# ---- design 1 ----
Fig. 1: design 1, cell outlines without signal wires
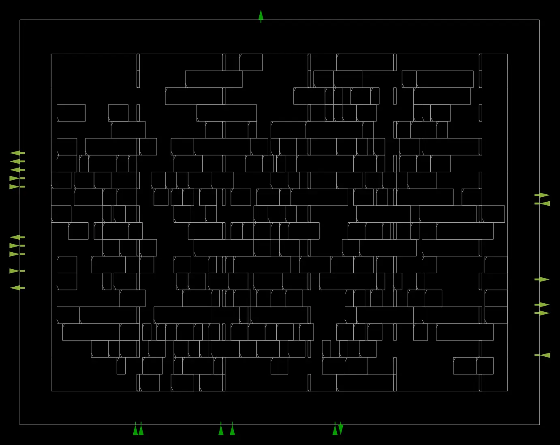

### config.mk
export PLATFORM = sky130hd
export DESIGN_NAME = vm_dispense_ctrl
export DESIGN_NICKNAME = d
export VERILOG_FILES = /design/src/rtl/vm_pkg.sv /design/src/rtl/vm_hopper_if.sv /design/src/rtl/vm_dispense_ctrl.sv
export SDC_FILE = /design/constraint.sdc
export NUM_CORES = 1
export LEC_CHECK = 0
export CAP_MARGIN = 20
export CORE_ASPECT_RATIO = 0.75
export CORE_MARGIN = 5
export CORE_UTILIZATION = 40
export CTS_BUF_LIST = sky130_fd_sc_hd__clkbuf_8
export DETAILED_ROUTE_END_ITERATION = 8
export SYNTH_ARGS = -nofsm -noshare
export SYNTH_HDL_FRONTEND = slang
export SYNTH_SLANG_ARGS = --single-unit
export TNS_END_PERCENT = 5
### constraint.sdc
create_clock -name clk -period 1.95 [get_ports clk]
set_input_delay 0.585 -clock clk [delete_from_list [all_inputs] [get_ports clk]]
set_output_delay 0.585 -clock clk [all_outputs]
set_load 0.01 [all_outputs]
### src/rtl/vm_pkg.sv
// vm_pkg: shared types and constants for the vending dispense controller.
//   vm_state_e : controller state encoding
//   COIN_*     : coin-unit codes seen on cash_return
//   PRICE_DEF  : default item price in coin units
//   CHG_W      : change-counter width (holds up to cash_return + PRICE = 6)
package vm_pkg;

    typedef enum logic [2:0] {
        IDLE,
        VEND,
        CHG_REQ,
        CHG_REL,
        HALT
    } vm_state_e;

    localparam logic [1:0] COIN_NONE = 2'd0;
    localparam logic [1:0] COIN_1    = 2'd1;
    localparam logic [1:0] COIN_2    = 2'd2;

    localparam int PRICE_DEF = 3;
    localparam int CHG_W     = 3;

endpackage

### src/rtl/vm_hopper_if.sv
// vm_hopper_if: change hopper sequencer.
// Holds the change owed and pays it out one coin per 4-phase handshake:
// raise coin_pulse, wait hopper_ack=1, drop coin_pulse (coin counted),
// wait hopper_ack=0, repeat while change remains.
// Ports:
//   clk, rst        clock, async active-low reset
//   load, load_val  overwrite the change counter
//   start           begin paying out (issued with the first request)
//   hopper_ack      hopper acknowledge
//   coin_pulse      registered hopper request
//   chg             change still owed
//   done            release phase complete with nothing left to pay
module vm_hopper_if
    import vm_pkg::*;
(
    input  logic             clk,
    input  logic             rst,
    input  logic             load,
    input  logic [CHG_W-1:0] load_val,
    input  logic             start,
    input  logic             hopper_ack,
    output logic             coin_pulse,
    output logic [CHG_W-1:0] chg,
    output logic             done
);

    logic active;
    logic paid;

    assign paid = coin_pulse & hopper_ack;
    // Release phase is "active with the request low"; no separate flag needed.
    assign done = active & ~coin_pulse & ~hopper_ack & (chg == '0);

    always_ff @(posedge clk or negedge rst) begin
        if (!rst) begin
            chg        <= '0;
            coin_pulse <= 1'b0;
            active     <= 1'b0;
        end else begin
            if (load)
                chg <= load_val;
            else if (paid)
                chg <= chg - CHG_W'(1);

            if (start) begin
                coin_pulse <= 1'b1;
                active     <= 1'b1;
            end else if (paid) begin
                coin_pulse <= 1'b0;
            end else if (active && !coin_pulse && !hopper_ack) begin
                if (chg == '0)
                    active <= 1'b0;
                else
                    coin_pulse <= 1'b1;
            end
        end
    end

endmodule

### src/rtl/vm_dispense_ctrl.sv
// vm_dispense_ctrl: sequences the dispense motor and change hopper behind
// the vending FSM, tracks stock, refunds on sold-out / motor timeout and
// gates coin acceptance while a transaction is in flight.
// Optional build macro VM_AUDIT_EN adds sales_count / refund_count outputs.
// Ports:
//   clk, rst                 clock, async active-low reset
//   purchase, cash_return    one-cycle event from the vending FSM
//   motor_on, motor_done     motor drive / end-of-travel sensor
//   coin_pulse, hopper_ack   hopper handshake
//   coin_accept_en, busy     upstream throttle / transaction in progress
//   sold_out, stock_level    stock status
//   fault, overrun           sticky motor timeout / dropped event flags
//   restock, restock_qty     saturating stock top-up (IDLE only)
module vm_dispense_ctrl
    import vm_pkg::*;
#(
    parameter int STOCK_W       = 4,
    parameter int STOCK_INIT    = 10,
    parameter int PRICE         = PRICE_DEF,
    parameter int MOTOR_TIMEOUT = 200
) (
    input  logic               clk,
    input  logic               rst,
    input  logic               purchase,
    input  logic [1:0]         cash_return,
    output logic               motor_on,
    input  logic               motor_done,
    output logic               coin_pulse,
    input  logic               hopper_ack,
    output logic               coin_accept_en,
    output logic               busy,
    output logic               sold_out,
    output logic               fault,
    output logic               overrun,
    output logic [STOCK_W-1:0] stock_level,
    input  logic               restock,
    input  logic [STOCK_W-1:0] restock_qty
`ifdef VM_AUDIT_EN
    ,
    output logic [15:0]        sales_count,
    output logic [15:0]        refund_count
`endif
);

    localparam int TMR_W = $clog2(MOTOR_TIMEOUT + 1);
    localparam logic [STOCK_W-1:0] STOCK_MAX = '1;

    vm_state_e        state, state_nxt;
    logic [TMR_W-1:0] timer;
    logic [STOCK_W-1:0] stock_nxt;
    logic [STOCK_W:0] restock_sum;
    logic             fault_nxt, overrun_nxt;
    logic             event_in;
    logic             hop_load, hop_start, hop_done;
    logic [CHG_W-1:0] hop_load_val, chg;

    assign event_in    = purchase | (cash_return != COIN_NONE);
    assign restock_sum = {1'b0, stock_level} + {1'b0, restock_qty};

    vm_hopper_if u_hopper (
        .clk        (clk),
        .rst        (rst),
        .load       (hop_load),
        .load_val   (hop_load_val),
        .start      (hop_start),
        .hopper_ack (hopper_ack),
        .coin_pulse (coin_pulse),
        .chg        (chg),
        .done       (hop_done)
    );

    always_comb begin
        state_nxt    = state;
        stock_nxt    = stock_level;
        fault_nxt    = fault;
        overrun_nxt  = overrun;
        hop_load     = 1'b0;
        hop_start    = 1'b0;
        hop_load_val = CHG_W'(cash_return);

        // Anything from upstream outside IDLE is lost; HALT included.
        if (state != IDLE && event_in)
            overrun_nxt = 1'b1;

        case (state)
            IDLE: begin
                if (purchase) begin
                    // Purchase beats a same-cycle restock.
                    if (restock)
                        overrun_nxt = 1'b1;
                    hop_load = 1'b1;
                    if (stock_level != '0) begin
                        state_nxt = VEND;
                    end else begin
                        // Sold out: refund the price along with the change.
                        hop_load_val = CHG_W'(cash_return) + CHG_W'(PRICE);
                        hop_start    = 1'b1;
                        state_nxt    = CHG_REQ;
                    end
                end else begin
                    if (restock)
                        stock_nxt = restock_sum[STOCK_W] ? STOCK_MAX
                                                         : restock_sum[STOCK_W-1:0];
                    if (cash_return != COIN_NONE) begin
                        hop_load  = 1'b1;
                        hop_start = 1'b1;
                        state_nxt = CHG_REQ;
                    end
                end
            end
            VEND: begin
                if (motor_done) begin
                    stock_nxt = stock_level - STOCK_W'(1);
                    if (chg != '0) begin
                        hop_start = 1'b1;
                        state_nxt = CHG_REQ;
                    end else begin
                        state_nxt = IDLE;
                    end
                end else if (timer == TMR_W'(MOTOR_TIMEOUT - 1)) begin
                    // Motor stuck: give the price back and halt after payout.
                    fault_nxt    = 1'b1;
                    hop_load     = 1'b1;
                    hop_load_val = chg + CHG_W'(PRICE);
                    hop_start    = 1'b1;
                    state_nxt    = CHG_REQ;
                end
            end
            CHG_REQ: begin
                if (hopper_ack)
                    state_nxt = CHG_REL;
            end
            CHG_REL: begin
                if (!hopper_ack)
                    state_nxt = hop_done ? (fault ? HALT : IDLE) : CHG_REQ;
            end
            default: ;
        endcase
    end

    always_ff @(posedge clk or negedge rst) begin
        if (!rst) begin
            state          <= IDLE;
            timer          <= '0;
            stock_level    <= STOCK_W'(STOCK_INIT);
            motor_on       <= 1'b0;
            busy           <= 1'b0;
            coin_accept_en <= 1'b0;
            sold_out       <= (STOCK_INIT == 0);
            fault          <= 1'b0;
            overrun        <= 1'b0;
        end else begin
            state          <= state_nxt;
            // Timer runs only across consecutive VEND cycles.
            timer          <= (state == VEND && state_nxt == VEND) ? timer + TMR_W'(1) : '0;
            stock_level    <= stock_nxt;
            motor_on       <= (state_nxt == VEND);
            busy           <= (state_nxt != IDLE);
            coin_accept_en <= (state_nxt == IDLE) & ~fault_nxt;
            sold_out       <= (stock_nxt == '0);
            fault          <= fault_nxt;
            overrun        <= overrun_nxt;
        end
    end

`ifdef VM_AUDIT_EN
    always_ff @(posedge clk or negedge rst) begin
        if (!rst) begin
            sales_count  <= '0;
            refund_count <= '0;
        end else begin
            if (state == VEND && motor_done)
                sales_count <= sales_count + 16'd1;
            if (coin_pulse && hopper_ack)
                refund_count <= refund_count + 16'd1;
        end
    end
`endif

endmodule

# ---- design 2 ----
`config.mk`:
```
export PLATFORM = sky130hd
export DESIGN_NAME = serdesphy_rx_link_trainer
export DESIGN_NICKNAME = d
export VERILOG_FILES = /design/src/rtl/serdesphy_rx_pkg.sv /design/src/rtl/serdesphy_rx_train_timer.sv /design/src/rtl/serdesphy_rx_link_trainer.sv
export SDC_FILE = /design/constraint.sdc
export NUM_CORES = 1
export LEC_CHECK = 0
export CORE_MARGIN = 8
export CORE_UTILIZATION = 50
export DETAILED_ROUTE_END_ITERATION = 8
export GPL_TIMING_DRIVEN = 0
export PLACE_DENSITY_LB_ADDON = 0.12
export SYNTH_ARGS = -nofsm -noshare
export SYNTH_HDL_FRONTEND = slang
export SYNTH_SLANG_ARGS = --single-unit
```
`constraint.sdc`:
```
create_clock -name clk_24m -period 4.7 [get_ports clk_24m]
set_input_delay 0.94 -clock clk_24m [delete_from_list [all_inputs] [get_ports clk_24m]]
set_output_delay 0.94 -clock clk_24m [all_outputs]
set_load 0.01 [all_outputs]
```
`src/rtl/serdesphy_rx_pkg.sv`:
```
// serdesphy_rx_pkg
// Shared definitions for the SerDes PHY RX link trainer:
//   - TIMER_W        : width of the phase timer and the PRBS error counter
//   - train_state_e  : trainer FSM state encoding
//   - FAIL_*         : fail_code values reported to the CSR block
//   - rx_ctl()       : RX control word {rx_en, rx_align_rst, rx_prbs_chk_en,
//                      rx_fifo_en, rx_data_sel} driven in each state
package serdesphy_rx_pkg;

  localparam int TIMER_W = 16;

  typedef enum logic [2:0] {
    ST_IDLE       = 3'd0,
    ST_ALIGN_RST  = 3'd1,
    ST_WAIT_ALIGN = 3'd2,
    ST_PRBS_CHK   = 3'd3,
    ST_DATA_EN    = 3'd4,
    ST_LINKED     = 3'd5,
    ST_FAIL       = 3'd6
  } train_state_e;

  localparam logic [1:0] FAIL_NONE   = 2'b00;
  localparam logic [1:0] FAIL_ALIGN  = 2'b01;
  localparam logic [1:0] FAIL_PRBS   = 2'b10;
  localparam logic [1:0] FAIL_RX_ERR = 2'b11;

  // Control word order: {rx_en, rx_align_rst, rx_prbs_chk_en, rx_fifo_en, rx_data_sel}
  function automatic logic [4:0] rx_ctl(input train_state_e s);
    logic [4:0] c;
    c = 5'b00000;
    case (s)
      ST_ALIGN_RST:          c = 5'b11000;
      ST_WAIT_ALIGN:         c = 5'b10000;
      ST_PRBS_CHK:           c = 5'b10101;
      ST_DATA_EN, ST_LINKED: c = 5'b10010;
      default:               c = 5'b00000;
    endcase
    return c;
  endfunction

endpackage

```
`src/rtl/serdesphy_rx_train_timer.sv`:
```
// serdesphy_rx_train_timer
// Up-counter with synchronous clear and count enable, plus an equality
// compare against a terminal value. Used both as the trainer's phase timer
// and (with term tied to all-ones and enable gated by at_term) as a
// saturating error counter.
// Ports:
//   clk_24m  : clock, rising edge
//   rst_24m  : asynchronous active-high reset, clears count
//   clr      : synchronous clear (wins over en)
//   en       : increment enable
//   term     : terminal compare value
//   count    : current count
//   at_term  : count == term (combinational)
import serdesphy_rx_pkg::*;

module serdesphy_rx_train_timer #(
  parameter int W = TIMER_W
) (
  input  logic         clk_24m,
  input  logic         rst_24m,
  input  logic         clr,
  input  logic         en,
  input  logic [W-1:0] term,
  output logic [W-1:0] count,
  output logic         at_term
);

  always_ff @(posedge clk_24m or posedge rst_24m) begin
    if (rst_24m) begin
      count <= '0;
    end else if (clr) begin
      count <= '0;
    end else if (en) begin
      count <= count + W'(1);
    end
  end

  assign at_term = (count == term);

endmodule

```
`src/rtl/serdesphy_rx_link_trainer.sv`:
```
// serdesphy_rx_link_trainer
// Link-training sequencer for the SerDes RX path: pulses alignment reset,
// waits for alignment, runs a PRBS check window, then switches the RX path
// into FIFO data mode. Failed attempts are retried up to MAX_RETRIES times.
// Optional build macro: SERDESPHY_RX_TRAIN_MONITOR_EN -- when defined, loss
// of alignment or an RX error while LINKED counts as a failed attempt.
// Ports:
//   clk_24m, rst_24m       : clock and asynchronous active-high reset
//   train_start            : level, starts training from IDLE or FAIL
//   train_abort            : level, forces IDLE from any state (top priority)
//   rx_aligned, prbs_err, rx_error : status from the RX top
//   rx_en, rx_align_rst, rx_prbs_chk_en, rx_fifo_en, rx_data_sel : RX controls
//   train_busy/done/fail   : status for the CSR block
//   fail_code              : last failure cause (00 none, 01 align, 10 PRBS, 11 RX error)
//   retry_cnt              : retries used in the current training
//   train_state            : current FSM state (debug visibility)
// All outputs are registered and reflect the state entered at the last edge.
import serdesphy_rx_pkg::*;

module serdesphy_rx_link_trainer #(
  parameter int ALIGN_RST_CYCLES = 4,
  parameter int ALIGN_TIMEOUT    = 4096,
  parameter int PRBS_WINDOW      = 1024,
  parameter int ERR_THRESH       = 0,
  parameter int MAX_RETRIES      = 3
) (
  input  logic       clk_24m,
  input  logic       rst_24m,
  input  logic       train_start,
  input  logic       train_abort,
  input  logic       rx_aligned,
  input  logic       prbs_err,
  input  logic       rx_error,
  output logic       rx_en,
  output logic       rx_align_rst,
  output logic       rx_prbs_chk_en,
  output logic       rx_fifo_en,
  output logic       rx_data_sel,
  output logic       train_busy,
  output logic       train_done,
  output logic       train_fail,
  output logic [1:0] fail_code,
  output logic [3:0] retry_cnt,
  output logic [2:0] train_state
);

  train_state_e        state_q, state_d;
  logic [1:0]          code_d;
  logic [3:0]          retry_d;
  logic                attempt_fail;
  logic [1:0]          fail_cause;

  logic [TIMER_W-1:0]  tmr_term;
  logic [TIMER_W-1:0]  tmr_count;
  logic                tmr_at_term;
  logic                tmr_en;
  logic [TIMER_W-1:0]  err_count;
  logic                err_sat;
  logic                err_en;
  logic                state_change;
  logic [TIMER_W:0]    err_sum;
  logic                err_breach;

  // Both counters restart whenever a new state is entered.
  assign state_change = (state_d != state_q);

  always_comb begin
    tmr_term = '1;
    case (state_q)
      ST_ALIGN_RST:  tmr_term = TIMER_W'(ALIGN_RST_CYCLES - 1);
      ST_WAIT_ALIGN: tmr_term = TIMER_W'(ALIGN_TIMEOUT - 1);
      ST_PRBS_CHK:   tmr_term = TIMER_W'(PRBS_WINDOW - 1);
      default:       tmr_term = '1;
    endcase
  end

  assign tmr_en = (state_q == ST_ALIGN_RST) || (state_q == ST_WAIT_ALIGN) ||
                  (state_q == ST_PRBS_CHK);

  serdesphy_rx_train_timer #(.W(TIMER_W)) u_phase_timer (
    .clk_24m (clk_24m),
    .rst_24m (rst_24m),
    .clr     (state_change),
    .en      (tmr_en),
    .term    (tmr_term),
    .count   (tmr_count),
    .at_term (tmr_at_term)
  );

  // Error counter saturates at all-ones: the terminal compare blocks the increment.
  assign err_en = (state_q == ST_PRBS_CHK) && prbs_err && !err_sat;

  serdesphy_rx_train_timer #(.W(TIMER_W)) u_err_counter (
    .clk_24m (clk_24m),
    .rst_24m (rst_24m),
    .clr     (state_change),
    .en      (err_en),
    .term    ({TIMER_W{1'b1}}),
    .count   (err_count),
    .at_term (err_sat)
  );

  // Threshold is judged on the count including this cycle's strobe, so the
  // attempt fails at the same edge the offending error is sampled -- this is
  // also what makes an error on the last window cycle beat the window end.
  assign err_sum    = {1'b0, err_count} + {{TIMER_W{1'b0}}, (prbs_err && !err_sat)};
  assign err_breach = (err_sum > (TIMER_W+1)'(ERR_THRESH));

  always_comb begin
    state_d      = state_q;
    code_d       = fail_code;
    retry_d      = retry_cnt;
    attempt_fail = 1'b0;
    fail_cause   = FAIL_NONE;

    if (train_abort) begin
      state_d = ST_IDLE;
    end else begin
      case (state_q)
        ST_IDLE, ST_FAIL: begin
          if (train_start) begin
            state_d = ST_ALIGN_RST;
            retry_d = 4'd0;
            code_d  = FAIL_NONE;
          end
        end
        ST_ALIGN_RST: begin
          if (tmr_at_term) state_d = ST_WAIT_ALIGN;
        end
        ST_WAIT_ALIGN: begin
          if (rx_error) begin
            attempt_fail = 1'b1;
            fail_cause   = FAIL_RX_ERR;
          end else if (rx_aligned) begin
            state_d = ST_PRBS_CHK;
          end else if (tmr_at_term) begin
            attempt_fail = 1'b1;
            fail_cause   = FAIL_ALIGN;
          end
        end
        ST_PRBS_CHK: begin
          if (rx_error) begin
            attempt_fail = 1'b1;
            fail_cause   = FAIL_RX_ERR;
          end else if (err_breach) begin
            attempt_fail = 1'b1;
            fail_cause   = FAIL_PRBS;
          end else if (!rx_aligned) begin
            attempt_fail = 1'b1;
            fail_cause   = FAIL_ALIGN;
          end else if (tmr_at_term) begin
            state_d = ST_DATA_EN;
          end
        end
        ST_DATA_EN: begin
          state_d = ST_LINKED;
        end
        ST_LINKED: begin
`ifdef SERDESPHY_RX_TRAIN_MONITOR_EN
          if (rx_error) begin
            attempt_fail = 1'b1;
            fail_cause   = FAIL_RX_ERR;
          end else if (!rx_aligned) begin
            attempt_fail = 1'b1;
            fail_cause   = FAIL_ALIGN;
          end
`else
          state_d = ST_LINKED;
`endif
        end
        default: state_d = ST_IDLE;
      endcase

      if (attempt_fail) begin
        code_d = fail_cause;
        if (retry_cnt < 4'(MAX_RETRIES)) begin
          retry_d = retry_cnt + 4'd1;
          state_d = ST_ALIGN_RST;
        end else begin
          state_d = ST_FAIL;
        end
      end
    end
  end

  // Outputs are decoded from the next state so they line up with the state
  // register (one cycle after the inputs that caused the transition).
  always_ff @(posedge clk_24m or posedge rst_24m) begin
    if (rst_24m) begin
      state_q        <= ST_IDLE;
      fail_code      <= FAIL_NONE;
      retry_cnt      <= 4'd0;
      rx_en          <= 1'b0;
      rx_align_rst   <= 1'b0;
      rx_prbs_chk_en <= 1'b0;
      rx_fifo_en     <= 1'b0;
      rx_data_sel    <= 1'b0;
      train_busy     <= 1'b0;
      train_done     <= 1'b0;
      train_fail     <= 1'b0;
    end else begin
      state_q   <= state_d;
      fail_code <= code_d;
      retry_cnt <= retry_d;
      {rx_en, rx_align_rst, rx_prbs_chk_en, rx_fifo_en, rx_data_sel} <= rx_ctl(state_d);
      train_busy <= (state_d == ST_ALIGN_RST) || (state_d == ST_WAIT_ALIGN) ||
                    (state_d == ST_PRBS_CHK)  || (state_d == ST_DATA_EN);
      train_done <= (state_d == ST_LINKED);
      train_fail <= (state_d == ST_FAIL);
    end
  end

  assign train_state = state_q;

endmodule

```

==> notes/layouts.md <==
Pictures saved along the way, in no particular order.

Metal layers overlaid.
Scale bar: 20 um.
panel A
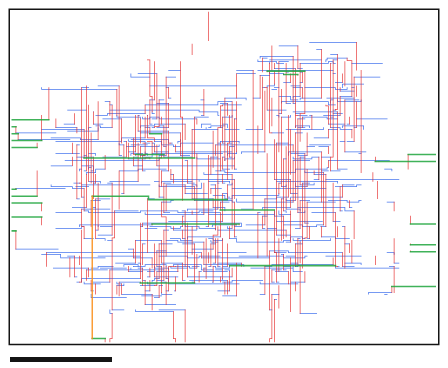
panel B
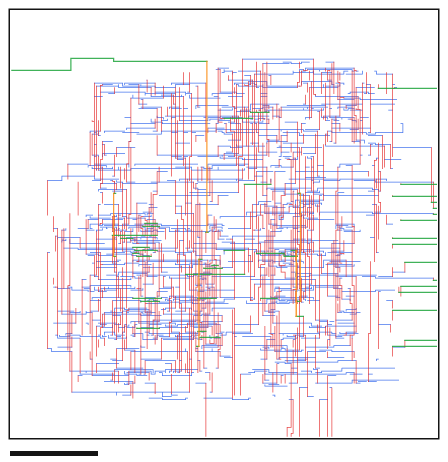
panel A -> design 1
panel B -> design 2
The one with the most wire is panel B.

Fig. 2: design 2, gate-type map
Scale bar: 20 um.
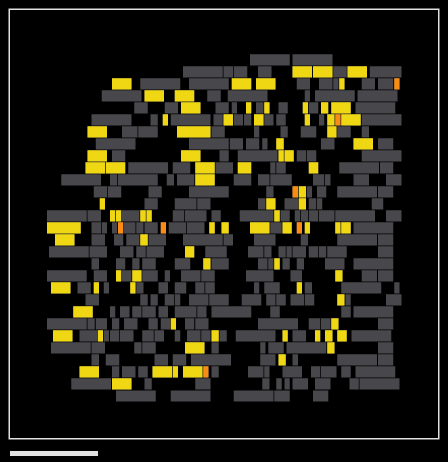
NOR gates -> yellow  # cells 84, most used nor4_2
inverters -> orange  # cells 7, most used inv_1
final cell count without fillers: 443
most instantiated logic cell after routing: dfrtp_1
logic share of the area: 51.0%

Fig. 3: design 2, where the registers sit
Scale bar: 20 um.
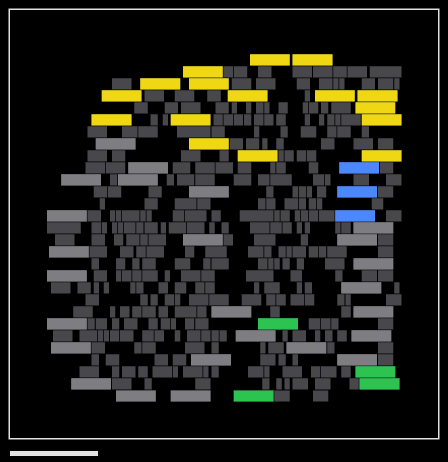
`train_state` -> blue  # sequential cells 3
`u_phase_timer.count` -> yellow  # sequential cells 16
`retry_cnt` -> green  # sequential cells 4, where bottom right
post-layout utilization of the core: 58.6%
sequential power: 438 uW

==> ci_impl_report.md, design 2 <==
## Synthesis and layout report

| Metric | Value |
|---|---|
| Status | `completed` |
| Worst-path fanout max | `10` |
| Yosys xor share | `9.35%` |
| Crit end category | `register` |
| Synth mux share | `1.83%` |
| Htree depth | `2` |
| Buffers and inverters on the worst path | `3` |
| Drt pass-1 iters | `4` |
| Clk latency of the worst-skew pair | `0.30 ns` |
| Routed wire per std cell | `16.3 um` |
| FP Core Util | `51.6%` |
| Met1 usage in global routing | `20.5%` |
| Vias in the first global route | `2604` |
| Combinational Power Share | `24.0%` |
| HPWL after DPL | `5.38 mm` |
| Total length of routed wires | `7.23 mm` |
| Yosys chip area | `3280 sq um` |
| Met3 wire length | `277 um` |
| Top-area cell share | `36.6%` |
| Wl on met1 | `3.39 mm` |
| First-pass GRT wire length | `12.5 mm` |
| Register share after synthesis | `36.6%` |
| Ys cells | `335` |
| CTS Buf Count | `5` |
| Worst-path cell chain | `clkdlybuf4s50_1, inv_1, a31oi_1, ha_1, ha_1, and3_1, nand3_1, o31a_1, or4_4, o31ai_4, or4b_1, o31ai_2, buf_6, nor4_2` |
| Core area | `6350 sq um` |
| Final worst slack | `0.190 ns` |
| CTS clock-pin slew for the worst setup and hold paths | `0.09 ns` |
| Yosys simple share | `34.5%` |
[design 2: layout make-up]
cell class,count,area [sq um],area share (%)
clock buffer,7,86.3,2.32
buffer,24,165,4.44
multi-input combinational,256,1900,51.0
clock inverter,1,7.51,0.202
inverter,7,26.3,0.706
sequential,48,1200,32.3
tap,77,96.3,2.59
timing repair buffer,23,240,6.45
[design 2: state kept, by name (all words and copies together), names as in the netlist]
register             flops
u_err_counter.count     16
retry_cnt                4
train_busy               1
train_fail               1
train_state              3
rx_align_rst             1
fail_code                2
train_done               1
rx_data_sel              1
u_phase_timer.count     16
rx_en                    1
rx_fifo_en               1
Fig. 4: design 1, where the registers sit
Scale bar: 20 um.
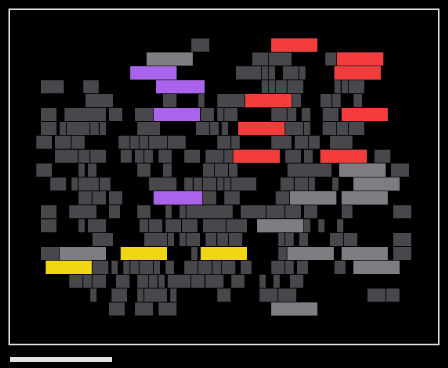
`stock_level` -> purple  # sequential cells 4
`u_hopper.chg` -> yellow  # sequential cells 3
`timer` -> red  # sequential cells 8
register area: 653 sq um
post-layout utilization of the core: 54.8%

Fig. 5: design 1, gate-type map
Scale bar: 20 um.
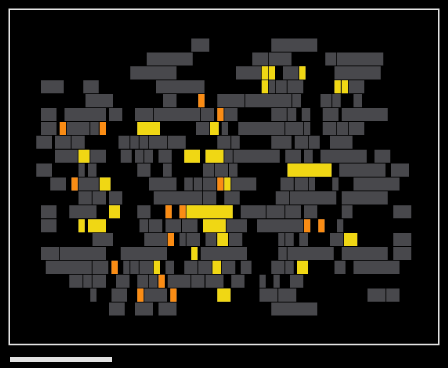
NOR gates -> yellow  # cells 26, most used nor2_1
inverters -> orange  # cells 15, most used inv_1
final cell count without fillers: 276
most instantiated logic cell after routing: buf_4

## Picture notes: Fig. 1
core area: 4000 sq um
flop share of the area: 29.8%
flip-flops: 26
number of fillers in the final layout: 365

==> ci_impl_report.md, design 1 <==
## Synthesis and layout report

| Metric | Value |
|---|---|
| Status | `finished with violations` |
| Failing checks | `setup timing` |
| Setup bufs post-CTS | `2` |
| Adders+Majority by Area | `8.12%` |
| Yosys reg bits | `26` |
| Final worst slack | `-0.0282 ns` |
| Initial antenna violation count | `0` |
| Syn Nets | `193` |
| Setup violators final | `1` |
| Total length of routed wires | `3.91 mm` |
| Final Instance Area | `2190 sq um` |
| Maximum resistive drop on vdd | `0.000235 V` |
| Worst Setup EP | `sold_out$_DFF_PN0_` |
| Hold_buf cts | `0` |
| Die width | `83.8 um` |
| Drt pass-1 iters | `4` |
| Register share after synthesis | `40.0%` |
==> design 1: cell type report <==
cell class	count	area share, %
inverters	15	2.57
repair buffers	50	19.2
flip-flops and latches	26	29.8
well taps	55	3.14
multi-input cells	127	43.4
clock buffers	3	1.88
==> design 1: where the power goes <==
| part | switching (mW) | leakage (nW) | total, mW | internal [mW] |
|---|---|---|---|---|
| Sequential | 0.0146 | 0.336 | 0.569 | 0.555 |
| Clock | 0.158 | 0.0216 | 0.296 | 0.138 |
| Combinational | 0.0768 | 0.681 | 0.156 | 0.0789 |
| Total | 0.249 | 1.04 | 1.02 | 0.772 |

# ---- design 3 ----
Fig. 6: design 3, metal layers overlaid
Scale bar: 50 um.
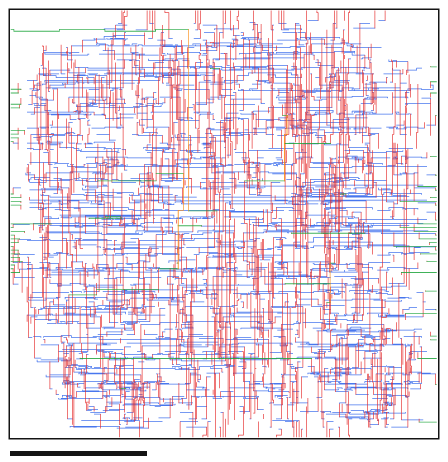

File: src/rtl/rand_pkg.sv
// Shared definitions for the random-number arbiter: LFSR constants, FSM state
// encoding and the single-step LFSR transition.
package rand_pkg;

  localparam int          LFSR_W       = 64;
  localparam logic [63:0] LFSR_POLY    = 64'h1B;
  localparam logic [63:0] DEFAULT_SEED = 64'h0c45f864_04e4684a;

  typedef enum logic [1:0] {
    ST_SERVE  = 2'd0,
    ST_RESEED = 2'd1,
    ST_WARM   = 2'd2
  } arb_state_t;

  // Galois form: shift left, fold the outgoing MSB back through the taps.
  function automatic logic [LFSR_W-1:0] lfsr_step(input logic [LFSR_W-1:0] v);
    return {v[LFSR_W-2:0], 1'b0} ^ (v[LFSR_W-1] ? LFSR_POLY : '0);
  endfunction

endpackage

File: src/rtl/rand_arb_if.sv
// Request/ack/data bundle between requesters and the random arbiter, plus the
// reseed controls.
interface rand_arb_if #(
  parameter int NUM_REQ = 4,
  parameter int WIDTH   = 32
);
  logic [NUM_REQ-1:0] req;
  logic [NUM_REQ-1:0] ack;
  logic [WIDTH-1:0]   rand_data;
  logic               seed_load;
  logic [63:0]        seed_value;
  logic               busy;

  modport master (
    output req, seed_load, seed_value,
    input  ack, rand_data, busy
  );

  modport slave (
    input  req, seed_load, seed_value,
    output ack, rand_data, busy
  );
endinterface

File: src/rtl/rand_lfsr.sv
// 64-bit Galois LFSR register with synchronous load and advance enable; load
// wins over advance. Exposes only the low WIDTH bits consumers need.
module rand_lfsr
  import rand_pkg::*;
#(
  parameter int          WIDTH = 32,
  parameter logic [63:0] SEED  = DEFAULT_SEED
) (
  input  logic              clk,
  input  logic              reset_n,
  input  logic              i_load,
  input  logic [LFSR_W-1:0] i_load_value,
  input  logic              i_advance,
  output logic [WIDTH-1:0]  o_word
);

  logic [LFSR_W-1:0] r_lfsr;

  // NOTE: sequential state uses non-blocking assignments so every register
  // samples pre-edge values regardless of block ordering.
  always_ff @(posedge clk or negedge reset_n) begin
    if (!reset_n) begin
      r_lfsr <= SEED;
    end else if (i_load) begin
      r_lfsr <= i_load_value;
    end else if (i_advance) begin
      r_lfsr <= lfsr_step(r_lfsr);
    end
  end

  assign o_word = r_lfsr[WIDTH-1:0];

endmodule

File: src/rtl/rand_arb.sv
// Round-robin arbiter handing out LFSR words: one grant per cycle in SERVE,
// reseed and warm-up sequencing in RESEED/WARM with busy raised.
module rand_arb
  import rand_pkg::*;
#(
  parameter int          NUM_REQ = 4,
  parameter int          WIDTH   = 32,
  parameter int          WARMUP  = 8,
  parameter logic [63:0] SEED    = DEFAULT_SEED
) (
  input  logic       clk,
  input  logic       reset_n,
  rand_arb_if.slave  bus
);

  localparam int                PTR_W     = $clog2(NUM_REQ);
  localparam logic [PTR_W:0]    NUM_REQ_W = (PTR_W+1)'(NUM_REQ);
  localparam logic [PTR_W-1:0]  PTR_LAST  = PTR_W'(NUM_REQ - 1);
  localparam logic [7:0]        WARM_LAST = 8'(WARMUP - 1);

  arb_state_t          r_state;
  logic [PTR_W-1:0]    r_ptr;
  logic [NUM_REQ-1:0]  r_ack;
  logic [WIDTH-1:0]    r_rand_data;
  logic                r_busy;
  logic [7:0]          r_warm_cnt;
  logic [LFSR_W-1:0]   r_seed;

  logic [WIDTH-1:0]    w_word;
  logic [NUM_REQ-1:0]  w_elig;
  logic                w_serve;
  logic                w_grant_vld;
  logic [PTR_W-1:0]    w_grant_idx;
  logic [PTR_W:0]      w_sum;
  logic                w_lfsr_load;
  logic                w_lfsr_adv;
  logic [LFSR_W-1:0]   w_seed_pick;

  // An all-zero seed would lock the LFSR, so it falls back to the reset seed.
  assign w_seed_pick = (bus.seed_value == '0) ? SEED : bus.seed_value;
  assign w_elig      = bus.req & ~r_ack;
  assign w_serve     = (r_state == ST_SERVE) && !bus.seed_load;
  assign w_lfsr_load = (r_state == ST_RESEED) && !bus.seed_load;
  assign w_lfsr_adv  = w_grant_vld || ((r_state == ST_WARM) && !bus.seed_load);

  // NOTE: every always_comb output gets a default first so no path leaves it
  // unassigned and a latch cannot be inferred.
  always_comb begin
    w_grant_vld = 1'b0;
    w_grant_idx = r_ptr;
    w_sum       = '0;
    if (w_serve) begin
      for (int k = 1; k <= NUM_REQ; k++) begin
        w_sum = {1'b0, r_ptr} + (PTR_W+1)'(k);
        if (w_sum >= NUM_REQ_W) w_sum = w_sum - NUM_REQ_W;
        if (!w_grant_vld && w_elig[w_sum[PTR_W-1:0]]) begin
          w_grant_vld = 1'b1;
          w_grant_idx = w_sum[PTR_W-1:0];
        end
      end
    end
  end

  rand_lfsr #(
    .WIDTH (WIDTH),
    .SEED  (SEED)
  ) u_lfsr (
    .clk          (clk),
    .reset_n      (reset_n),
    .i_load       (w_lfsr_load),
    .i_load_value (r_seed),
    .i_advance    (w_lfsr_adv),
    .o_word       (w_word)
  );

  always_ff @(posedge clk or negedge reset_n) begin
    if (!reset_n) begin
      r_state     <= ST_SERVE;
      r_ptr       <= PTR_LAST;
      r_ack       <= '0;
      r_rand_data <= '0;
      r_busy      <= 1'b0;
      r_warm_cnt  <= '0;
      r_seed      <= SEED;
    end else begin
      r_ack <= '0;
      if (bus.seed_load) begin
        // Reseed preempts any grant this cycle and restarts an ongoing reseed.
        r_state <= ST_RESEED;
        r_seed  <= w_seed_pick;
        r_busy  <= 1'b1;
      end else begin
        case (r_state)
          ST_SERVE: begin
            if (w_grant_vld) begin
              r_ack       <= NUM_REQ'(1) << w_grant_idx;
              r_rand_data <= w_word;
              r_ptr       <= w_grant_idx;
            end
          end
          ST_RESEED: begin
            r_state    <= ST_WARM;
            r_warm_cnt <= '0;
            r_busy     <= 1'b1;
          end
          ST_WARM: begin
            if (r_warm_cnt == WARM_LAST) begin
              r_state <= ST_SERVE;
              r_busy  <= 1'b0;
            end else begin
              r_warm_cnt <= r_warm_cnt + 8'd1;
            end
          end
          default: begin
            r_state <= ST_SERVE;
            r_busy  <= 1'b0;
          end
        endcase
      end
    end
  end

  assign bus.ack       = r_ack;
  assign bus.rand_data = r_rand_data;
  assign bus.busy      = r_busy;

endmodule

File: src/flat_wrapper.sv
// flat-port wrapper written by rule: the top's interface ports become plain ports
module rand_arb_flat import rand_pkg::*;
#(
  parameter int          NUM_REQ = 4,
  parameter int          WIDTH   = 32,
  parameter int          WARMUP  = 8,
  parameter logic [63:0] SEED    = DEFAULT_SEED
)
  (clk, reset_n, bus_req, bus_seed_load, bus_seed_value, bus_ack, bus_rand_data, bus_busy);
  rand_arb_if #(.NUM_REQ(NUM_REQ), .WIDTH(WIDTH)) bus_i ();
  input  logic clk;
  input  logic reset_n;
  input wire logic [$bits(bus_i.req)-1:0] bus_req;
  input wire logic [$bits(bus_i.seed_load)-1:0] bus_seed_load;
  input wire logic [$bits(bus_i.seed_value)-1:0] bus_seed_value;
  output wire logic [$bits(bus_i.ack)-1:0] bus_ack;
  output wire logic [$bits(bus_i.rand_data)-1:0] bus_rand_data;
  output wire logic [$bits(bus_i.busy)-1:0] bus_busy;
  assign bus_i.req = bus_req;
  assign bus_i.seed_load = bus_seed_load;
  assign bus_i.seed_value = bus_seed_value;
  assign bus_ack = bus_i.ack;
  assign bus_rand_data = bus_i.rand_data;
  assign bus_busy = bus_i.busy;
  rand_arb #(.NUM_REQ(NUM_REQ), .WIDTH(WIDTH), .WARMUP(WARMUP), .SEED(SEED)) u_core (.clk(clk), .reset_n(reset_n), .bus(bus_i));
endmodule
File: config.mk
export PLATFORM = sky130hd
export DESIGN_NAME = rand_arb_flat
export DESIGN_NICKNAME = d
export VERILOG_FILES = /design/src/rtl/rand_pkg.sv /design/src/rtl/rand_arb_if.sv /design/src/rtl/rand_lfsr.sv /design/src/rtl/rand_arb.sv /design/src/flat_wrapper.sv
export SDC_FILE = /design/constraint.sdc
export NUM_CORES = 1
export LEC_CHECK = 0
export ABC_AREA = 1
export ABC_CLOCK_PERIOD_IN_PS = 5880
export CELL_PAD_IN_SITES_DETAIL_PLACEMENT = 1
export CELL_PAD_IN_SITES_GLOBAL_PLACEMENT = 2
export CORE_MARGIN = 2
export CORE_UTILIZATION = 37
export DETAILED_ROUTE_END_ITERATION = 10
export PLACE_DENSITY_LB_ADDON = 0.1
export SYNTH_ARGS = -nofsm -noshare
export SYNTH_HDL_FRONTEND = slang
export SYNTH_HIERARCHICAL = 1
export SYNTH_SLANG_ARGS = --single-unit
File: constraint.sdc
create_clock -name clk -period 5.88 [get_ports clk]
set_input_delay 1.47 -clock clk [delete_from_list [all_inputs] [get_ports clk]]
set_output_delay 1.47 -clock clk [all_outputs]
set_load 0.05 [all_outputs]
# ---- design 4 ----
`config.mk`:
```
export PLATFORM = sky130hd
export DESIGN_NAME = p_encoder_7_3
export DESIGN_NICKNAME = d
export VERILOG_FILES = /design/src/rtl/p_encoder_pkg.sv /design/src/rtl/p_encoder_core.sv /design/src/rtl/p_encoder_7_3.sv
export SDC_FILE = /design/constraint.sdc
export NUM_CORES = 1
export LEC_CHECK = 0
export ABC_AREA = 0
export ABC_CLOCK_PERIOD_IN_PS = 800
export CAP_MARGIN = 20
export CORE_AREA = 2 2 39 41
export CTS_CLUSTER_DIAMETER = 120
export DETAILED_ROUTE_END_ITERATION = 7
export DIE_AREA = 0 0 41 43
export GPL_TIMING_DRIVEN = 1
export PLACE_DENSITY = 0.42
export SLEW_MARGIN = 10
export SYNTH_ARGS = -nofsm -noshare
export SYNTH_HDL_FRONTEND = slang
export SYNTH_SLANG_ARGS = --single-unit
```
`constraint.sdc`:
```
create_clock -name clk -period 0.8 [get_ports clk]
set_input_delay 0.16 -clock clk [delete_from_list [all_inputs] [get_ports clk]]
set_output_delay 0.16 -clock clk [all_outputs]
set_load 0.005 [all_outputs]
```
`src/rtl/p_encoder_pkg.sv`:
```
// Shared widths, types and helpers for the registered priority encoder.
package p_encoder_pkg;

    localparam int IN_W_DFLT  = 8;
    localparam int OUT_W_DFLT = $clog2(IN_W_DFLT);

    typedef logic [IN_W_DFLT-1:0]  req_t;
    typedef logic [OUT_W_DFLT-1:0] idx_t;

    function automatic bit is_pow2(input int v);
        return (v >= 2) && ((v & (v - 1)) == 0);
    endfunction

endpackage

```
`src/rtl/p_encoder_core.sv`:
```
// Combinational priority search: index of the highest set request bit.
module p_encoder_core
    import p_encoder_pkg::*;
#(
    parameter int IN_W  = IN_W_DFLT,
    parameter int OUT_W = $clog2(IN_W)
) (
    input  logic [IN_W-1:0]  a_in,
    output logic [OUT_W-1:0] idx,
    output logic             any
);

    // Scan upward so a higher set bit always overwrites a lower one.
    always_comb begin
        idx = '0;
        any = 1'b0;
        for (int i = 0; i < IN_W; i++) begin
            if (a_in[i]) begin
                idx = OUT_W'(i);
                any = 1'b1;
            end
        end
    end

endmodule

```
`src/rtl/p_encoder_7_3.sv`:
```
// Registered priority encoder: one output stage with capture enable.
module p_encoder_7_3
    import p_encoder_pkg::*;
#(
    parameter int IN_W  = IN_W_DFLT,
    parameter int OUT_W = $clog2(IN_W)
) (
    input  logic             clk,
    input  logic             rst_n,
    input  logic             en,
    input  logic [IN_W-1:0]  a_in,
    output logic [OUT_W-1:0] a_out,
    output logic             valid
);

    if (!is_pow2(IN_W)) begin : g_bad_in_w
        $error("p_encoder_7_3: IN_W must be a power of two and at least 2");
    end
    if (OUT_W != $clog2(IN_W)) begin : g_bad_out_w
        $error("p_encoder_7_3: OUT_W must equal $clog2(IN_W)");
    end

    logic [OUT_W-1:0] idx;
    logic             any;

    logic [OUT_W-1:0] a_out_d, a_out_q;
    logic             valid_d, valid_q;

    p_encoder_core #(
        .IN_W  (IN_W),
        .OUT_W (OUT_W)
    ) u_core (
        .a_in (a_in),
        .idx  (idx),
        .any  (any)
    );

    always_comb begin
        a_out_d = a_out_q;
        valid_d = valid_q;
        if (en) begin
            a_out_d = idx;
            valid_d = any;
        end
    end

    always_ff @(posedge clk or negedge rst_n) begin
        if (!rst_n) begin
            a_out_q <= '0;
            valid_q <= 1'b0;
        end else begin
            a_out_q <= a_out_d;
            valid_q <= valid_d;
        end
    end

    assign a_out = a_out_q;
    assign valid = valid_q;

endmodule

```
# ---- design 5 ----
===== src/rtl/bcd_xs3_pkg.sv =====
// Shared constants for the BCD -> Excess-3 sequencing controller: FSM state codes
// and digit encoding constants.
package bcd_xs3_pkg;

    localparam logic [1:0] ST_IDLE = 2'd0;
    localparam logic [1:0] ST_CONV = 2'd1;
    localparam logic [1:0] ST_DONE = 2'd2;

    localparam logic [3:0] XS3_OFFSET    = 4'd3;
    localparam logic [3:0] BCD_MAX_DIGIT = 4'd9;

    function automatic logic digit_out_of_range(input logic [3:0] d);
        return (d > BCD_MAX_DIGIT);
    endfunction

endpackage


===== src/rtl/bcd_xs3_seq_ctrl_enc.sv =====
// Single-digit Excess-3 encoder, time-shared by the controller.
// Out-of-range digits wrap modulo 16 (10..15 -> 13,14,15,0,1,2).
module xs3_digit_enc
    import bcd_xs3_pkg::*;
(
    input  logic [3:0] i_digit,
    output logic [3:0] o_xs3
);

    assign o_xs3 = i_digit + XS3_OFFSET;

endmodule


===== src/rtl/bcd_xs3_seq_ctrl.sv =====
// Multi-digit BCD -> Excess-3 sequencer: one digit per cycle, LSD first, valid/ready on both sides.
// Optional macro BCD_XS3_ERR_CHECK_EN adds a sticky out-of-range digit flag on err.
module bcd_xs3_seq_ctrl
    import bcd_xs3_pkg::*;
#(
    parameter int NUM_DIGITS = 4,
    parameter int DW         = 4 * NUM_DIGITS
) (
    input  logic          clk,
    input  logic          rst,
    input  logic          in_valid,
    output logic          in_ready,
    input  logic [DW-1:0] in_bcd,
    output logic          out_valid,
    input  logic          out_ready,
    output logic [DW-1:0] out_xs3,
    output logic          busy,
    output logic          err
);

    localparam int CNT_W = $clog2(NUM_DIGITS);
    localparam logic [CNT_W-1:0] CNT_LAST = CNT_W'(NUM_DIGITS - 1);

    logic [1:0]       r_state;
    logic [CNT_W-1:0] r_cnt;
    logic [DW-1:0]    r_shift;
    logic [DW-1:0]    r_result;

    logic [3:0]       w_digit;
    logic [3:0]       w_xs3;
    logic             w_accept;
    logic             w_last;

    assign w_digit  = r_shift[3:0];
    assign w_accept = in_valid && (r_state == ST_IDLE);
    assign w_last   = (r_cnt == CNT_LAST);

    xs3_digit_enc u_enc (
        .i_digit (w_digit),
        .o_xs3   (w_xs3)
    );

    // The shift register always presents the next digit to convert at its low nibble
    always_ff @(posedge clk or posedge rst) begin
        if (rst) begin
            r_state  <= ST_IDLE;
            r_cnt    <= '0;
            r_shift  <= '0;
            r_result <= '0;
        end else begin
            case (r_state)
                ST_IDLE: begin
                    if (w_accept) begin
                        r_shift  <= in_bcd;
                        r_result <= '0;
                        r_cnt    <= '0;
                        r_state  <= ST_CONV;
                    end
                end
                ST_CONV: begin
                    for (int i = 0; i < NUM_DIGITS; i++) begin
                        if (r_cnt == CNT_W'(i)) begin
                            r_result[4*i +: 4] <= w_xs3;
                        end
                    end
                    r_shift <= r_shift >> 4;
                    if (w_last) begin
                        r_state <= ST_DONE;
                    end else begin
                        r_cnt <= r_cnt + 1'b1;
                    end
                end
                ST_DONE: begin
                    if (out_ready) begin
                        r_state <= ST_IDLE;
                    end
                end
                default: r_state <= ST_IDLE;
            endcase
        end
    end

`ifdef BCD_XS3_ERR_CHECK_EN
    logic r_err;

    // Sticky across the word; cleared only when the next word is accepted
    always_ff @(posedge clk or posedge rst) begin
        if (rst) begin
            r_err <= 1'b0;
        end else if (w_accept) begin
            r_err <= 1'b0;
        end else if (r_state == ST_CONV) begin
            r_err <= r_err | digit_out_of_range(w_digit);
        end
    end

    assign err = r_err;
`else
    assign err = 1'b0;
`endif

    assign in_ready  = (r_state == ST_IDLE);
    assign out_valid = (r_state == ST_DONE);
    assign busy      = (r_state == ST_CONV) || (r_state == ST_DONE);
    assign out_xs3   = r_result;

endmodule


===== config.mk =====
export PLATFORM = sky130hd
export DESIGN_NAME = bcd_xs3_seq_ctrl
export DESIGN_NICKNAME = d
export VERILOG_FILES = /design/src/rtl/bcd_xs3_pkg.sv /design/src/rtl/bcd_xs3_seq_ctrl_enc.sv /design/src/rtl/bcd_xs3_seq_ctrl.sv
export SDC_FILE = /design/constraint.sdc
export NUM_CORES = 1
export LEC_CHECK = 0
export ABC_CLOCK_PERIOD_IN_PS = 5680
export CORE_ASPECT_RATIO = 0.9
export CORE_MARGIN = 4
export CORE_UTILIZATION = 27
export CTS_BUF_LIST = sky130_fd_sc_hd__clkbuf_2
export DETAILED_ROUTE_END_ITERATION = 7
export GPL_TIMING_DRIVEN = 0
export HOLD_SLACK_MARGIN = 0.08
export PLACE_DENSITY_LB_ADDON = 0.05
export SLEW_MARGIN = 0
export SYNTH_ARGS = -nofsm -noshare
export SYNTH_HDL_FRONTEND = slang
export SYNTH_SLANG_ARGS = --single-unit
export TNS_END_PERCENT = 100

===== constraint.sdc =====
create_clock -name clk -period 5.68 [get_ports clk]
set_clock_uncertainty 0.2 [all_clocks]
set_input_delay 1.42 -clock clk [delete_from_list [all_inputs] [get_ports clk]]
set_output_delay 1.42 -clock clk [all_outputs]
set_load 0.01 [all_outputs]

Fig. 7: design 4, metal layers overlaid
Scale bar: 10 um.
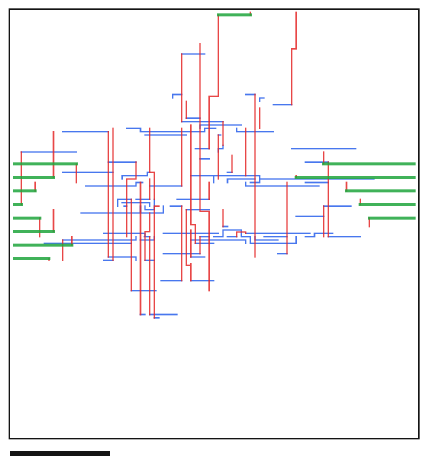
metal 2 -> red  # wire length 265 um
metal 3 -> green  # wire length 69.4 um
metal 1 -> blue  # wire length 232 um
overall routing resource usage: 8.06%
total length of routed wires: 565 um

==> ci_impl_report.md, design 4 <==
## Synthesis and layout report

| Metric | Value |
|---|---|
| Status | `finished with violations` |
| Failing checks | `setup timing` |
| Post-Synth AOI/OAI Area | `19.9%` |
| Reg-to-reg startpoint | `a_out[0]$_DFFE_PN0P_` |
| Register area | `100 sq um` |
| Syn Nets | `34` |
| Syn. warnings | `0` |
| CP Class | `reg2out` |
| Max reg flops | `3` |
| Top pwr grp | `the clock network` |
| Skew final | `0 ns` |
| Final routed DRC violation total | `0` |
| Vias in the first global route | `262` |
| Rows | `14` |
| Setup violators final | `4` |
| Crit path depth | `1` |
| Reg power frac | `36.9%` |
| Fin nets | `58` |
| Distinct lib cells | `10` |
| Most common logic cells in the final layout | `6 x buf_4, 4 x nor2_1, 4 x dfrtp_1, 4 x buf_2` |
| Number of gates resized after cts | `25` |
| Vias/cell | `3.92` |
| Comb group | `128 uW` |
| Final worst slack | `-0.0887 ns` |
| PD cells | `1420 nW/um^2` |
| Longest Clk Path Bufs | `2` |
| Clk network pwr share | `41.6%` |
design 4: metrics by stage:
stage	setup TNS [ns]	hold WS [ns]	util (%)	std cells	instance area, sq um
2_1_floorplan	0	-0.136	-	23	195
3_3_place_gp	-2.38	0.376	28.1	57	389
3_5_place_dp	-2.52	0.377	28.1	57	389
4_1_cts	-0.367	0.130	28.6	61	395
5_1_grt	-0.461	0.143	30.3	61	419
6_report	-0.326	0.127	30.3	61	419
design 4: metal layers:
metal	GRT usage, %	vias to the layer above	share of wire [%]
met5	0	-	0
met2	10.6	15	47
li1	-	127	-
met3	1.57	0	12
met4	8.00	0	0
met1	10.1	97	41
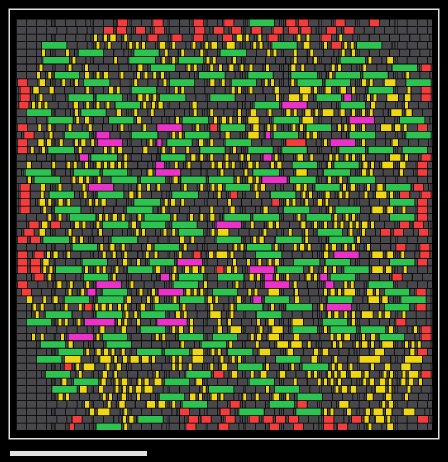
Fig. 8. Placement by cell class (design 3).
Scale bar: 50 um. Fill, decap, tap and diode cells in gray.
other buffers and delay cells -> red  # cells 115, share of their area 12%
clock drivers and dummy loads -> magenta  # cells 32, share of their area 6.2%
combinational and other logic -> yellow  # cells 721, share of their area 36%
flops -> green  # cells 177, share of their area 47%
flop share of the area: 44.9%
core area: 22600 sq um

## Picture notes: Fig. 6
metal 3 -> green  # wire length 561 um
metal 1 -> blue  # wire length 9980 um
metal 2 -> red  # wire length 10500 um
metal 4 -> orange  # wire length 142 um
routed vias: 6419
Routed wire per std cell: 15.9 um
overall routing resource usage: 18.4%
total length of routed wires: 21.2 mm

==> ci_impl_report.md, design 3 <==
## Synthesis and layout report

| Metric | Value |
|---|---|
| CP max stage delay | `0.55 ns` |
| Worst EP arrival | `4.29 ns` |
| Fin. max-slew vios | `0` |
| Period utilization | `66.8%` |
| Status | `completed` |
| Clk latency of the worst-skew pair | `0.43 ns` |
| Wl on met1 | `9.98 mm` |
| Largest net degree at the start of global routing | `96` |
| Met3 wire length | `561 um` |
| Cell family with most CP delay | `simple AND/OR/NAND/NOR gates` |
| Worst-path cell chain | `clkdlybuf4s50_1, nand2_1, nand2_1, nand2_1, nand2_1, o21ai_2, nand4_4, nand2_4, o21ai_1, nor2_4, buf_4, nand2_1, nand3_1` |
| Synthesized instance count | `974` |
| Ant diodes | `0` |
| Port bufs | `107` |
| PD cells | `446 nW/um^2` |
| Worst Setup EP | `u_core/u_lfsr/r_lfsr[37]$_DFFE_PN1P_` |
| Number of hold violations in the final report | `0` |
| Worst hold start | `u_core/r_seed[42]$_DFFE_PN0P_` |
| Initial antenna violation count | `0` |
| Number of logic gates | `691` |
==> design 3: state kept, by name, indices dropped and copies added (netlist names) <==
name                  cells
u_core/bus.ack            4
u_core/bus.busy           1
u_core/bus.rand_data     32
u_core/r_ptr              2
u_core/r_seed            64
u_core/r_state            2
u_core/r_warm_cnt         8
u_core/u_lfsr/r_lfsr     64
==> design 3: cell families (layout without fill, tap and decap cells) <==
group	after synthesis	count (layout)	share of synthesized area, %
AOI/OAI and AO/OA	42	42	2.62
and+or+nand+nor	645	645	35.6
adders and majority gates	1	1	0.147
xor gates and xnor gates	3	3	0.309
buffers and inverters	106	177	8.49
DFF	177	177	52.8
Fig. 9: design 5, gate-type map
Scale bar: 20 um.
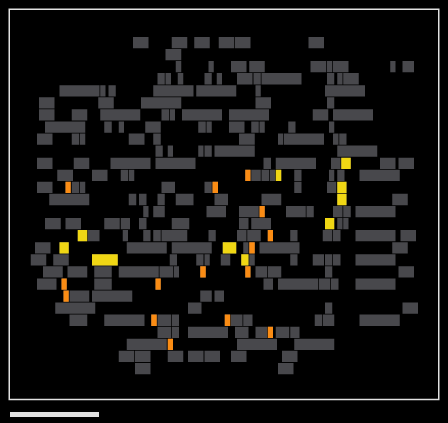
NOR gates -> yellow  # cells 10, most used nor2b_1
inverters -> orange  # cells 15, most used inv_1
final cell count without fillers: 328
logic share of the area: 35.1%
most instantiated logic cell after routing: clkdlybuf4s50_1

==> ci_impl_report.md, design 5 <==
## Synthesis and layout report

| Metric | Value |
|---|---|
| Rows | `28` |
| Largest area contributor in the netlist | `dfrtp_1` |
| Flip-flops with a built-in enable | `0` |
| CP startpoint kind | `register` |
| Die width | `96.4 um` |
| Setup violators final | `0` |
| Sw frac | `43.8%` |
| Most frequent cell after synthesis | `dfrtp_1` |
| Setup bufs post-CTS | `0` |
| Worst hold path class | `reg2reg` |
| Mapped Area | `1900 sq um` |
| Status | `completed` |
| Wl on met1 | `2.44 mm` |
| Routed wire per std cell | `14.7 um` |
| CTS clock-pin slew for the worst setup and hold paths | `0.19 ns` |
| Initial DRC count | `45` |
| CTS sink count | `36` |
| Fin nets | `266` |
| Number of logic gates | `128` |
| GP Congestion | `0.744` |
| Gate Area | `853 sq um` |
| Drt pass-1 iters | `4` |
==> design 5: worst paths after layout <==
| kind | endpoint | slack, ns |
|---|---|---|
| worst min-delay path | r_shift[14]$_DFFE_PP0P_ | 0.31 |
| min in group asynchronous | out_xs3[14]$_DFFE_PP0P_ | 1.26 |
| worst max-delay path | in_ready | 2.28 |
| worst max register to register | r_state[1]$_DFFE_PP0P_ | 3.75 |
| max in group asynchronous | out_xs3[0]$_DFFE_PP0P_ | 3.53 |
| worst min register to register | r_shift[14]$_DFFE_PP0P_ | 0.31 |

# ---- design 6 ----
Fig. 10: design 6, cell outlines without signal wires
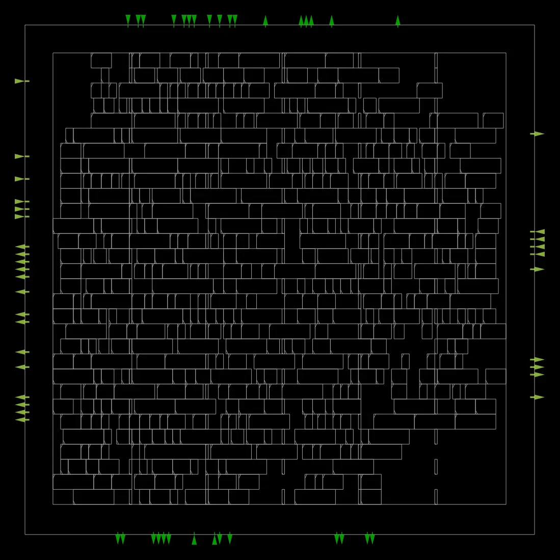

==> src/rtl/j_field_accum_if.sv <==
// Bus bundle for j_field_accum: sweep control, BRAM read port and field output stream.
// master is the accumulator side; slave is the surrounding environment.
interface j_field_accum_if #(
  parameter int unsigned WIDTH  = 4,
  parameter int unsigned N      = 16,
  parameter int unsigned ADDR_W = 20,
  parameter int unsigned ACC_W  = 10
);
  localparam int unsigned IdxW = (N > 1) ? $clog2(N) : 1;

  logic                     start;
  logic [N-1:0]             spins;
  logic                     en_read;
  logic [ADDR_W-1:0]        count_addr;
  logic signed [WIDTH-1:0]  J;
  logic                     field_valid;
  logic [IdxW-1:0]          field_idx;
  logic signed [ACC_W-1:0]  field;
  logic                     busy;
  logic                     done;

  modport master (
    input  start, spins, J,
    output en_read, count_addr, field_valid, field_idx, field, busy, done
  );

  modport slave (
    output start, spins, J,
    input  en_read, count_addr, field_valid, field_idx, field, busy, done
  );
endinterface

==> src/rtl/j_field_accum.sv <==
// Sweeps the N x N coupling matrix out of BRAM and emits the local field
// h_i = sum_{j!=i} J[i][j]*s_j for every row, one address per cycle.
module j_field_accum #(
  parameter int unsigned WIDTH  = 4,
  parameter int unsigned N      = 16,
  parameter int unsigned ADDR_W = 20,
  parameter int unsigned RD_LAT = 1,
  parameter int unsigned ACC_W  = 10
) (
  input  logic            clk,
  input  logic            rst,
  j_field_accum_if.master bus
);
  localparam int unsigned IdxW = (N > 1) ? $clog2(N) : 1;
  localparam int unsigned NSq  = N * N;

  typedef enum logic [1:0] {StIdle, StIssue, StDrain} state_e;

  state_e             state_q, state_d;
  logic [N-1:0]       spins_q;
  logic               en_q, en_d;
  logic [ADDR_W-1:0]  addr_q, addr_d;
  logic [IdxW-1:0]    row_q, row_d, col_q, col_d;
  logic               latch;

  logic [RD_LAT-1:0]  vld_q;
  logic [IdxW-1:0]    ti_q [RD_LAT];
  logic [IdxW-1:0]    tj_q [RD_LAT];

  logic signed [ACC_W-1:0] acc_q, field_q, j_ext, term, sum;
  logic                    fv_q, done_q;
  logic [IdxW-1:0]         fidx_q;
  logic                    tv;
  logic [IdxW-1:0]         ti, tj;

  always_comb begin
    state_d = state_q;
    en_d    = 1'b0;
    addr_d  = addr_q;
    row_d   = row_q;
    col_d   = col_q;
    latch   = 1'b0;
    unique case (state_q)
      StIdle: begin
        if (bus.start) begin
          state_d = StIssue;
          en_d    = 1'b1;
          addr_d  = '0;
          row_d   = '0;
          col_d   = '0;
          latch   = 1'b1;
        end
      end
      StIssue: begin
        if (addr_q == ADDR_W'(NSq - 1)) begin
          state_d = StDrain;
        end else begin
          en_d   = 1'b1;
          addr_d = addr_q + ADDR_W'(1);
          if (col_q == IdxW'(N - 1)) begin
            col_d = '0;
            row_d = row_q + IdxW'(1);
          end else begin
            col_d = col_q + IdxW'(1);
          end
        end
      end
      StDrain: begin
        if (done_q) state_d = StIdle;
      end
      default: state_d = StIdle;
    endcase
  end

  always_ff @(posedge clk) begin
    if (rst) begin
      state_q <= StIdle;
      en_q    <= 1'b0;
      addr_q  <= '0;
      row_q   <= '0;
      col_q   <= '0;
      spins_q <= '0;
    end else begin
      state_q <= state_d;
      en_q    <= en_d;
      addr_q  <= addr_d;
      row_q   <= row_d;
      col_q   <= col_d;
      if (latch) spins_q <= bus.spins;
    end
  end

  // Tags travel alongside the read so data is matched to (i,j) without stalls.
  always_ff @(posedge clk) begin
    if (rst) begin
      vld_q <= '0;
      for (int s = 0; s < RD_LAT; s++) begin
        ti_q[s] <= '0;
        tj_q[s] <= '0;
      end
    end else begin
      vld_q[0] <= en_q;
      ti_q[0]  <= row_q;
      tj_q[0]  <= col_q;
      for (int s = 1; s < RD_LAT; s++) begin
        vld_q[s] <= vld_q[s-1];
        ti_q[s]  <= ti_q[s-1];
        tj_q[s]  <= tj_q[s-1];
      end
    end
  end

  assign tv    = vld_q[RD_LAT-1];
  assign ti    = ti_q[RD_LAT-1];
  assign tj    = tj_q[RD_LAT-1];
  assign j_ext = {{(ACC_W - WIDTH){bus.J[WIDTH-1]}}, bus.J};

  always_comb begin
    term = '0;
    if (ti != tj) term = spins_q[tj] ? j_ext : -j_ext;
    sum = (tj == '0) ? term : acc_q + term;
  end

  always_ff @(posedge clk) begin
    if (rst) begin
      acc_q   <= '0;
      field_q <= '0;
      fidx_q  <= '0;
      fv_q    <= 1'b0;
      done_q  <= 1'b0;
    end else begin
      fv_q   <= 1'b0;
      done_q <= 1'b0;
      if (tv) begin
        acc_q <= sum;
        if (tj == IdxW'(N - 1)) begin
          fv_q    <= 1'b1;
          field_q <= sum;
          fidx_q  <= ti;
          done_q  <= (ti == IdxW'(N - 1));
        end
      end
    end
  end

  assign bus.en_read     = en_q;
  assign bus.count_addr  = addr_q;
  assign bus.field_valid = fv_q;
  assign bus.field_idx   = fidx_q;
  assign bus.field       = field_q;
  assign bus.done        = done_q;
  assign bus.busy        = (state_q != StIdle);
endmodule

==> src/flat_wrapper.sv <==
// flat-port wrapper written by rule: the top's interface ports become plain ports
module j_field_accum_flat 
#(
  parameter int unsigned WIDTH  = 4,
  parameter int unsigned N      = 16,
  parameter int unsigned ADDR_W = 20,
  parameter int unsigned RD_LAT = 1,
  parameter int unsigned ACC_W  = 10
)
  (clk, rst, bus_start, bus_spins, bus_J, bus_en_read, bus_count_addr, bus_field_valid, bus_field_idx, bus_field, bus_busy, bus_done);
  j_field_accum_if #(.WIDTH(WIDTH), .N(N), .ADDR_W(ADDR_W), .ACC_W(ACC_W)) bus_i ();
  input  logic clk;
  input  logic rst;
  input wire logic [$bits(bus_i.start)-1:0] bus_start;
  input wire logic [$bits(bus_i.spins)-1:0] bus_spins;
  input wire logic [$bits(bus_i.J)-1:0] bus_J;
  output wire logic [$bits(bus_i.en_read)-1:0] bus_en_read;
  output wire logic [$bits(bus_i.count_addr)-1:0] bus_count_addr;
  output wire logic [$bits(bus_i.field_valid)-1:0] bus_field_valid;
  output wire logic [$bits(bus_i.field_idx)-1:0] bus_field_idx;
  output wire logic [$bits(bus_i.field)-1:0] bus_field;
  output wire logic [$bits(bus_i.busy)-1:0] bus_busy;
  output wire logic [$bits(bus_i.done)-1:0] bus_done;
  assign bus_i.start = bus_start;
  assign bus_i.spins = bus_spins;
  assign bus_i.J = bus_J;
  assign bus_en_read = bus_i.en_read;
  assign bus_count_addr = bus_i.count_addr;
  assign bus_field_valid = bus_i.field_valid;
  assign bus_field_idx = bus_i.field_idx;
  assign bus_field = bus_i.field;
  assign bus_busy = bus_i.busy;
  assign bus_done = bus_i.done;
  j_field_accum #(.WIDTH(WIDTH), .N(N), .ADDR_W(ADDR_W), .RD_LAT(RD_LAT), .ACC_W(ACC_W)) u_core (.clk(clk), .rst(rst), .bus(bus_i));
endmodule
==> config.mk <==
export PLATFORM = sky130hd
export DESIGN_NAME = j_field_accum_flat
export DESIGN_NICKNAME = d
export VERILOG_FILES = /design/src/rtl/j_field_accum_if.sv /design/src/rtl/j_field_accum.sv /design/src/flat_wrapper.sv
export SDC_FILE = /design/constraint.sdc
export NUM_CORES = 1
export LEC_CHECK = 0
export CORE_MARGIN = 5
export CORE_UTILIZATION = 58
export CTS_CLUSTER_SIZE = 40
export DETAILED_ROUTE_END_ITERATION = 6
export GPL_TIMING_DRIVEN = 0
export HOLD_SLACK_MARGIN = 0.03
export PLACE_DENSITY = 0.85
export RECOVER_POWER = 50
export SLEW_MARGIN = 20
export SYNTH_ARGS = -nofsm -noshare
export SYNTH_HDL_FRONTEND = slang
export SYNTH_SLANG_ARGS = --single-unit
==> constraint.sdc <==
create_clock -name clk -period 6.6 [get_ports clk]
set_input_delay 1.32 -clock clk [delete_from_list [all_inputs] [get_ports clk]]
set_output_delay 1.32 -clock clk [all_outputs]
set_load 0.02 [all_outputs]
# ---- design 7 ----
**src/rtl/col_coeff_writer_pkg.sv**
```systemverilog
// ---------------------------------------------------------------------------
// col_coeff_writer_pkg
//   Shared constants and types for the column coefficient writer.
//   LENGTH  : coefficients per output row (matches the lifting stage)
//   ROWS    : output rows per frame
//   ADDR_W  : coefficient memory address width
//   HI_BASE : base address of the high band (low band starts at 0)
//   DATA_W  : coefficient width
//   wr_state_t : writer FSM state encoding
// ---------------------------------------------------------------------------
package col_coeff_writer_pkg;

    localparam int LENGTH  = 256;
    localparam int ROWS    = 128;
    localparam int ADDR_W  = 16;
    localparam int HI_BASE = ROWS * LENGTH;
    localparam int DATA_W  = 8;

    typedef enum logic [1:0] {
        ST_IDLE   = 2'd0,
        ST_WAIT   = 2'd1,
        ST_STREAM = 2'd2,
        ST_DRAIN  = 2'd3
    } wr_state_t;

    // Index width that never collapses to zero bits for degenerate sizes.
    function automatic int clog2_min1(input int v);
        return (v > 1) ? $clog2(v) : 1;
    endfunction

endpackage

```
**src/rtl/col_coeff_writer_if.sv**
```systemverilog
// ---------------------------------------------------------------------------
// col_coeff_writer_if
//   Bundles the coefficient-pair stream from the lifting stage with the
//   single-port coefficient memory write bus.
//   Signals:
//     in_valid, s_in, d_in        coefficient pair from the lifting stage
//     mem_we, mem_addr, mem_wdata memory write port
//   Modports:
//     master : the writer (consumes the pair stream, drives the memory bus)
//     slave  : the surroundings (produce the pair stream, observe the bus)
// ---------------------------------------------------------------------------
interface col_coeff_writer_if
    import col_coeff_writer_pkg::*;
#(
    parameter int ADDR_W = col_coeff_writer_pkg::ADDR_W
);

    logic              in_valid;
    logic [DATA_W-1:0] s_in;
    logic [DATA_W-1:0] d_in;

    logic              mem_we;
    logic [ADDR_W-1:0] mem_addr;
    logic [DATA_W-1:0] mem_wdata;

    modport master (
        input  in_valid,
        input  s_in,
        input  d_in,
        output mem_we,
        output mem_addr,
        output mem_wdata
    );

    modport slave (
        output in_valid,
        output s_in,
        output d_in,
        input  mem_we,
        input  mem_addr,
        input  mem_wdata
    );

endinterface

```
**src/rtl/col_coeff_writer_coeff_fifo.sv**
```systemverilog
// ---------------------------------------------------------------------------
// col_coeff_writer_coeff_fifo
//   Synchronous show-ahead FIFO holding the high-pass coefficients of one
//   row until the low-pass stream has finished.
//   Ports:
//     clk, resetn   clock, asynchronous active-low reset
//     push, wdata   write one entry (ignored when full)
//     pop           discard the head entry (ignored when empty)
//     flush         empty the FIFO; takes priority over push/pop
//     rdata         head entry, valid whenever empty is low
//     empty, full   status
//     count         number of stored entries
// ---------------------------------------------------------------------------
module col_coeff_writer_coeff_fifo
    import col_coeff_writer_pkg::*;
#(
    parameter int DEPTH = col_coeff_writer_pkg::LENGTH,
    parameter int WIDTH = col_coeff_writer_pkg::DATA_W
) (
    input  logic                       clk,
    input  logic                       resetn,
    input  logic                       push,
    input  logic                       pop,
    input  logic                       flush,
    input  logic [WIDTH-1:0]           wdata,
    output logic [WIDTH-1:0]           rdata,
    output logic                       empty,
    output logic                       full,
    output logic [$clog2(DEPTH+1)-1:0] count
);

    localparam int PW = clog2_min1(DEPTH);
    localparam int CW = $clog2(DEPTH + 1);

    logic [WIDTH-1:0] store [DEPTH];
    logic [PW-1:0]    wr_ptr;
    logic [PW-1:0]    rd_ptr;
    logic [CW-1:0]    count_q;
    logic             do_push;
    logic             do_pop;

    // Pointers wrap explicitly so non-power-of-two depths work.
    function automatic logic [PW-1:0] ptr_next(input logic [PW-1:0] p);
        return (p == PW'(DEPTH - 1)) ? '0 : p + PW'(1);
    endfunction

    assign empty   = (count_q == '0);
    assign full    = (count_q == CW'(DEPTH));
    assign count   = count_q;
    assign rdata   = store[rd_ptr];
    assign do_push = push && !full && !flush;
    assign do_pop  = pop && !empty && !flush;

    always_ff @(posedge clk or negedge resetn) begin
        if (!resetn) begin
            wr_ptr  <= '0;
            rd_ptr  <= '0;
            count_q <= '0;
        end else if (flush) begin
            wr_ptr  <= '0;
            rd_ptr  <= '0;
            count_q <= '0;
        end else begin
            if (do_push) begin
                wr_ptr <= ptr_next(wr_ptr);
            end
            if (do_pop) begin
                rd_ptr <= ptr_next(rd_ptr);
            end
            case ({do_push, do_pop})
                2'b10:   count_q <= count_q + CW'(1);
                2'b01:   count_q <= count_q - CW'(1);
                default: count_q <= count_q;
            endcase
        end
    end

    // Storage has no reset; contents are only visible through valid entries.
    always_ff @(posedge clk) begin
        if (do_push) begin
            store[wr_ptr] <= wdata;
        end
    end

    // The writer never pushes more than one row, so a full push is a design bug.
    push_when_full: assert property (@(posedge clk) disable iff (!resetn)
        !(push && full && !flush));

endmodule

```
**src/rtl/col_coeff_writer.sv**
```systemverilog
// ---------------------------------------------------------------------------
// col_coeff_writer
//   Takes the (s, d) coefficient pairs produced by the column-lifting stage
//   and writes them to the single-port coefficient memory. Low-pass s values
//   are written as they arrive; high-pass d values are parked in a FIFO and
//   written back-to-back once the row's s stream ends. Tracks the row index
//   across a frame and reports row/frame completion.
//
//   Ports:
//     clk, resetn   clock, asynchronous active-low reset
//     start         one-cycle pulse: begin frame, clear row index and overflow
//     bus           col_coeff_writer_if.master: pair stream in, memory bus out
//     busy          high while a row is being streamed or drained
//     row_done      one-cycle pulse after the last write of a row
//     frame_done    one-cycle pulse after the last row of the frame
//     overflow      sticky: a pair arrived when it could not be accepted
//     wr_count      (COL_WRITER_WRCOUNT_EN only) saturating count of writes
//
//   Build option: define COL_WRITER_WRCOUNT_EN to add the wr_count output.
//
//   state     | meaning
//   ----------+----------------------------------------------------------
//   ST_IDLE   | no frame active, in_valid ignored
//   ST_WAIT   | frame active, waiting for the first pair of a row
//   ST_STREAM | accepting pairs, writing s values, buffering d values
//   ST_DRAIN  | writing buffered d values, then closing the row
// ---------------------------------------------------------------------------
module col_coeff_writer
    import col_coeff_writer_pkg::*;
#(
    parameter int LENGTH  = col_coeff_writer_pkg::LENGTH,
    parameter int ROWS    = col_coeff_writer_pkg::ROWS,
    parameter int ADDR_W  = col_coeff_writer_pkg::ADDR_W,
    parameter int HI_BASE = ROWS * LENGTH
) (
    input  logic                clk,
    input  logic                resetn,
    input  logic                start,
    col_coeff_writer_if.master  bus,
    output logic                busy,
    output logic                row_done,
    output logic                frame_done,
    output logic                overflow
`ifdef COL_WRITER_WRCOUNT_EN
    ,
    output logic [2*ADDR_W-1:0] wr_count
`endif
);

    localparam int JW = $clog2(LENGTH + 1);
    localparam int RW = clog2_min1(ROWS);

    localparam logic [1:0] S_IDLE   = ST_IDLE;
    localparam logic [1:0] S_WAIT   = ST_WAIT;
    localparam logic [1:0] S_STREAM = ST_STREAM;
    localparam logic [1:0] S_DRAIN  = ST_DRAIN;

    localparam logic [ADDR_W-1:0] HI_A  = ADDR_W'(HI_BASE);
    localparam logic [ADDR_W-1:0] LEN_A = ADDR_W'(LENGTH);

    logic [1:0]        state;
    logic [RW-1:0]     r;
    logic [ADDR_W-1:0] row_base;   // r*LENGTH, kept as a running sum
    logic [JW-1:0]     j;          // pairs accepted in the current row
    logic [JW-1:0]     k;          // d values written in the current row

    logic              mem_we_q;
    logic [ADDR_W-1:0] mem_addr_q;
    logic [DATA_W-1:0] mem_wdata_q;

    logic              fifo_empty;
    logic              fifo_full;
    logic [DATA_W-1:0] fifo_rdata;
    logic [JW-1:0]     fifo_count;

    logic              in_row;
    logic              room;
    logic              accept;
    logic              drop;
    logic              drain_pop;
    logic              row_end;

    assign in_row = (state == S_WAIT) || (state == S_STREAM);
    assign room   = (j != JW'(LENGTH)) && !fifo_full;

    // start wins over everything else in the cycle it is seen.
    assign accept = !start && bus.in_valid && in_row && room;
    assign drop   = !start && bus.in_valid &&
                    ((state == S_DRAIN) || (in_row && !room));

    // The first d write is issued in the same cycle the s stream is seen to
    // stop, so a short row drains with no idle gap after its last s write.
    assign drain_pop = !start && !fifo_empty &&
                       ((state == S_DRAIN) || ((state == S_STREAM) && !accept));
    assign row_end   = !start && (state == S_DRAIN) && fifo_empty;

    assign busy = (state == S_STREAM) || (state == S_DRAIN) || row_done || accept;

    assign bus.mem_we    = mem_we_q;
    assign bus.mem_addr  = mem_addr_q;
    assign bus.mem_wdata = mem_wdata_q;

    col_coeff_writer_coeff_fifo #(
        .DEPTH (LENGTH),
        .WIDTH (DATA_W)
    ) u_fifo (
        .clk    (clk),
        .resetn (resetn),
        .push   (accept),
        .pop    (drain_pop),
        .flush  (start),
        .wdata  (bus.d_in),
        .rdata  (fifo_rdata),
        .empty  (fifo_empty),
        .full   (fifo_full),
        .count  (fifo_count)
    );

    always_ff @(posedge clk or negedge resetn) begin
        if (!resetn) begin
            state       <= S_IDLE;
            r           <= '0;
            row_base    <= '0;
            j           <= '0;
            k           <= '0;
            overflow    <= 1'b0;
            row_done    <= 1'b0;
            frame_done  <= 1'b0;
            mem_we_q    <= 1'b0;
            mem_addr_q  <= '0;
            mem_wdata_q <= '0;
        end else begin
            mem_we_q   <= 1'b0;
            row_done   <= 1'b0;
            frame_done <= 1'b0;

            if (start) begin
                // Also aborts a row in flight; the FIFO is flushed alongside.
                state    <= S_WAIT;
                r        <= '0;
                row_base <= '0;
                j        <= '0;
                k        <= '0;
                overflow <= 1'b0;
            end else begin
                if (drop) begin
                    overflow <= 1'b1;
                end

                if (accept) begin
                    mem_we_q    <= 1'b1;
                    mem_addr_q  <= row_base + ADDR_W'(j);
                    mem_wdata_q <= bus.s_in;
                    j           <= j + JW'(1);
                    state       <= (j == JW'(LENGTH - 1)) ? S_DRAIN : S_STREAM;
                end else if (drain_pop) begin
                    mem_we_q    <= 1'b1;
                    mem_addr_q  <= row_base + HI_A + ADDR_W'(k);
                    mem_wdata_q <= fifo_rdata;
                    k           <= k + JW'(1);
                    state       <= S_DRAIN;
                end else if (state == S_STREAM) begin
                    state <= S_DRAIN;
                end else if (row_end) begin
                    row_done <= 1'b1;
                    j        <= '0;
                    k        <= '0;
                    if (r == RW'(ROWS - 1)) begin
                        frame_done <= 1'b1;
                        r          <= '0;
                        row_base   <= '0;
                        state      <= S_IDLE;
                    end else begin
                        r        <= r + RW'(1);
                        row_base <= row_base + LEN_A;
                        state    <= S_WAIT;
                    end
                end
            end
        end
    end

`ifdef COL_WRITER_WRCOUNT_EN
    always_ff @(posedge clk or negedge resetn) begin
        if (!resetn) begin
            wr_count <= '0;
        end else if (start) begin
            wr_count <= '0;
        end else if (mem_we_q && (wr_count != '1)) begin
            wr_count <= wr_count + (2*ADDR_W)'(1);
        end
    end
`endif

    // Buffered d values always equal pairs accepted minus d values written.
    fifo_tracks_row: assert property (@(posedge clk) disable iff (!resetn)
        ((state == S_STREAM) || (state == S_DRAIN)) |-> (fifo_count == j - k));

endmodule

```
**src/flat_wrapper.sv**
```systemverilog
// flat-port wrapper written by rule: the top's interface ports become plain ports
module col_coeff_writer_flat import col_coeff_writer_pkg::*;
#(
    parameter int LENGTH  = col_coeff_writer_pkg::LENGTH,
    parameter int ROWS    = col_coeff_writer_pkg::ROWS,
    parameter int ADDR_W  = col_coeff_writer_pkg::ADDR_W,
    parameter int HI_BASE = ROWS * LENGTH
)
  (clk, resetn, start, busy, row_done, frame_done, overflow, bus_in_valid, bus_s_in, bus_d_in, bus_mem_we, bus_mem_addr, bus_mem_wdata);
  col_coeff_writer_if #(.ADDR_W(ADDR_W)) bus_i ();
  input  logic clk;
  input  logic resetn;
  input  logic start;
  output logic busy;
  output logic row_done;
  output logic frame_done;
  output logic overflow;
  input wire logic [$bits(bus_i.in_valid)-1:0] bus_in_valid;
  input wire logic [$bits(bus_i.s_in)-1:0] bus_s_in;
  input wire logic [$bits(bus_i.d_in)-1:0] bus_d_in;
  output wire logic [$bits(bus_i.mem_we)-1:0] bus_mem_we;
  output wire logic [$bits(bus_i.mem_addr)-1:0] bus_mem_addr;
  output wire logic [$bits(bus_i.mem_wdata)-1:0] bus_mem_wdata;
  assign bus_i.in_valid = bus_in_valid;
  assign bus_i.s_in = bus_s_in;
  assign bus_i.d_in = bus_d_in;
  assign bus_mem_we = bus_i.mem_we;
  assign bus_mem_addr = bus_i.mem_addr;
  assign bus_mem_wdata = bus_i.mem_wdata;
  col_coeff_writer #(.LENGTH(LENGTH), .ROWS(ROWS), .ADDR_W(ADDR_W), .HI_BASE(HI_BASE)) u_core (.clk(clk), .resetn(resetn), .start(start), .bus(bus_i), .busy(busy), .row_done(row_done), .frame_done(frame_done), .overflow(overflow));
endmodule
```
**config.mk**
```make
export PLATFORM = sky130hd
export DESIGN_NAME = col_coeff_writer_flat
export DESIGN_NICKNAME = d
export VERILOG_FILES = /design/src/rtl/col_coeff_writer_pkg.sv /design/src/rtl/col_coeff_writer_if.sv /design/src/rtl/col_coeff_writer_coeff_fifo.sv /design/src/rtl/col_coeff_writer.sv /design/src/flat_wrapper.sv
export SDC_FILE = /design/constraint.sdc
export NUM_CORES = 2
export LEC_CHECK = 0
export CORE_MARGIN = 8
export CORE_UTILIZATION = 60
export CTS_CLUSTER_DIAMETER = 200
export CTS_CLUSTER_SIZE = 12
export DETAILED_ROUTE_END_ITERATION = 10
export PLACE_DENSITY_LB_ADDON = 0.25
export SLEW_MARGIN = 20
export SYNTH_ARGS = -nofsm -noshare
export SYNTH_HDL_FRONTEND = slang
export SYNTH_SLANG_ARGS = --single-unit
export TNS_END_PERCENT = 20
```
**constraint.sdc**
```tcl
create_clock -name clk -period 4.4 [get_ports clk]
set_clock_uncertainty 0.15 [all_clocks]
set_input_delay 0.88 -clock clk [delete_from_list [all_inputs] [get_ports clk]]
set_output_delay 0.88 -clock clk [all_outputs]
set_load 0.02 [all_outputs]
```
# ---- design 8 ----
## config.mk

```make
export PLATFORM = sky130hd
export DESIGN_NAME = conv_stream_ctrl
export DESIGN_NICKNAME = d
export VERILOG_FILES = /design/src/rtl/conv_stream_ctrl.sv
export SDC_FILE = /design/constraint.sdc
export NUM_CORES = 1
export LEC_CHECK = 0
export CAP_MARGIN = 40
export CORE_MARGIN = 2
export CORE_UTILIZATION = 49
export DETAILED_ROUTE_END_ITERATION = 16
export GPL_TIMING_DRIVEN = 0
export PLACE_DENSITY = 0.84
export SLEW_MARGIN = 10
export SYNTH_ARGS = -nofsm -noshare
export SYNTH_HDL_FRONTEND = slang
export SYNTH_SLANG_ARGS = --single-unit
export TNS_END_PERCENT = 10
```

## constraint.sdc

```tcl
create_clock -name i_CLK -period 2.5 [get_ports i_CLK]
set_input_delay 0.5 -clock i_CLK [delete_from_list [all_inputs] [get_ports i_CLK]]
set_output_delay 0.5 -clock i_CLK [all_outputs]
set_load 0.03 [all_outputs]
```

## src/rtl/conv_stream_ctrl.sv

```systemverilog
`timescale 1ns/1ps
// Column feeder / result collector for the 3x3 convolutor.
// Ports: i_CLK, i_reset (sync, active-high); i_start, i_kernel_mode, i_width
//   start an operation; o_mem_en/o_mem_addr/i_mem_data0..2 read the line buffer;
//   o_dato0..2/o_selecK_I/o_valid push columns; i_conv_data is the convolutor
//   output; o_result/o_result_addr/o_result_valid emit windows; o_busy, o_done.
module conv_stream_ctrl #(
    parameter int BIT_LEN   = 8,
    parameter int M_LEN     = 3,
    parameter int CONV_LPOS = 13,
    parameter int ADDR_LEN  = 11
) (
    input  logic                 i_CLK,
    input  logic                 i_reset,
    input  logic                 i_start,
    input  logic                 i_kernel_mode,
    input  logic [ADDR_LEN-1:0]  i_width,
    output logic                 o_mem_en,
    output logic [ADDR_LEN-1:0]  o_mem_addr,
    input  logic [BIT_LEN-1:0]   i_mem_data0,
    input  logic [BIT_LEN-1:0]   i_mem_data1,
    input  logic [BIT_LEN-1:0]   i_mem_data2,
    output logic [BIT_LEN-1:0]   o_dato0,
    output logic [BIT_LEN-1:0]   o_dato1,
    output logic [BIT_LEN-1:0]   o_dato2,
    output logic                 o_selecK_I,
    output logic                 o_valid,
    input  logic [CONV_LPOS-1:0] i_conv_data,
    output logic [CONV_LPOS-1:0] o_result,
    output logic [ADDR_LEN-1:0]  o_result_addr,
    output logic                 o_result_valid,
    output logic                 o_busy,
    output logic                 o_done
);

    typedef enum logic [2:0] {
        S_IDLE,
        S_READ,
        S_PUSH,
        S_FLUSH,
        S_DRAIN,
        S_DONE
    } state_t;

    localparam int CW = ADDR_LEN + 1;
    // The convolutor output lags one push, so the first full window
    // is readable after push number M_LEN has been counted.
    localparam logic [CW-1:0] FIRST_RES = CW'(M_LEN + 1);

    state_t state;
    state_t state_nx;

    logic                kmode;
    logic [ADDR_LEN-1:0] w;
    logic [ADDR_LEN-1:0] col;
    logic                phase;
    logic [CW-1:0]       push_cnt;
    logic                valid_d;

    // Compare in one extra bit so W = 2^ADDR_LEN-1 cannot wrap.
    logic [CW-1:0] col_inc;
    logic          last;
    logic          res_hit;

    assign col_inc = {1'b0, col} + CW'(1);
    assign last    = (col_inc == {1'b0, w});
    assign res_hit = o_result_valid
                   && (o_result_addr == w - ADDR_LEN'(M_LEN));

    assign o_mem_addr = col;

    always_ff @(posedge i_CLK) begin
        if (i_reset) begin
            state <= S_IDLE;
        end else begin
            state <= state_nx;
        end
    end

    always_comb begin
        state_nx = state;
        o_mem_en = 1'b0;
        o_busy   = 1'b1;
        o_done   = 1'b0;
        unique case (state)
            S_IDLE: begin
                o_busy = 1'b0;
                if (i_start) begin
                    if (!i_kernel_mode
                        && (i_width < ADDR_LEN'(M_LEN))) begin
                        state_nx = S_DONE;
                    end else begin
                        state_nx = S_READ;
                    end
                end
            end
            S_READ: begin
                o_mem_en = 1'b1;
                state_nx = S_PUSH;
            end
            S_PUSH: begin
                if (!last) begin
                    state_nx = S_READ;
                end else if (kmode) begin
                    state_nx = S_DONE;
                end else begin
                    state_nx = S_FLUSH;
                end
            end
            // Two cycles here keep the flush push off the cycle
            // right after the last real push.
            S_FLUSH: begin
                if (phase) begin
                    state_nx = S_DRAIN;
                end
            end
            S_DRAIN: begin
                if (res_hit) begin
                    state_nx = S_DONE;
                end
            end
            S_DONE: begin
                o_done   = 1'b1;
                state_nx = S_IDLE;
            end
            default: state_nx = S_IDLE;
        endcase
    end

    always_ff @(posedge i_CLK) begin
        if (i_reset) begin
            kmode          <= 1'b0;
            w              <= '0;
            col            <= '0;
            phase          <= 1'b0;
            push_cnt       <= '0;
            valid_d        <= 1'b0;
            o_dato0        <= '0;
            o_dato1        <= '0;
            o_dato2        <= '0;
            o_selecK_I     <= 1'b0;
            o_valid        <= 1'b0;
            o_result       <= '0;
            o_result_addr  <= '0;
            o_result_valid <= 1'b0;
        end else begin
            o_valid        <= 1'b0;
            o_result_valid <= 1'b0;
            valid_d        <= o_valid;

            if (o_valid) begin
                push_cnt <= push_cnt + CW'(1);
            end

            if (state == S_IDLE && i_start) begin
                kmode    <= i_kernel_mode;
                w        <= i_kernel_mode ? ADDR_LEN'(M_LEN) : i_width;
                col      <= '0;
                phase    <= 1'b0;
                push_cnt <= '0;
            end

            if (state == S_PUSH) begin
                o_dato0    <= i_mem_data0;
                o_dato1    <= i_mem_data1;
                o_dato2    <= i_mem_data2;
                o_selecK_I <= ~kmode;
                o_valid    <= 1'b1;
                col        <= col_inc[ADDR_LEN-1:0];
            end

            if (state == S_FLUSH) begin
                phase <= ~phase;
                if (phase) begin
                    o_dato0    <= '0;
                    o_dato1    <= '0;
                    o_dato2    <= '0;
                    o_selecK_I <= 1'b1;
                    o_valid    <= 1'b1;
                end
            end

            if (state == S_DONE) begin
                col <= '0;
            end

            // Convolutor output is offset binary; flip the MSB back.
            if (valid_d && !kmode && (push_cnt >= FIRST_RES)) begin
                o_result <= {~i_conv_data[CONV_LPOS-1],
                             i_conv_data[CONV_LPOS-2:0]};
                o_result_addr  <= ADDR_LEN'(push_cnt - FIRST_RES);
                o_result_valid <= 1'b1;
            end
        end
    end

endmodule

```

# ---- design 9 ----
$ cat src/rtl/rr_mux_n_to_1_pkg.sv
`default_nettype none
// ----------------------------------------------------------------------------
// rr_mux_n_to_1_pkg : mode encodings and clog2 helper for the RR word mux
// Revision: 1.0
// ----------------------------------------------------------------------------
package rr_mux_n_to_1_pkg;

   localparam logic MODE_FIXED = 1'b0;
   localparam logic MODE_RR    = 1'b1;

   function automatic int clog2(input int value);
      int r;
      int v;
      r = 0;
      v = value - 1;
      while (v > 0) begin
         r = r + 1;
         v = v >> 1;
      end
      return r;
   endfunction

endpackage
`default_nettype wire

$ cat src/rtl/rr_mux_n_to_1_priority_pick.sv
`default_nettype none
// ----------------------------------------------------------------------------
// rr_priority_pick : combinational rotating-priority encoder (first req at/after ptr)
// Revision: 1.0
// ----------------------------------------------------------------------------
module rr_priority_pick
   import rr_mux_n_to_1_pkg::*;
#(
   parameter  int NCH  = 16,
   localparam int SELW = clog2(NCH)
) (
   input  logic [NCH-1:0]  req,
   input  logic [SELW-1:0] ptr,
   output logic [SELW-1:0] gnt_idx,
   output logic            gnt_any
);

   logic [2*NCH-1:0] w_dbl;
   logic [2*NCH-1:0] w_masked;

   // Lower copy is masked below ptr; the upper copy supplies the wrap-around.
   always_comb begin
      w_dbl = {req, req};
      for (int j = 0; j < 2*NCH; j++) begin
         w_masked[j] = w_dbl[j] && (j >= int'(ptr));
      end
      gnt_any = |req;
      gnt_idx = '0;
      for (int j = 2*NCH-1; j >= 0; j--) begin
         if (w_masked[j]) begin
            gnt_idx = (j >= NCH) ? SELW'(j - NCH) : SELW'(j);
         end
      end
   end

endmodule
`default_nettype wire

$ cat src/rtl/rr_mux_n_to_1.sv
`default_nettype none
// ----------------------------------------------------------------------------
// rr_mux_n_to_1 : N-to-1 registered word mux, fixed or round-robin select, valid/ready
// Revision: 1.0
// ----------------------------------------------------------------------------
module rr_mux_n_to_1
   import rr_mux_n_to_1_pkg::*;
#(
   parameter  int WIDTH = 32,
   parameter  int NCH   = 16,
   localparam int SELW  = clog2(NCH)
) (
   input  logic                 clk,
   input  logic                 rst,
   input  logic                 mode,
   input  logic [SELW-1:0]      sel,
   input  logic [NCH-1:0]       in_valid,
   input  logic [NCH*WIDTH-1:0] in_data,
   output logic [NCH-1:0]       in_ready,
   output logic                 out_valid,
   output logic [WIDTH-1:0]     out_data,
   output logic [SELW-1:0]      out_ch,
   input  logic                 out_ready
);

   logic             r_out_valid;
   logic [WIDTH-1:0] r_out_data;
   logic [SELW-1:0]  r_out_ch;
   logic [SELW-1:0]  r_ptr;

   logic             w_load;
   logic             w_fixed_any;
   logic [SELW-1:0]  w_rr_idx;
   logic             w_rr_any;
   logic [SELW-1:0]  w_grant;
   logic             w_grant_any;
   logic [WIDTH-1:0] w_grant_data;

   rr_priority_pick #(
      .NCH (NCH)
   ) u_pick (
      .req     (in_valid),
      .ptr     (r_ptr),
      .gnt_idx (w_rr_idx),
      .gnt_any (w_rr_any)
   );

   // A sel value at or beyond NCH matches no channel and therefore never grants.
   always_comb begin
      w_load      = !r_out_valid || out_ready;
      w_fixed_any = 1'b0;
      for (int i = 0; i < NCH; i++) begin
         if (sel == SELW'(i) && in_valid[i]) begin
            w_fixed_any = 1'b1;
         end
      end

      if (mode == MODE_FIXED) begin
         w_grant     = sel;
         w_grant_any = w_fixed_any;
      end else begin
         w_grant     = w_rr_idx;
         w_grant_any = w_rr_any;
      end

      w_grant_data = '0;
      in_ready     = '0;
      for (int i = 0; i < NCH; i++) begin
         if (w_grant == SELW'(i)) begin
            w_grant_data = in_data[i*WIDTH +: WIDTH];
         end
         in_ready[i] = w_load && w_grant_any && (w_grant == SELW'(i)) && !rst;
      end
   end

   always_ff @(posedge clk) begin
      if (rst) begin
         r_out_valid <= 1'b0;
         r_out_data  <= '0;
         r_out_ch    <= '0;
         r_ptr       <= '0;
      end else if (w_load) begin
         if (w_grant_any) begin
            r_out_valid <= 1'b1;
            r_out_data  <= w_grant_data;
            r_out_ch    <= w_grant;
            if (mode == MODE_RR) begin
               r_ptr <= (w_grant == SELW'(NCH-1)) ? '0 : w_grant + 1'b1;
            end
         end else begin
            r_out_valid <= 1'b0;
         end
      end
   end

   assign out_valid = r_out_valid;
   assign out_data  = r_out_data;
   assign out_ch    = r_out_ch;

endmodule
`default_nettype wire

$ cat config.mk
export PLATFORM = sky130hd
export DESIGN_NAME = rr_mux_n_to_1
export DESIGN_NICKNAME = d
export VERILOG_FILES = /design/src/rtl/rr_mux_n_to_1_pkg.sv /design/src/rtl/rr_mux_n_to_1_priority_pick.sv /design/src/rtl/rr_mux_n_to_1.sv
export SDC_FILE = /design/constraint.sdc
export NUM_CORES = 1
export LEC_CHECK = 0
export CELL_PAD_IN_SITES_DETAIL_PLACEMENT = 1
export CELL_PAD_IN_SITES_GLOBAL_PLACEMENT = 1
export CORE_AREA = 2 2 232 234
export DETAILED_ROUTE_END_ITERATION = 6
export DIE_AREA = 0 0 234 236
export PLACE_DENSITY_LB_ADDON = 0.1
export SLEW_MARGIN = 20
export SYNTH_ARGS = -nofsm -noshare
export SYNTH_HDL_FRONTEND = slang
export SYNTH_SLANG_ARGS = --single-unit
export TNS_END_PERCENT = 5
$ cat constraint.sdc
create_clock -name clk -period 10.4 [get_ports clk]
set_clock_uncertainty 0.15 [all_clocks]
set_input_delay 2.6 -clock clk [delete_from_list [all_inputs] [get_ports clk]]
set_output_delay 2.6 -clock clk [all_outputs]
set_load 0.05 [all_outputs]

==> layout pictures side by side <==
Cell outlines without signal wires.
picture 1
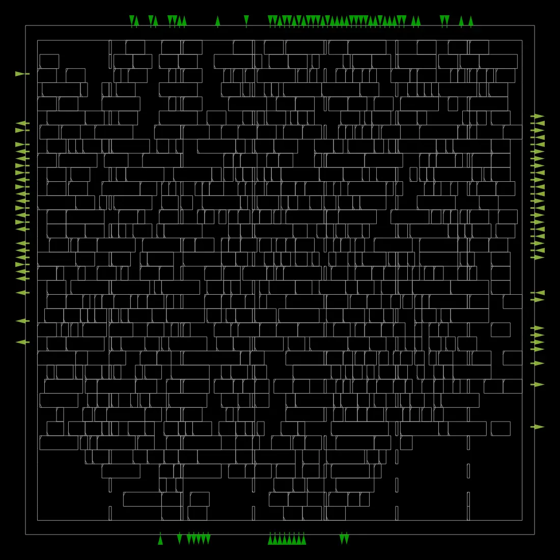
picture 2
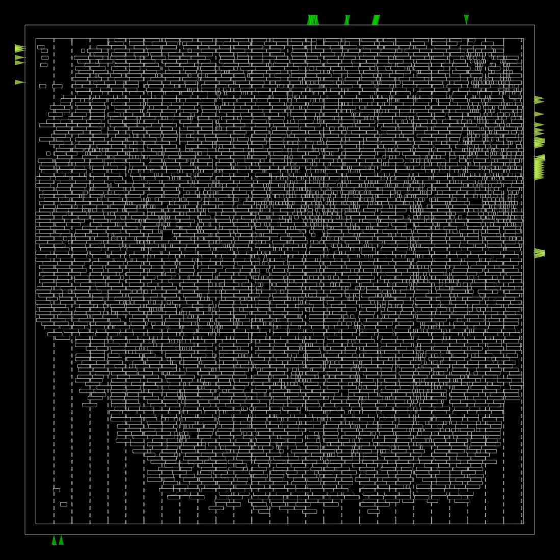
picture 3
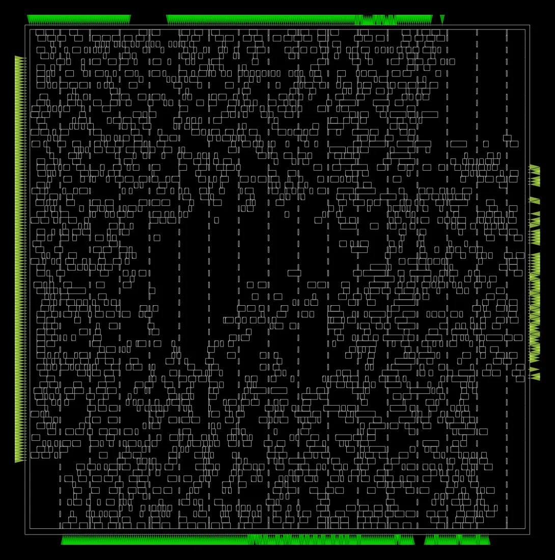
| from | picture |
|---|---|
| design 7 | picture 2 |
| design 9 | picture 3 |
| design 8 | picture 1 |

Fig. 11: design 8, the metal 4 layer
Scale bar: 20 um.
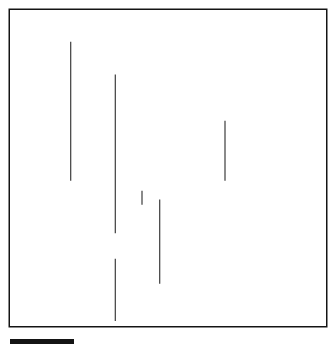
wire length on this layer = 159 um
nets with wire on the layer = 5
total length of routed wires: 11.4 mm
routed vias: 4090

==> ci_impl_report.md, design 8 <==
## Synthesis and layout report

| Metric | Value |
|---|---|
| CP startpoint kind | `register` |
| Flip-flops with a built-in enable | `0` |
| Most instantiated logic cell after routing | `clkdlybuf4s50_1` |
| Number of fillers in the final layout | `701` |
| CP startpoint | `state[1]$_SDFFE_PP0P_` |
| Most common reg cell | `dfxtp_1` |
| RSZ-0062 raised after global routing | `no` |
| Fin. max-slew vios | `0` |
| CP Class | `reg2out` |
| Status | `completed` |
| PD cells | `518 nW/um^2` |
| Yosys simple share | `24.2%` |
| Vias/cell | `5.40` |
| Setup violators final | `0` |
| Comb area leader | `simple AND/OR/NAND/NOR gates` |
| Number of gates resized after cts | `2` |
design 8: critical path: stages, from the launching register on:
cell and delay [ns]:
dfxtp_1 0.32, buf_2 0.16, nor3_1 0.31, inv_1 0.11, clkdlybuf4s50_1 0.62
design 8: per-layer routing:
| layer | routed length (um) | share of wire (%) | track usage (%) |
|---|---|---|---|
| met5 | 0 | 0 | 0 |
| met3 | 596 | 5.2 | 4.01 |
| met4 | 159 | 1.4 | 7.26 |
| met1 | 4860 | 43 | 27.4 |
| met2 | 5760 | 51 | 40.9 |
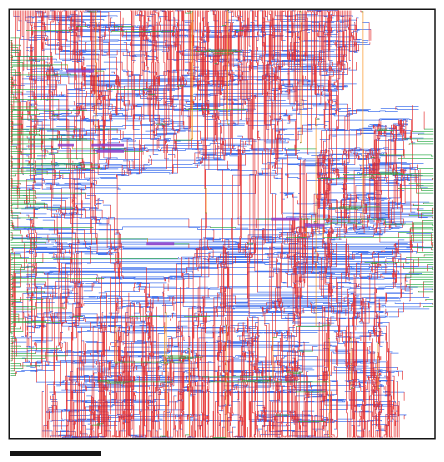
Fig. 12. Metal layers overlaid (design 9).
Scale bar: 50 um.
metal 3 -> green  # wire length 3470 um
metal 1 -> blue  # wire length 28.5 mm
metal 4 -> orange  # wire length 957 um
metal 5 -> purple  # wire length 88.3 um
metal 2 -> red  # wire length 31.9 mm
Routed wire per std cell: 26.1 um
total length of routed wires: 64.9 mm

Fig. 13: design 9, gate-type map
Scale bar: 50 um.
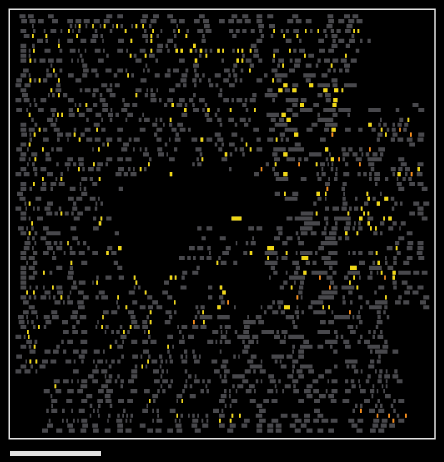
NOR gates -> yellow  # cells 219, most used nor2_1, where all over the die
inverters -> orange  # cells 22, most used inv_1
logic share of the area: 44.2%
most instantiated logic cell after routing: clkdlybuf4s50_1
final cell count without fillers: 2484

==> ci_impl_report.md, design 9 <==
## Synthesis and layout report

| Metric | Value |
|---|---|
| Final worst slack | `0.903 ns` |
| Tap Cells | `696` |
| Setup violators final | `0` |
| Full die area | `55200 sq um` |
| CP startpoint kind | `input port` |
| Initial DRC count | `568` |
| Initial antenna violation count | `25` |
| Synthesized instance count | `1285` |
| Synth top cells by count | `211 x nand2_1, 171 x a21oi_1, 162 x nor2_1, 94 x o21ai_0, 86 x clkbuf_1` |
| Fin. max-slew vios | `0` |
| Worst hold start | `out_data[29]$_SDFFE_PP0P_` |
| Flop share of the area | `5.65%` |
| Overall routing resource usage | `22.5%` |
| Reg-to-reg startpoint | `r_ptr[1]$_SDFFE_PP0P_` |
| Ys cells | `1285` |
| Final Instance Area | `14500 sq um` |
| Period utilization | `91.3%` |
| Final-layout clock buffer total | `7` |
| Grt peak-use layer | `met2` |
| Port bufs | `588` |
| Data required time at the worst endpoint | `7.65 ns` |
| Hold_buf cts | `0` |
| Post-DRT Antenna Nets | `0` |
| Number of fillers in the final layout | `6472` |
| Ports | `589` |
| Status | `completed` |
-- design 9: where the power goes --
| part | switching [mW] | internal (mW) | leakage (nW) |
|---|---|---|---|
| sequential | 0.0231 | 0.185 | 0.337 |
| combinational | 0.672 | 0.459 | 4.56 |
| clock | 0.0761 | 0.102 | 0.0800 |
-- design 9: kinds of logic after synthesis --
kind of cell    share of synthesized area [%]
compound gates                           45.9
xor+xnor                                0.112
fa+ha+maj                               0.641
buf+inv                                  8.36
flops                                    10.5
mux                                      5.33
simple gates                             29.2
-- design 9: sequential cells by signal, indices dropped and copies added (netlist names) --
name	flops
r_ptr	4
out_valid	1
out_ch	4
out_data	32
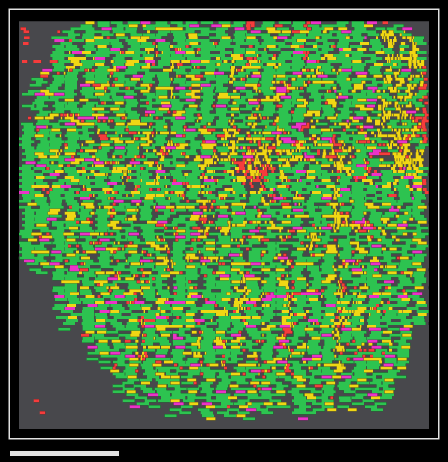
Fig. 14. Placement by cell class (design 7).
Scale bar: 100 um. Fill, decap, tap and diode cells in gray.
other buffers and delay cells -> red  # cells 515, share of their area 4.9%
clock drivers and dummy loads -> magenta  # cells 233, share of their area 5.7%
combinational and other logic -> yellow  # cells 1851, share of their area 21%
flops -> green  # cells 2136, share of their area 69%
Final Instance Area: 95000 sq um
post-layout utilization of the core: 68.1%
core area: 140000 sq um
Rows: 137

Fig. 15: design 7, the metal 4 layer
Scale bar: 100 um.
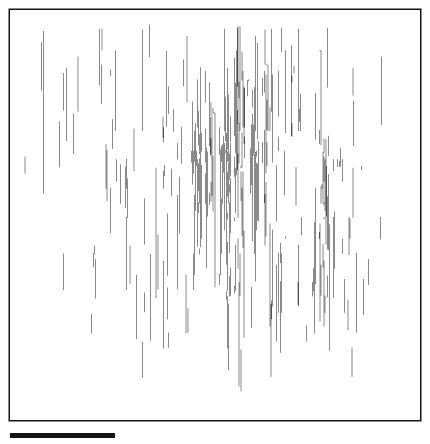
longest straight run = 166 um
share of all routed wire = 5.2%
main direction = vertical
routed vias: 45600
total length of routed wires: 225 mm

==> ci_impl_report.md, design 7 <==
## Synthesis and layout report

| Metric | Value |
|---|---|
| Status | `completed` |
| Combinational Power Share | `10.4%` |
| Vias/cell | `6.90` |
| CTS tree | `built` |
| RR Endpoint | `u_core.bus.mem_wdata[5]$_DFFE_PN0P_` |
| Die y size | `391 um` |
| Hold path endpoint | `u_core.bus.mem_addr[15]$_DFFE_PN0P_` |
| Number of max-cap violations | `0` |
| Reg power frac | `53.9%` |
| GP Congestion | `0.939` |
| Fin nets | `4737` |
| Synth top cells by count | `2048 x edfxtp_1, 478 x mux4_2, 332 x nor2_1, 172 x nand2_1, 144 x mux2i_1` |
| Htree depth | `4` |
| Worst hold path class | `reg2reg` |
| Routed wire per std cell | `34.0 um` |
| First-pass GRT wire length | `323 mm` |
| Comb group | `4.37 mW` |
| Syn. warnings | `0` |
## design 7: final cells by class
type                            count  area (sq um)
Sequential cell                  2136         63700
Fill cell                        8649         44500
Multi-Input combinational cell   1833         19100
Clock buffer                      221          5020
Timing Repair Buffer              515          4500
Tap cell                         1876          2350
Clock inverter                     12           218
Inverter                           18          70.1
Antenna cell                        3          7.51
## design 7: worst max-delay path: stages, from the launching register on
cell	delay (ns)
dfrtp_1	0.44
nor4_1	0.51
a41o_1	0.37
nor2_4	0.05
or4_1	0.39
clkdlybuf4s50_1	0.55
Fig. 16: design 6, placement by cell class
Scale bar: 20 um. Fill, decap, tap and diode cells in gray.
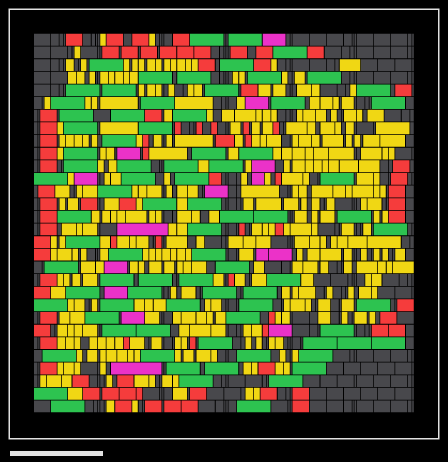
clock drivers and dummy loads -> magenta  # cells 15, share of their area 4.8%
combinational and other logic -> yellow  # cells 354, share of their area 46%
flops -> green  # cells 82, share of their area 35%
other buffers and delay cells -> red  # cells 81, share of their area 15%
flop share of the area: 34.0%
post-layout utilization of the core: 72.3%
Final Instance Area: 4830 sq um
core area: 6680 sq um
Rows: 30

Fig. 17: design 6, gate-type map
Scale bar: 20 um.
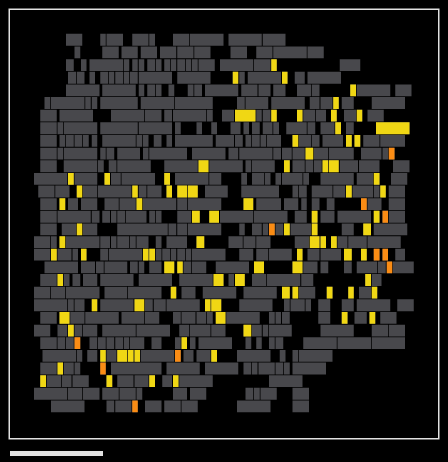
NOR gates -> yellow  # cells 89, most used nor2_1
inverters -> orange  # cells 11, most used inv_1
final cell count without fillers: 612
most instantiated logic cell after routing: dfxtp_1
logic share of the area: 44.1%

## Picture notes: Fig. 10
number of fillers in the final layout: 508
flip-flops: 82
Tap Cells: 80

==> ci_impl_report.md, design 6 <==
## Synthesis and layout report

| Metric | Value |
|---|---|
| CTS sink count | `82` |
| Post-DP Area | `4610 sq um` |
| Number of gates resized after cts | `0` |
| Worst Setup EP | `u_core.acc_q[9]$_SDFFE_PP0P_` |
| Total length of routed wires | `9.12 mm` |
| Cells after DPL | `597` |
| Most frequent cell after synthesis | `dfxtp_1` |
| Average size of a mapped cell | `8.55 sq um` |
| Clock network power | `411 uW` |
| Gate Area | `2130 sq um` |
| Number of max-cap violations | `1` |
| Fin. max-slew vios | `11` |
| Synthesized instance count | `457` |
| Failing checks | `capacitance limit, slew limit` |
| Hold path endpoint | `u_core.bus.field_idx[2]$_SDFFE_PP0P_` |
| Data required time at the worst endpoint | `6.88 ns` |
| Die width | `92.1 um` |
| Fin Setup TNS | `0 ns` |
| Full die area | `8480 sq um` |
| Status | `finished with violations` |
-- design 6: state kept, by name, indices dropped and copies added (netlist names) --
| signal | count |
|---|---|
| u_core.acc_q | 10 |
| u_core.bus.count_addr | 20 |
| u_core.bus.done | 1 |
| u_core.bus.en_read | 1 |
| u_core.bus.field | 10 |
| u_core.bus.field_idx | 4 |
| u_core.bus.field_valid | 1 |
| u_core.col_q | 4 |
| u_core.row_q | 4 |
| u_core.spins_q | 16 |
| u_core.state_q | 2 |
| u_core.ti_q | 4 |
| u_core.tj_q | 4 |
| u_core.tv | 1 |


==> notes/layouts.md <==
Pictures saved along the way, in no particular order.

Placement by cell class.
image #1
Scale bar: 20 um. Fill, decap, tap and diode cells in gray.
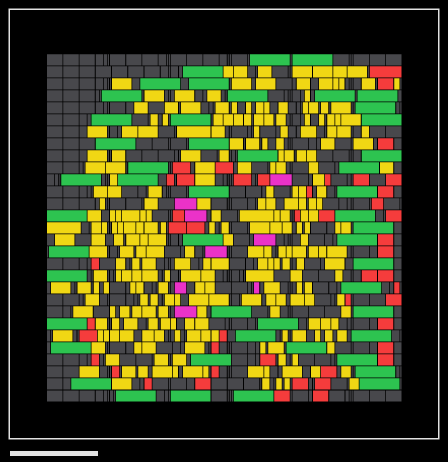
image #2
Scale bar: 20 um. Fill, decap, tap and diode cells in gray.
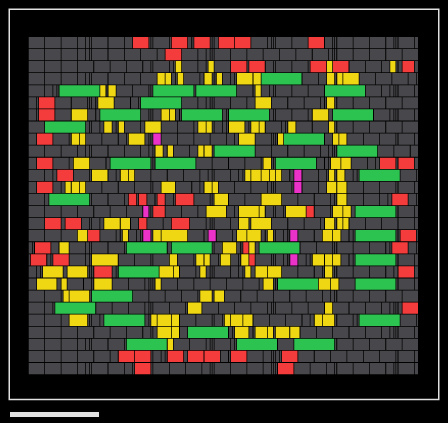
image #3
Scale bar: 10 um. Fill, decap, tap and diode cells in gray.
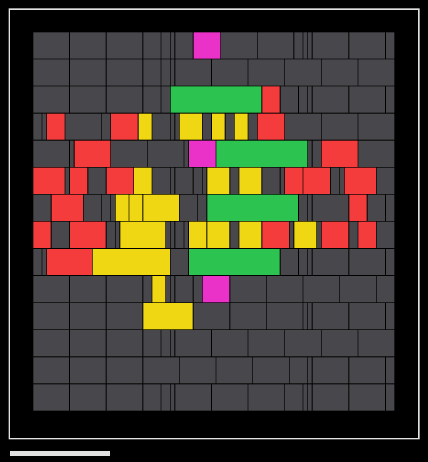
image #4
Scale bar: 20 um. Fill, decap, tap and diode cells in gray.
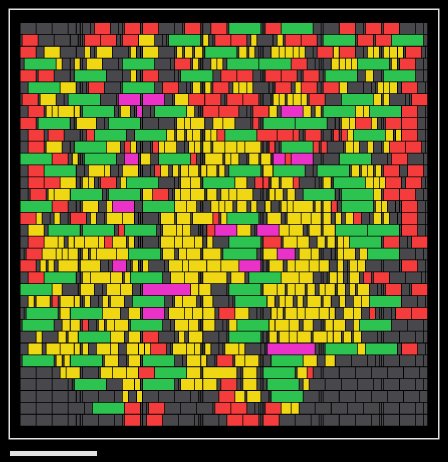
image #5
Scale bar: 50 um. Fill, decap, tap and diode cells in gray.
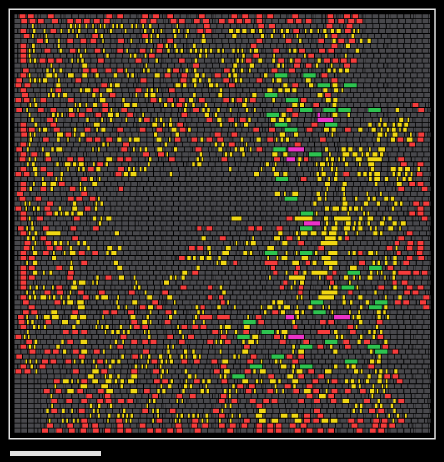
image #6
Scale bar: 20 um. Fill, decap, tap and diode cells in gray.
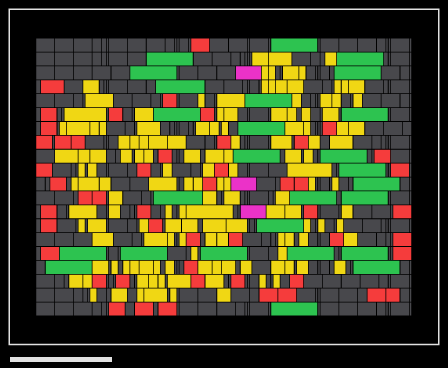
Of these, highest utilization: image #4
Of these, fewest cells: image #3
For design 1, see image #6.
For design 5, see image #2.
For design 9, see image #5.
For design 4, see image #3.
For design 2, see image #1.
For design 8, see image #4.


## Gallery

The metal 4 layer.
shot_01.png
Scale bar: 20 um.
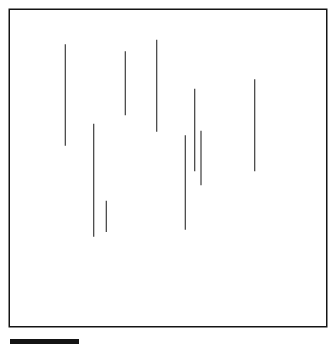
shot_02.png
Scale bar: 50 um.
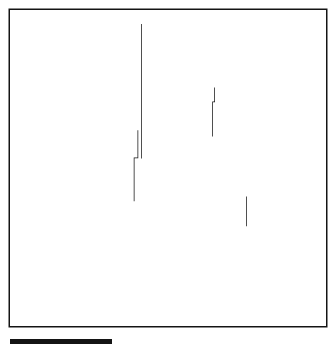
design 3 -> shot_02.png
design 6 -> shot_01.png

Key to shot_01.png:
wire length on this layer = 209 um
main direction = vertical

No activity file was given, so power comes from the tool's default toggle rates.
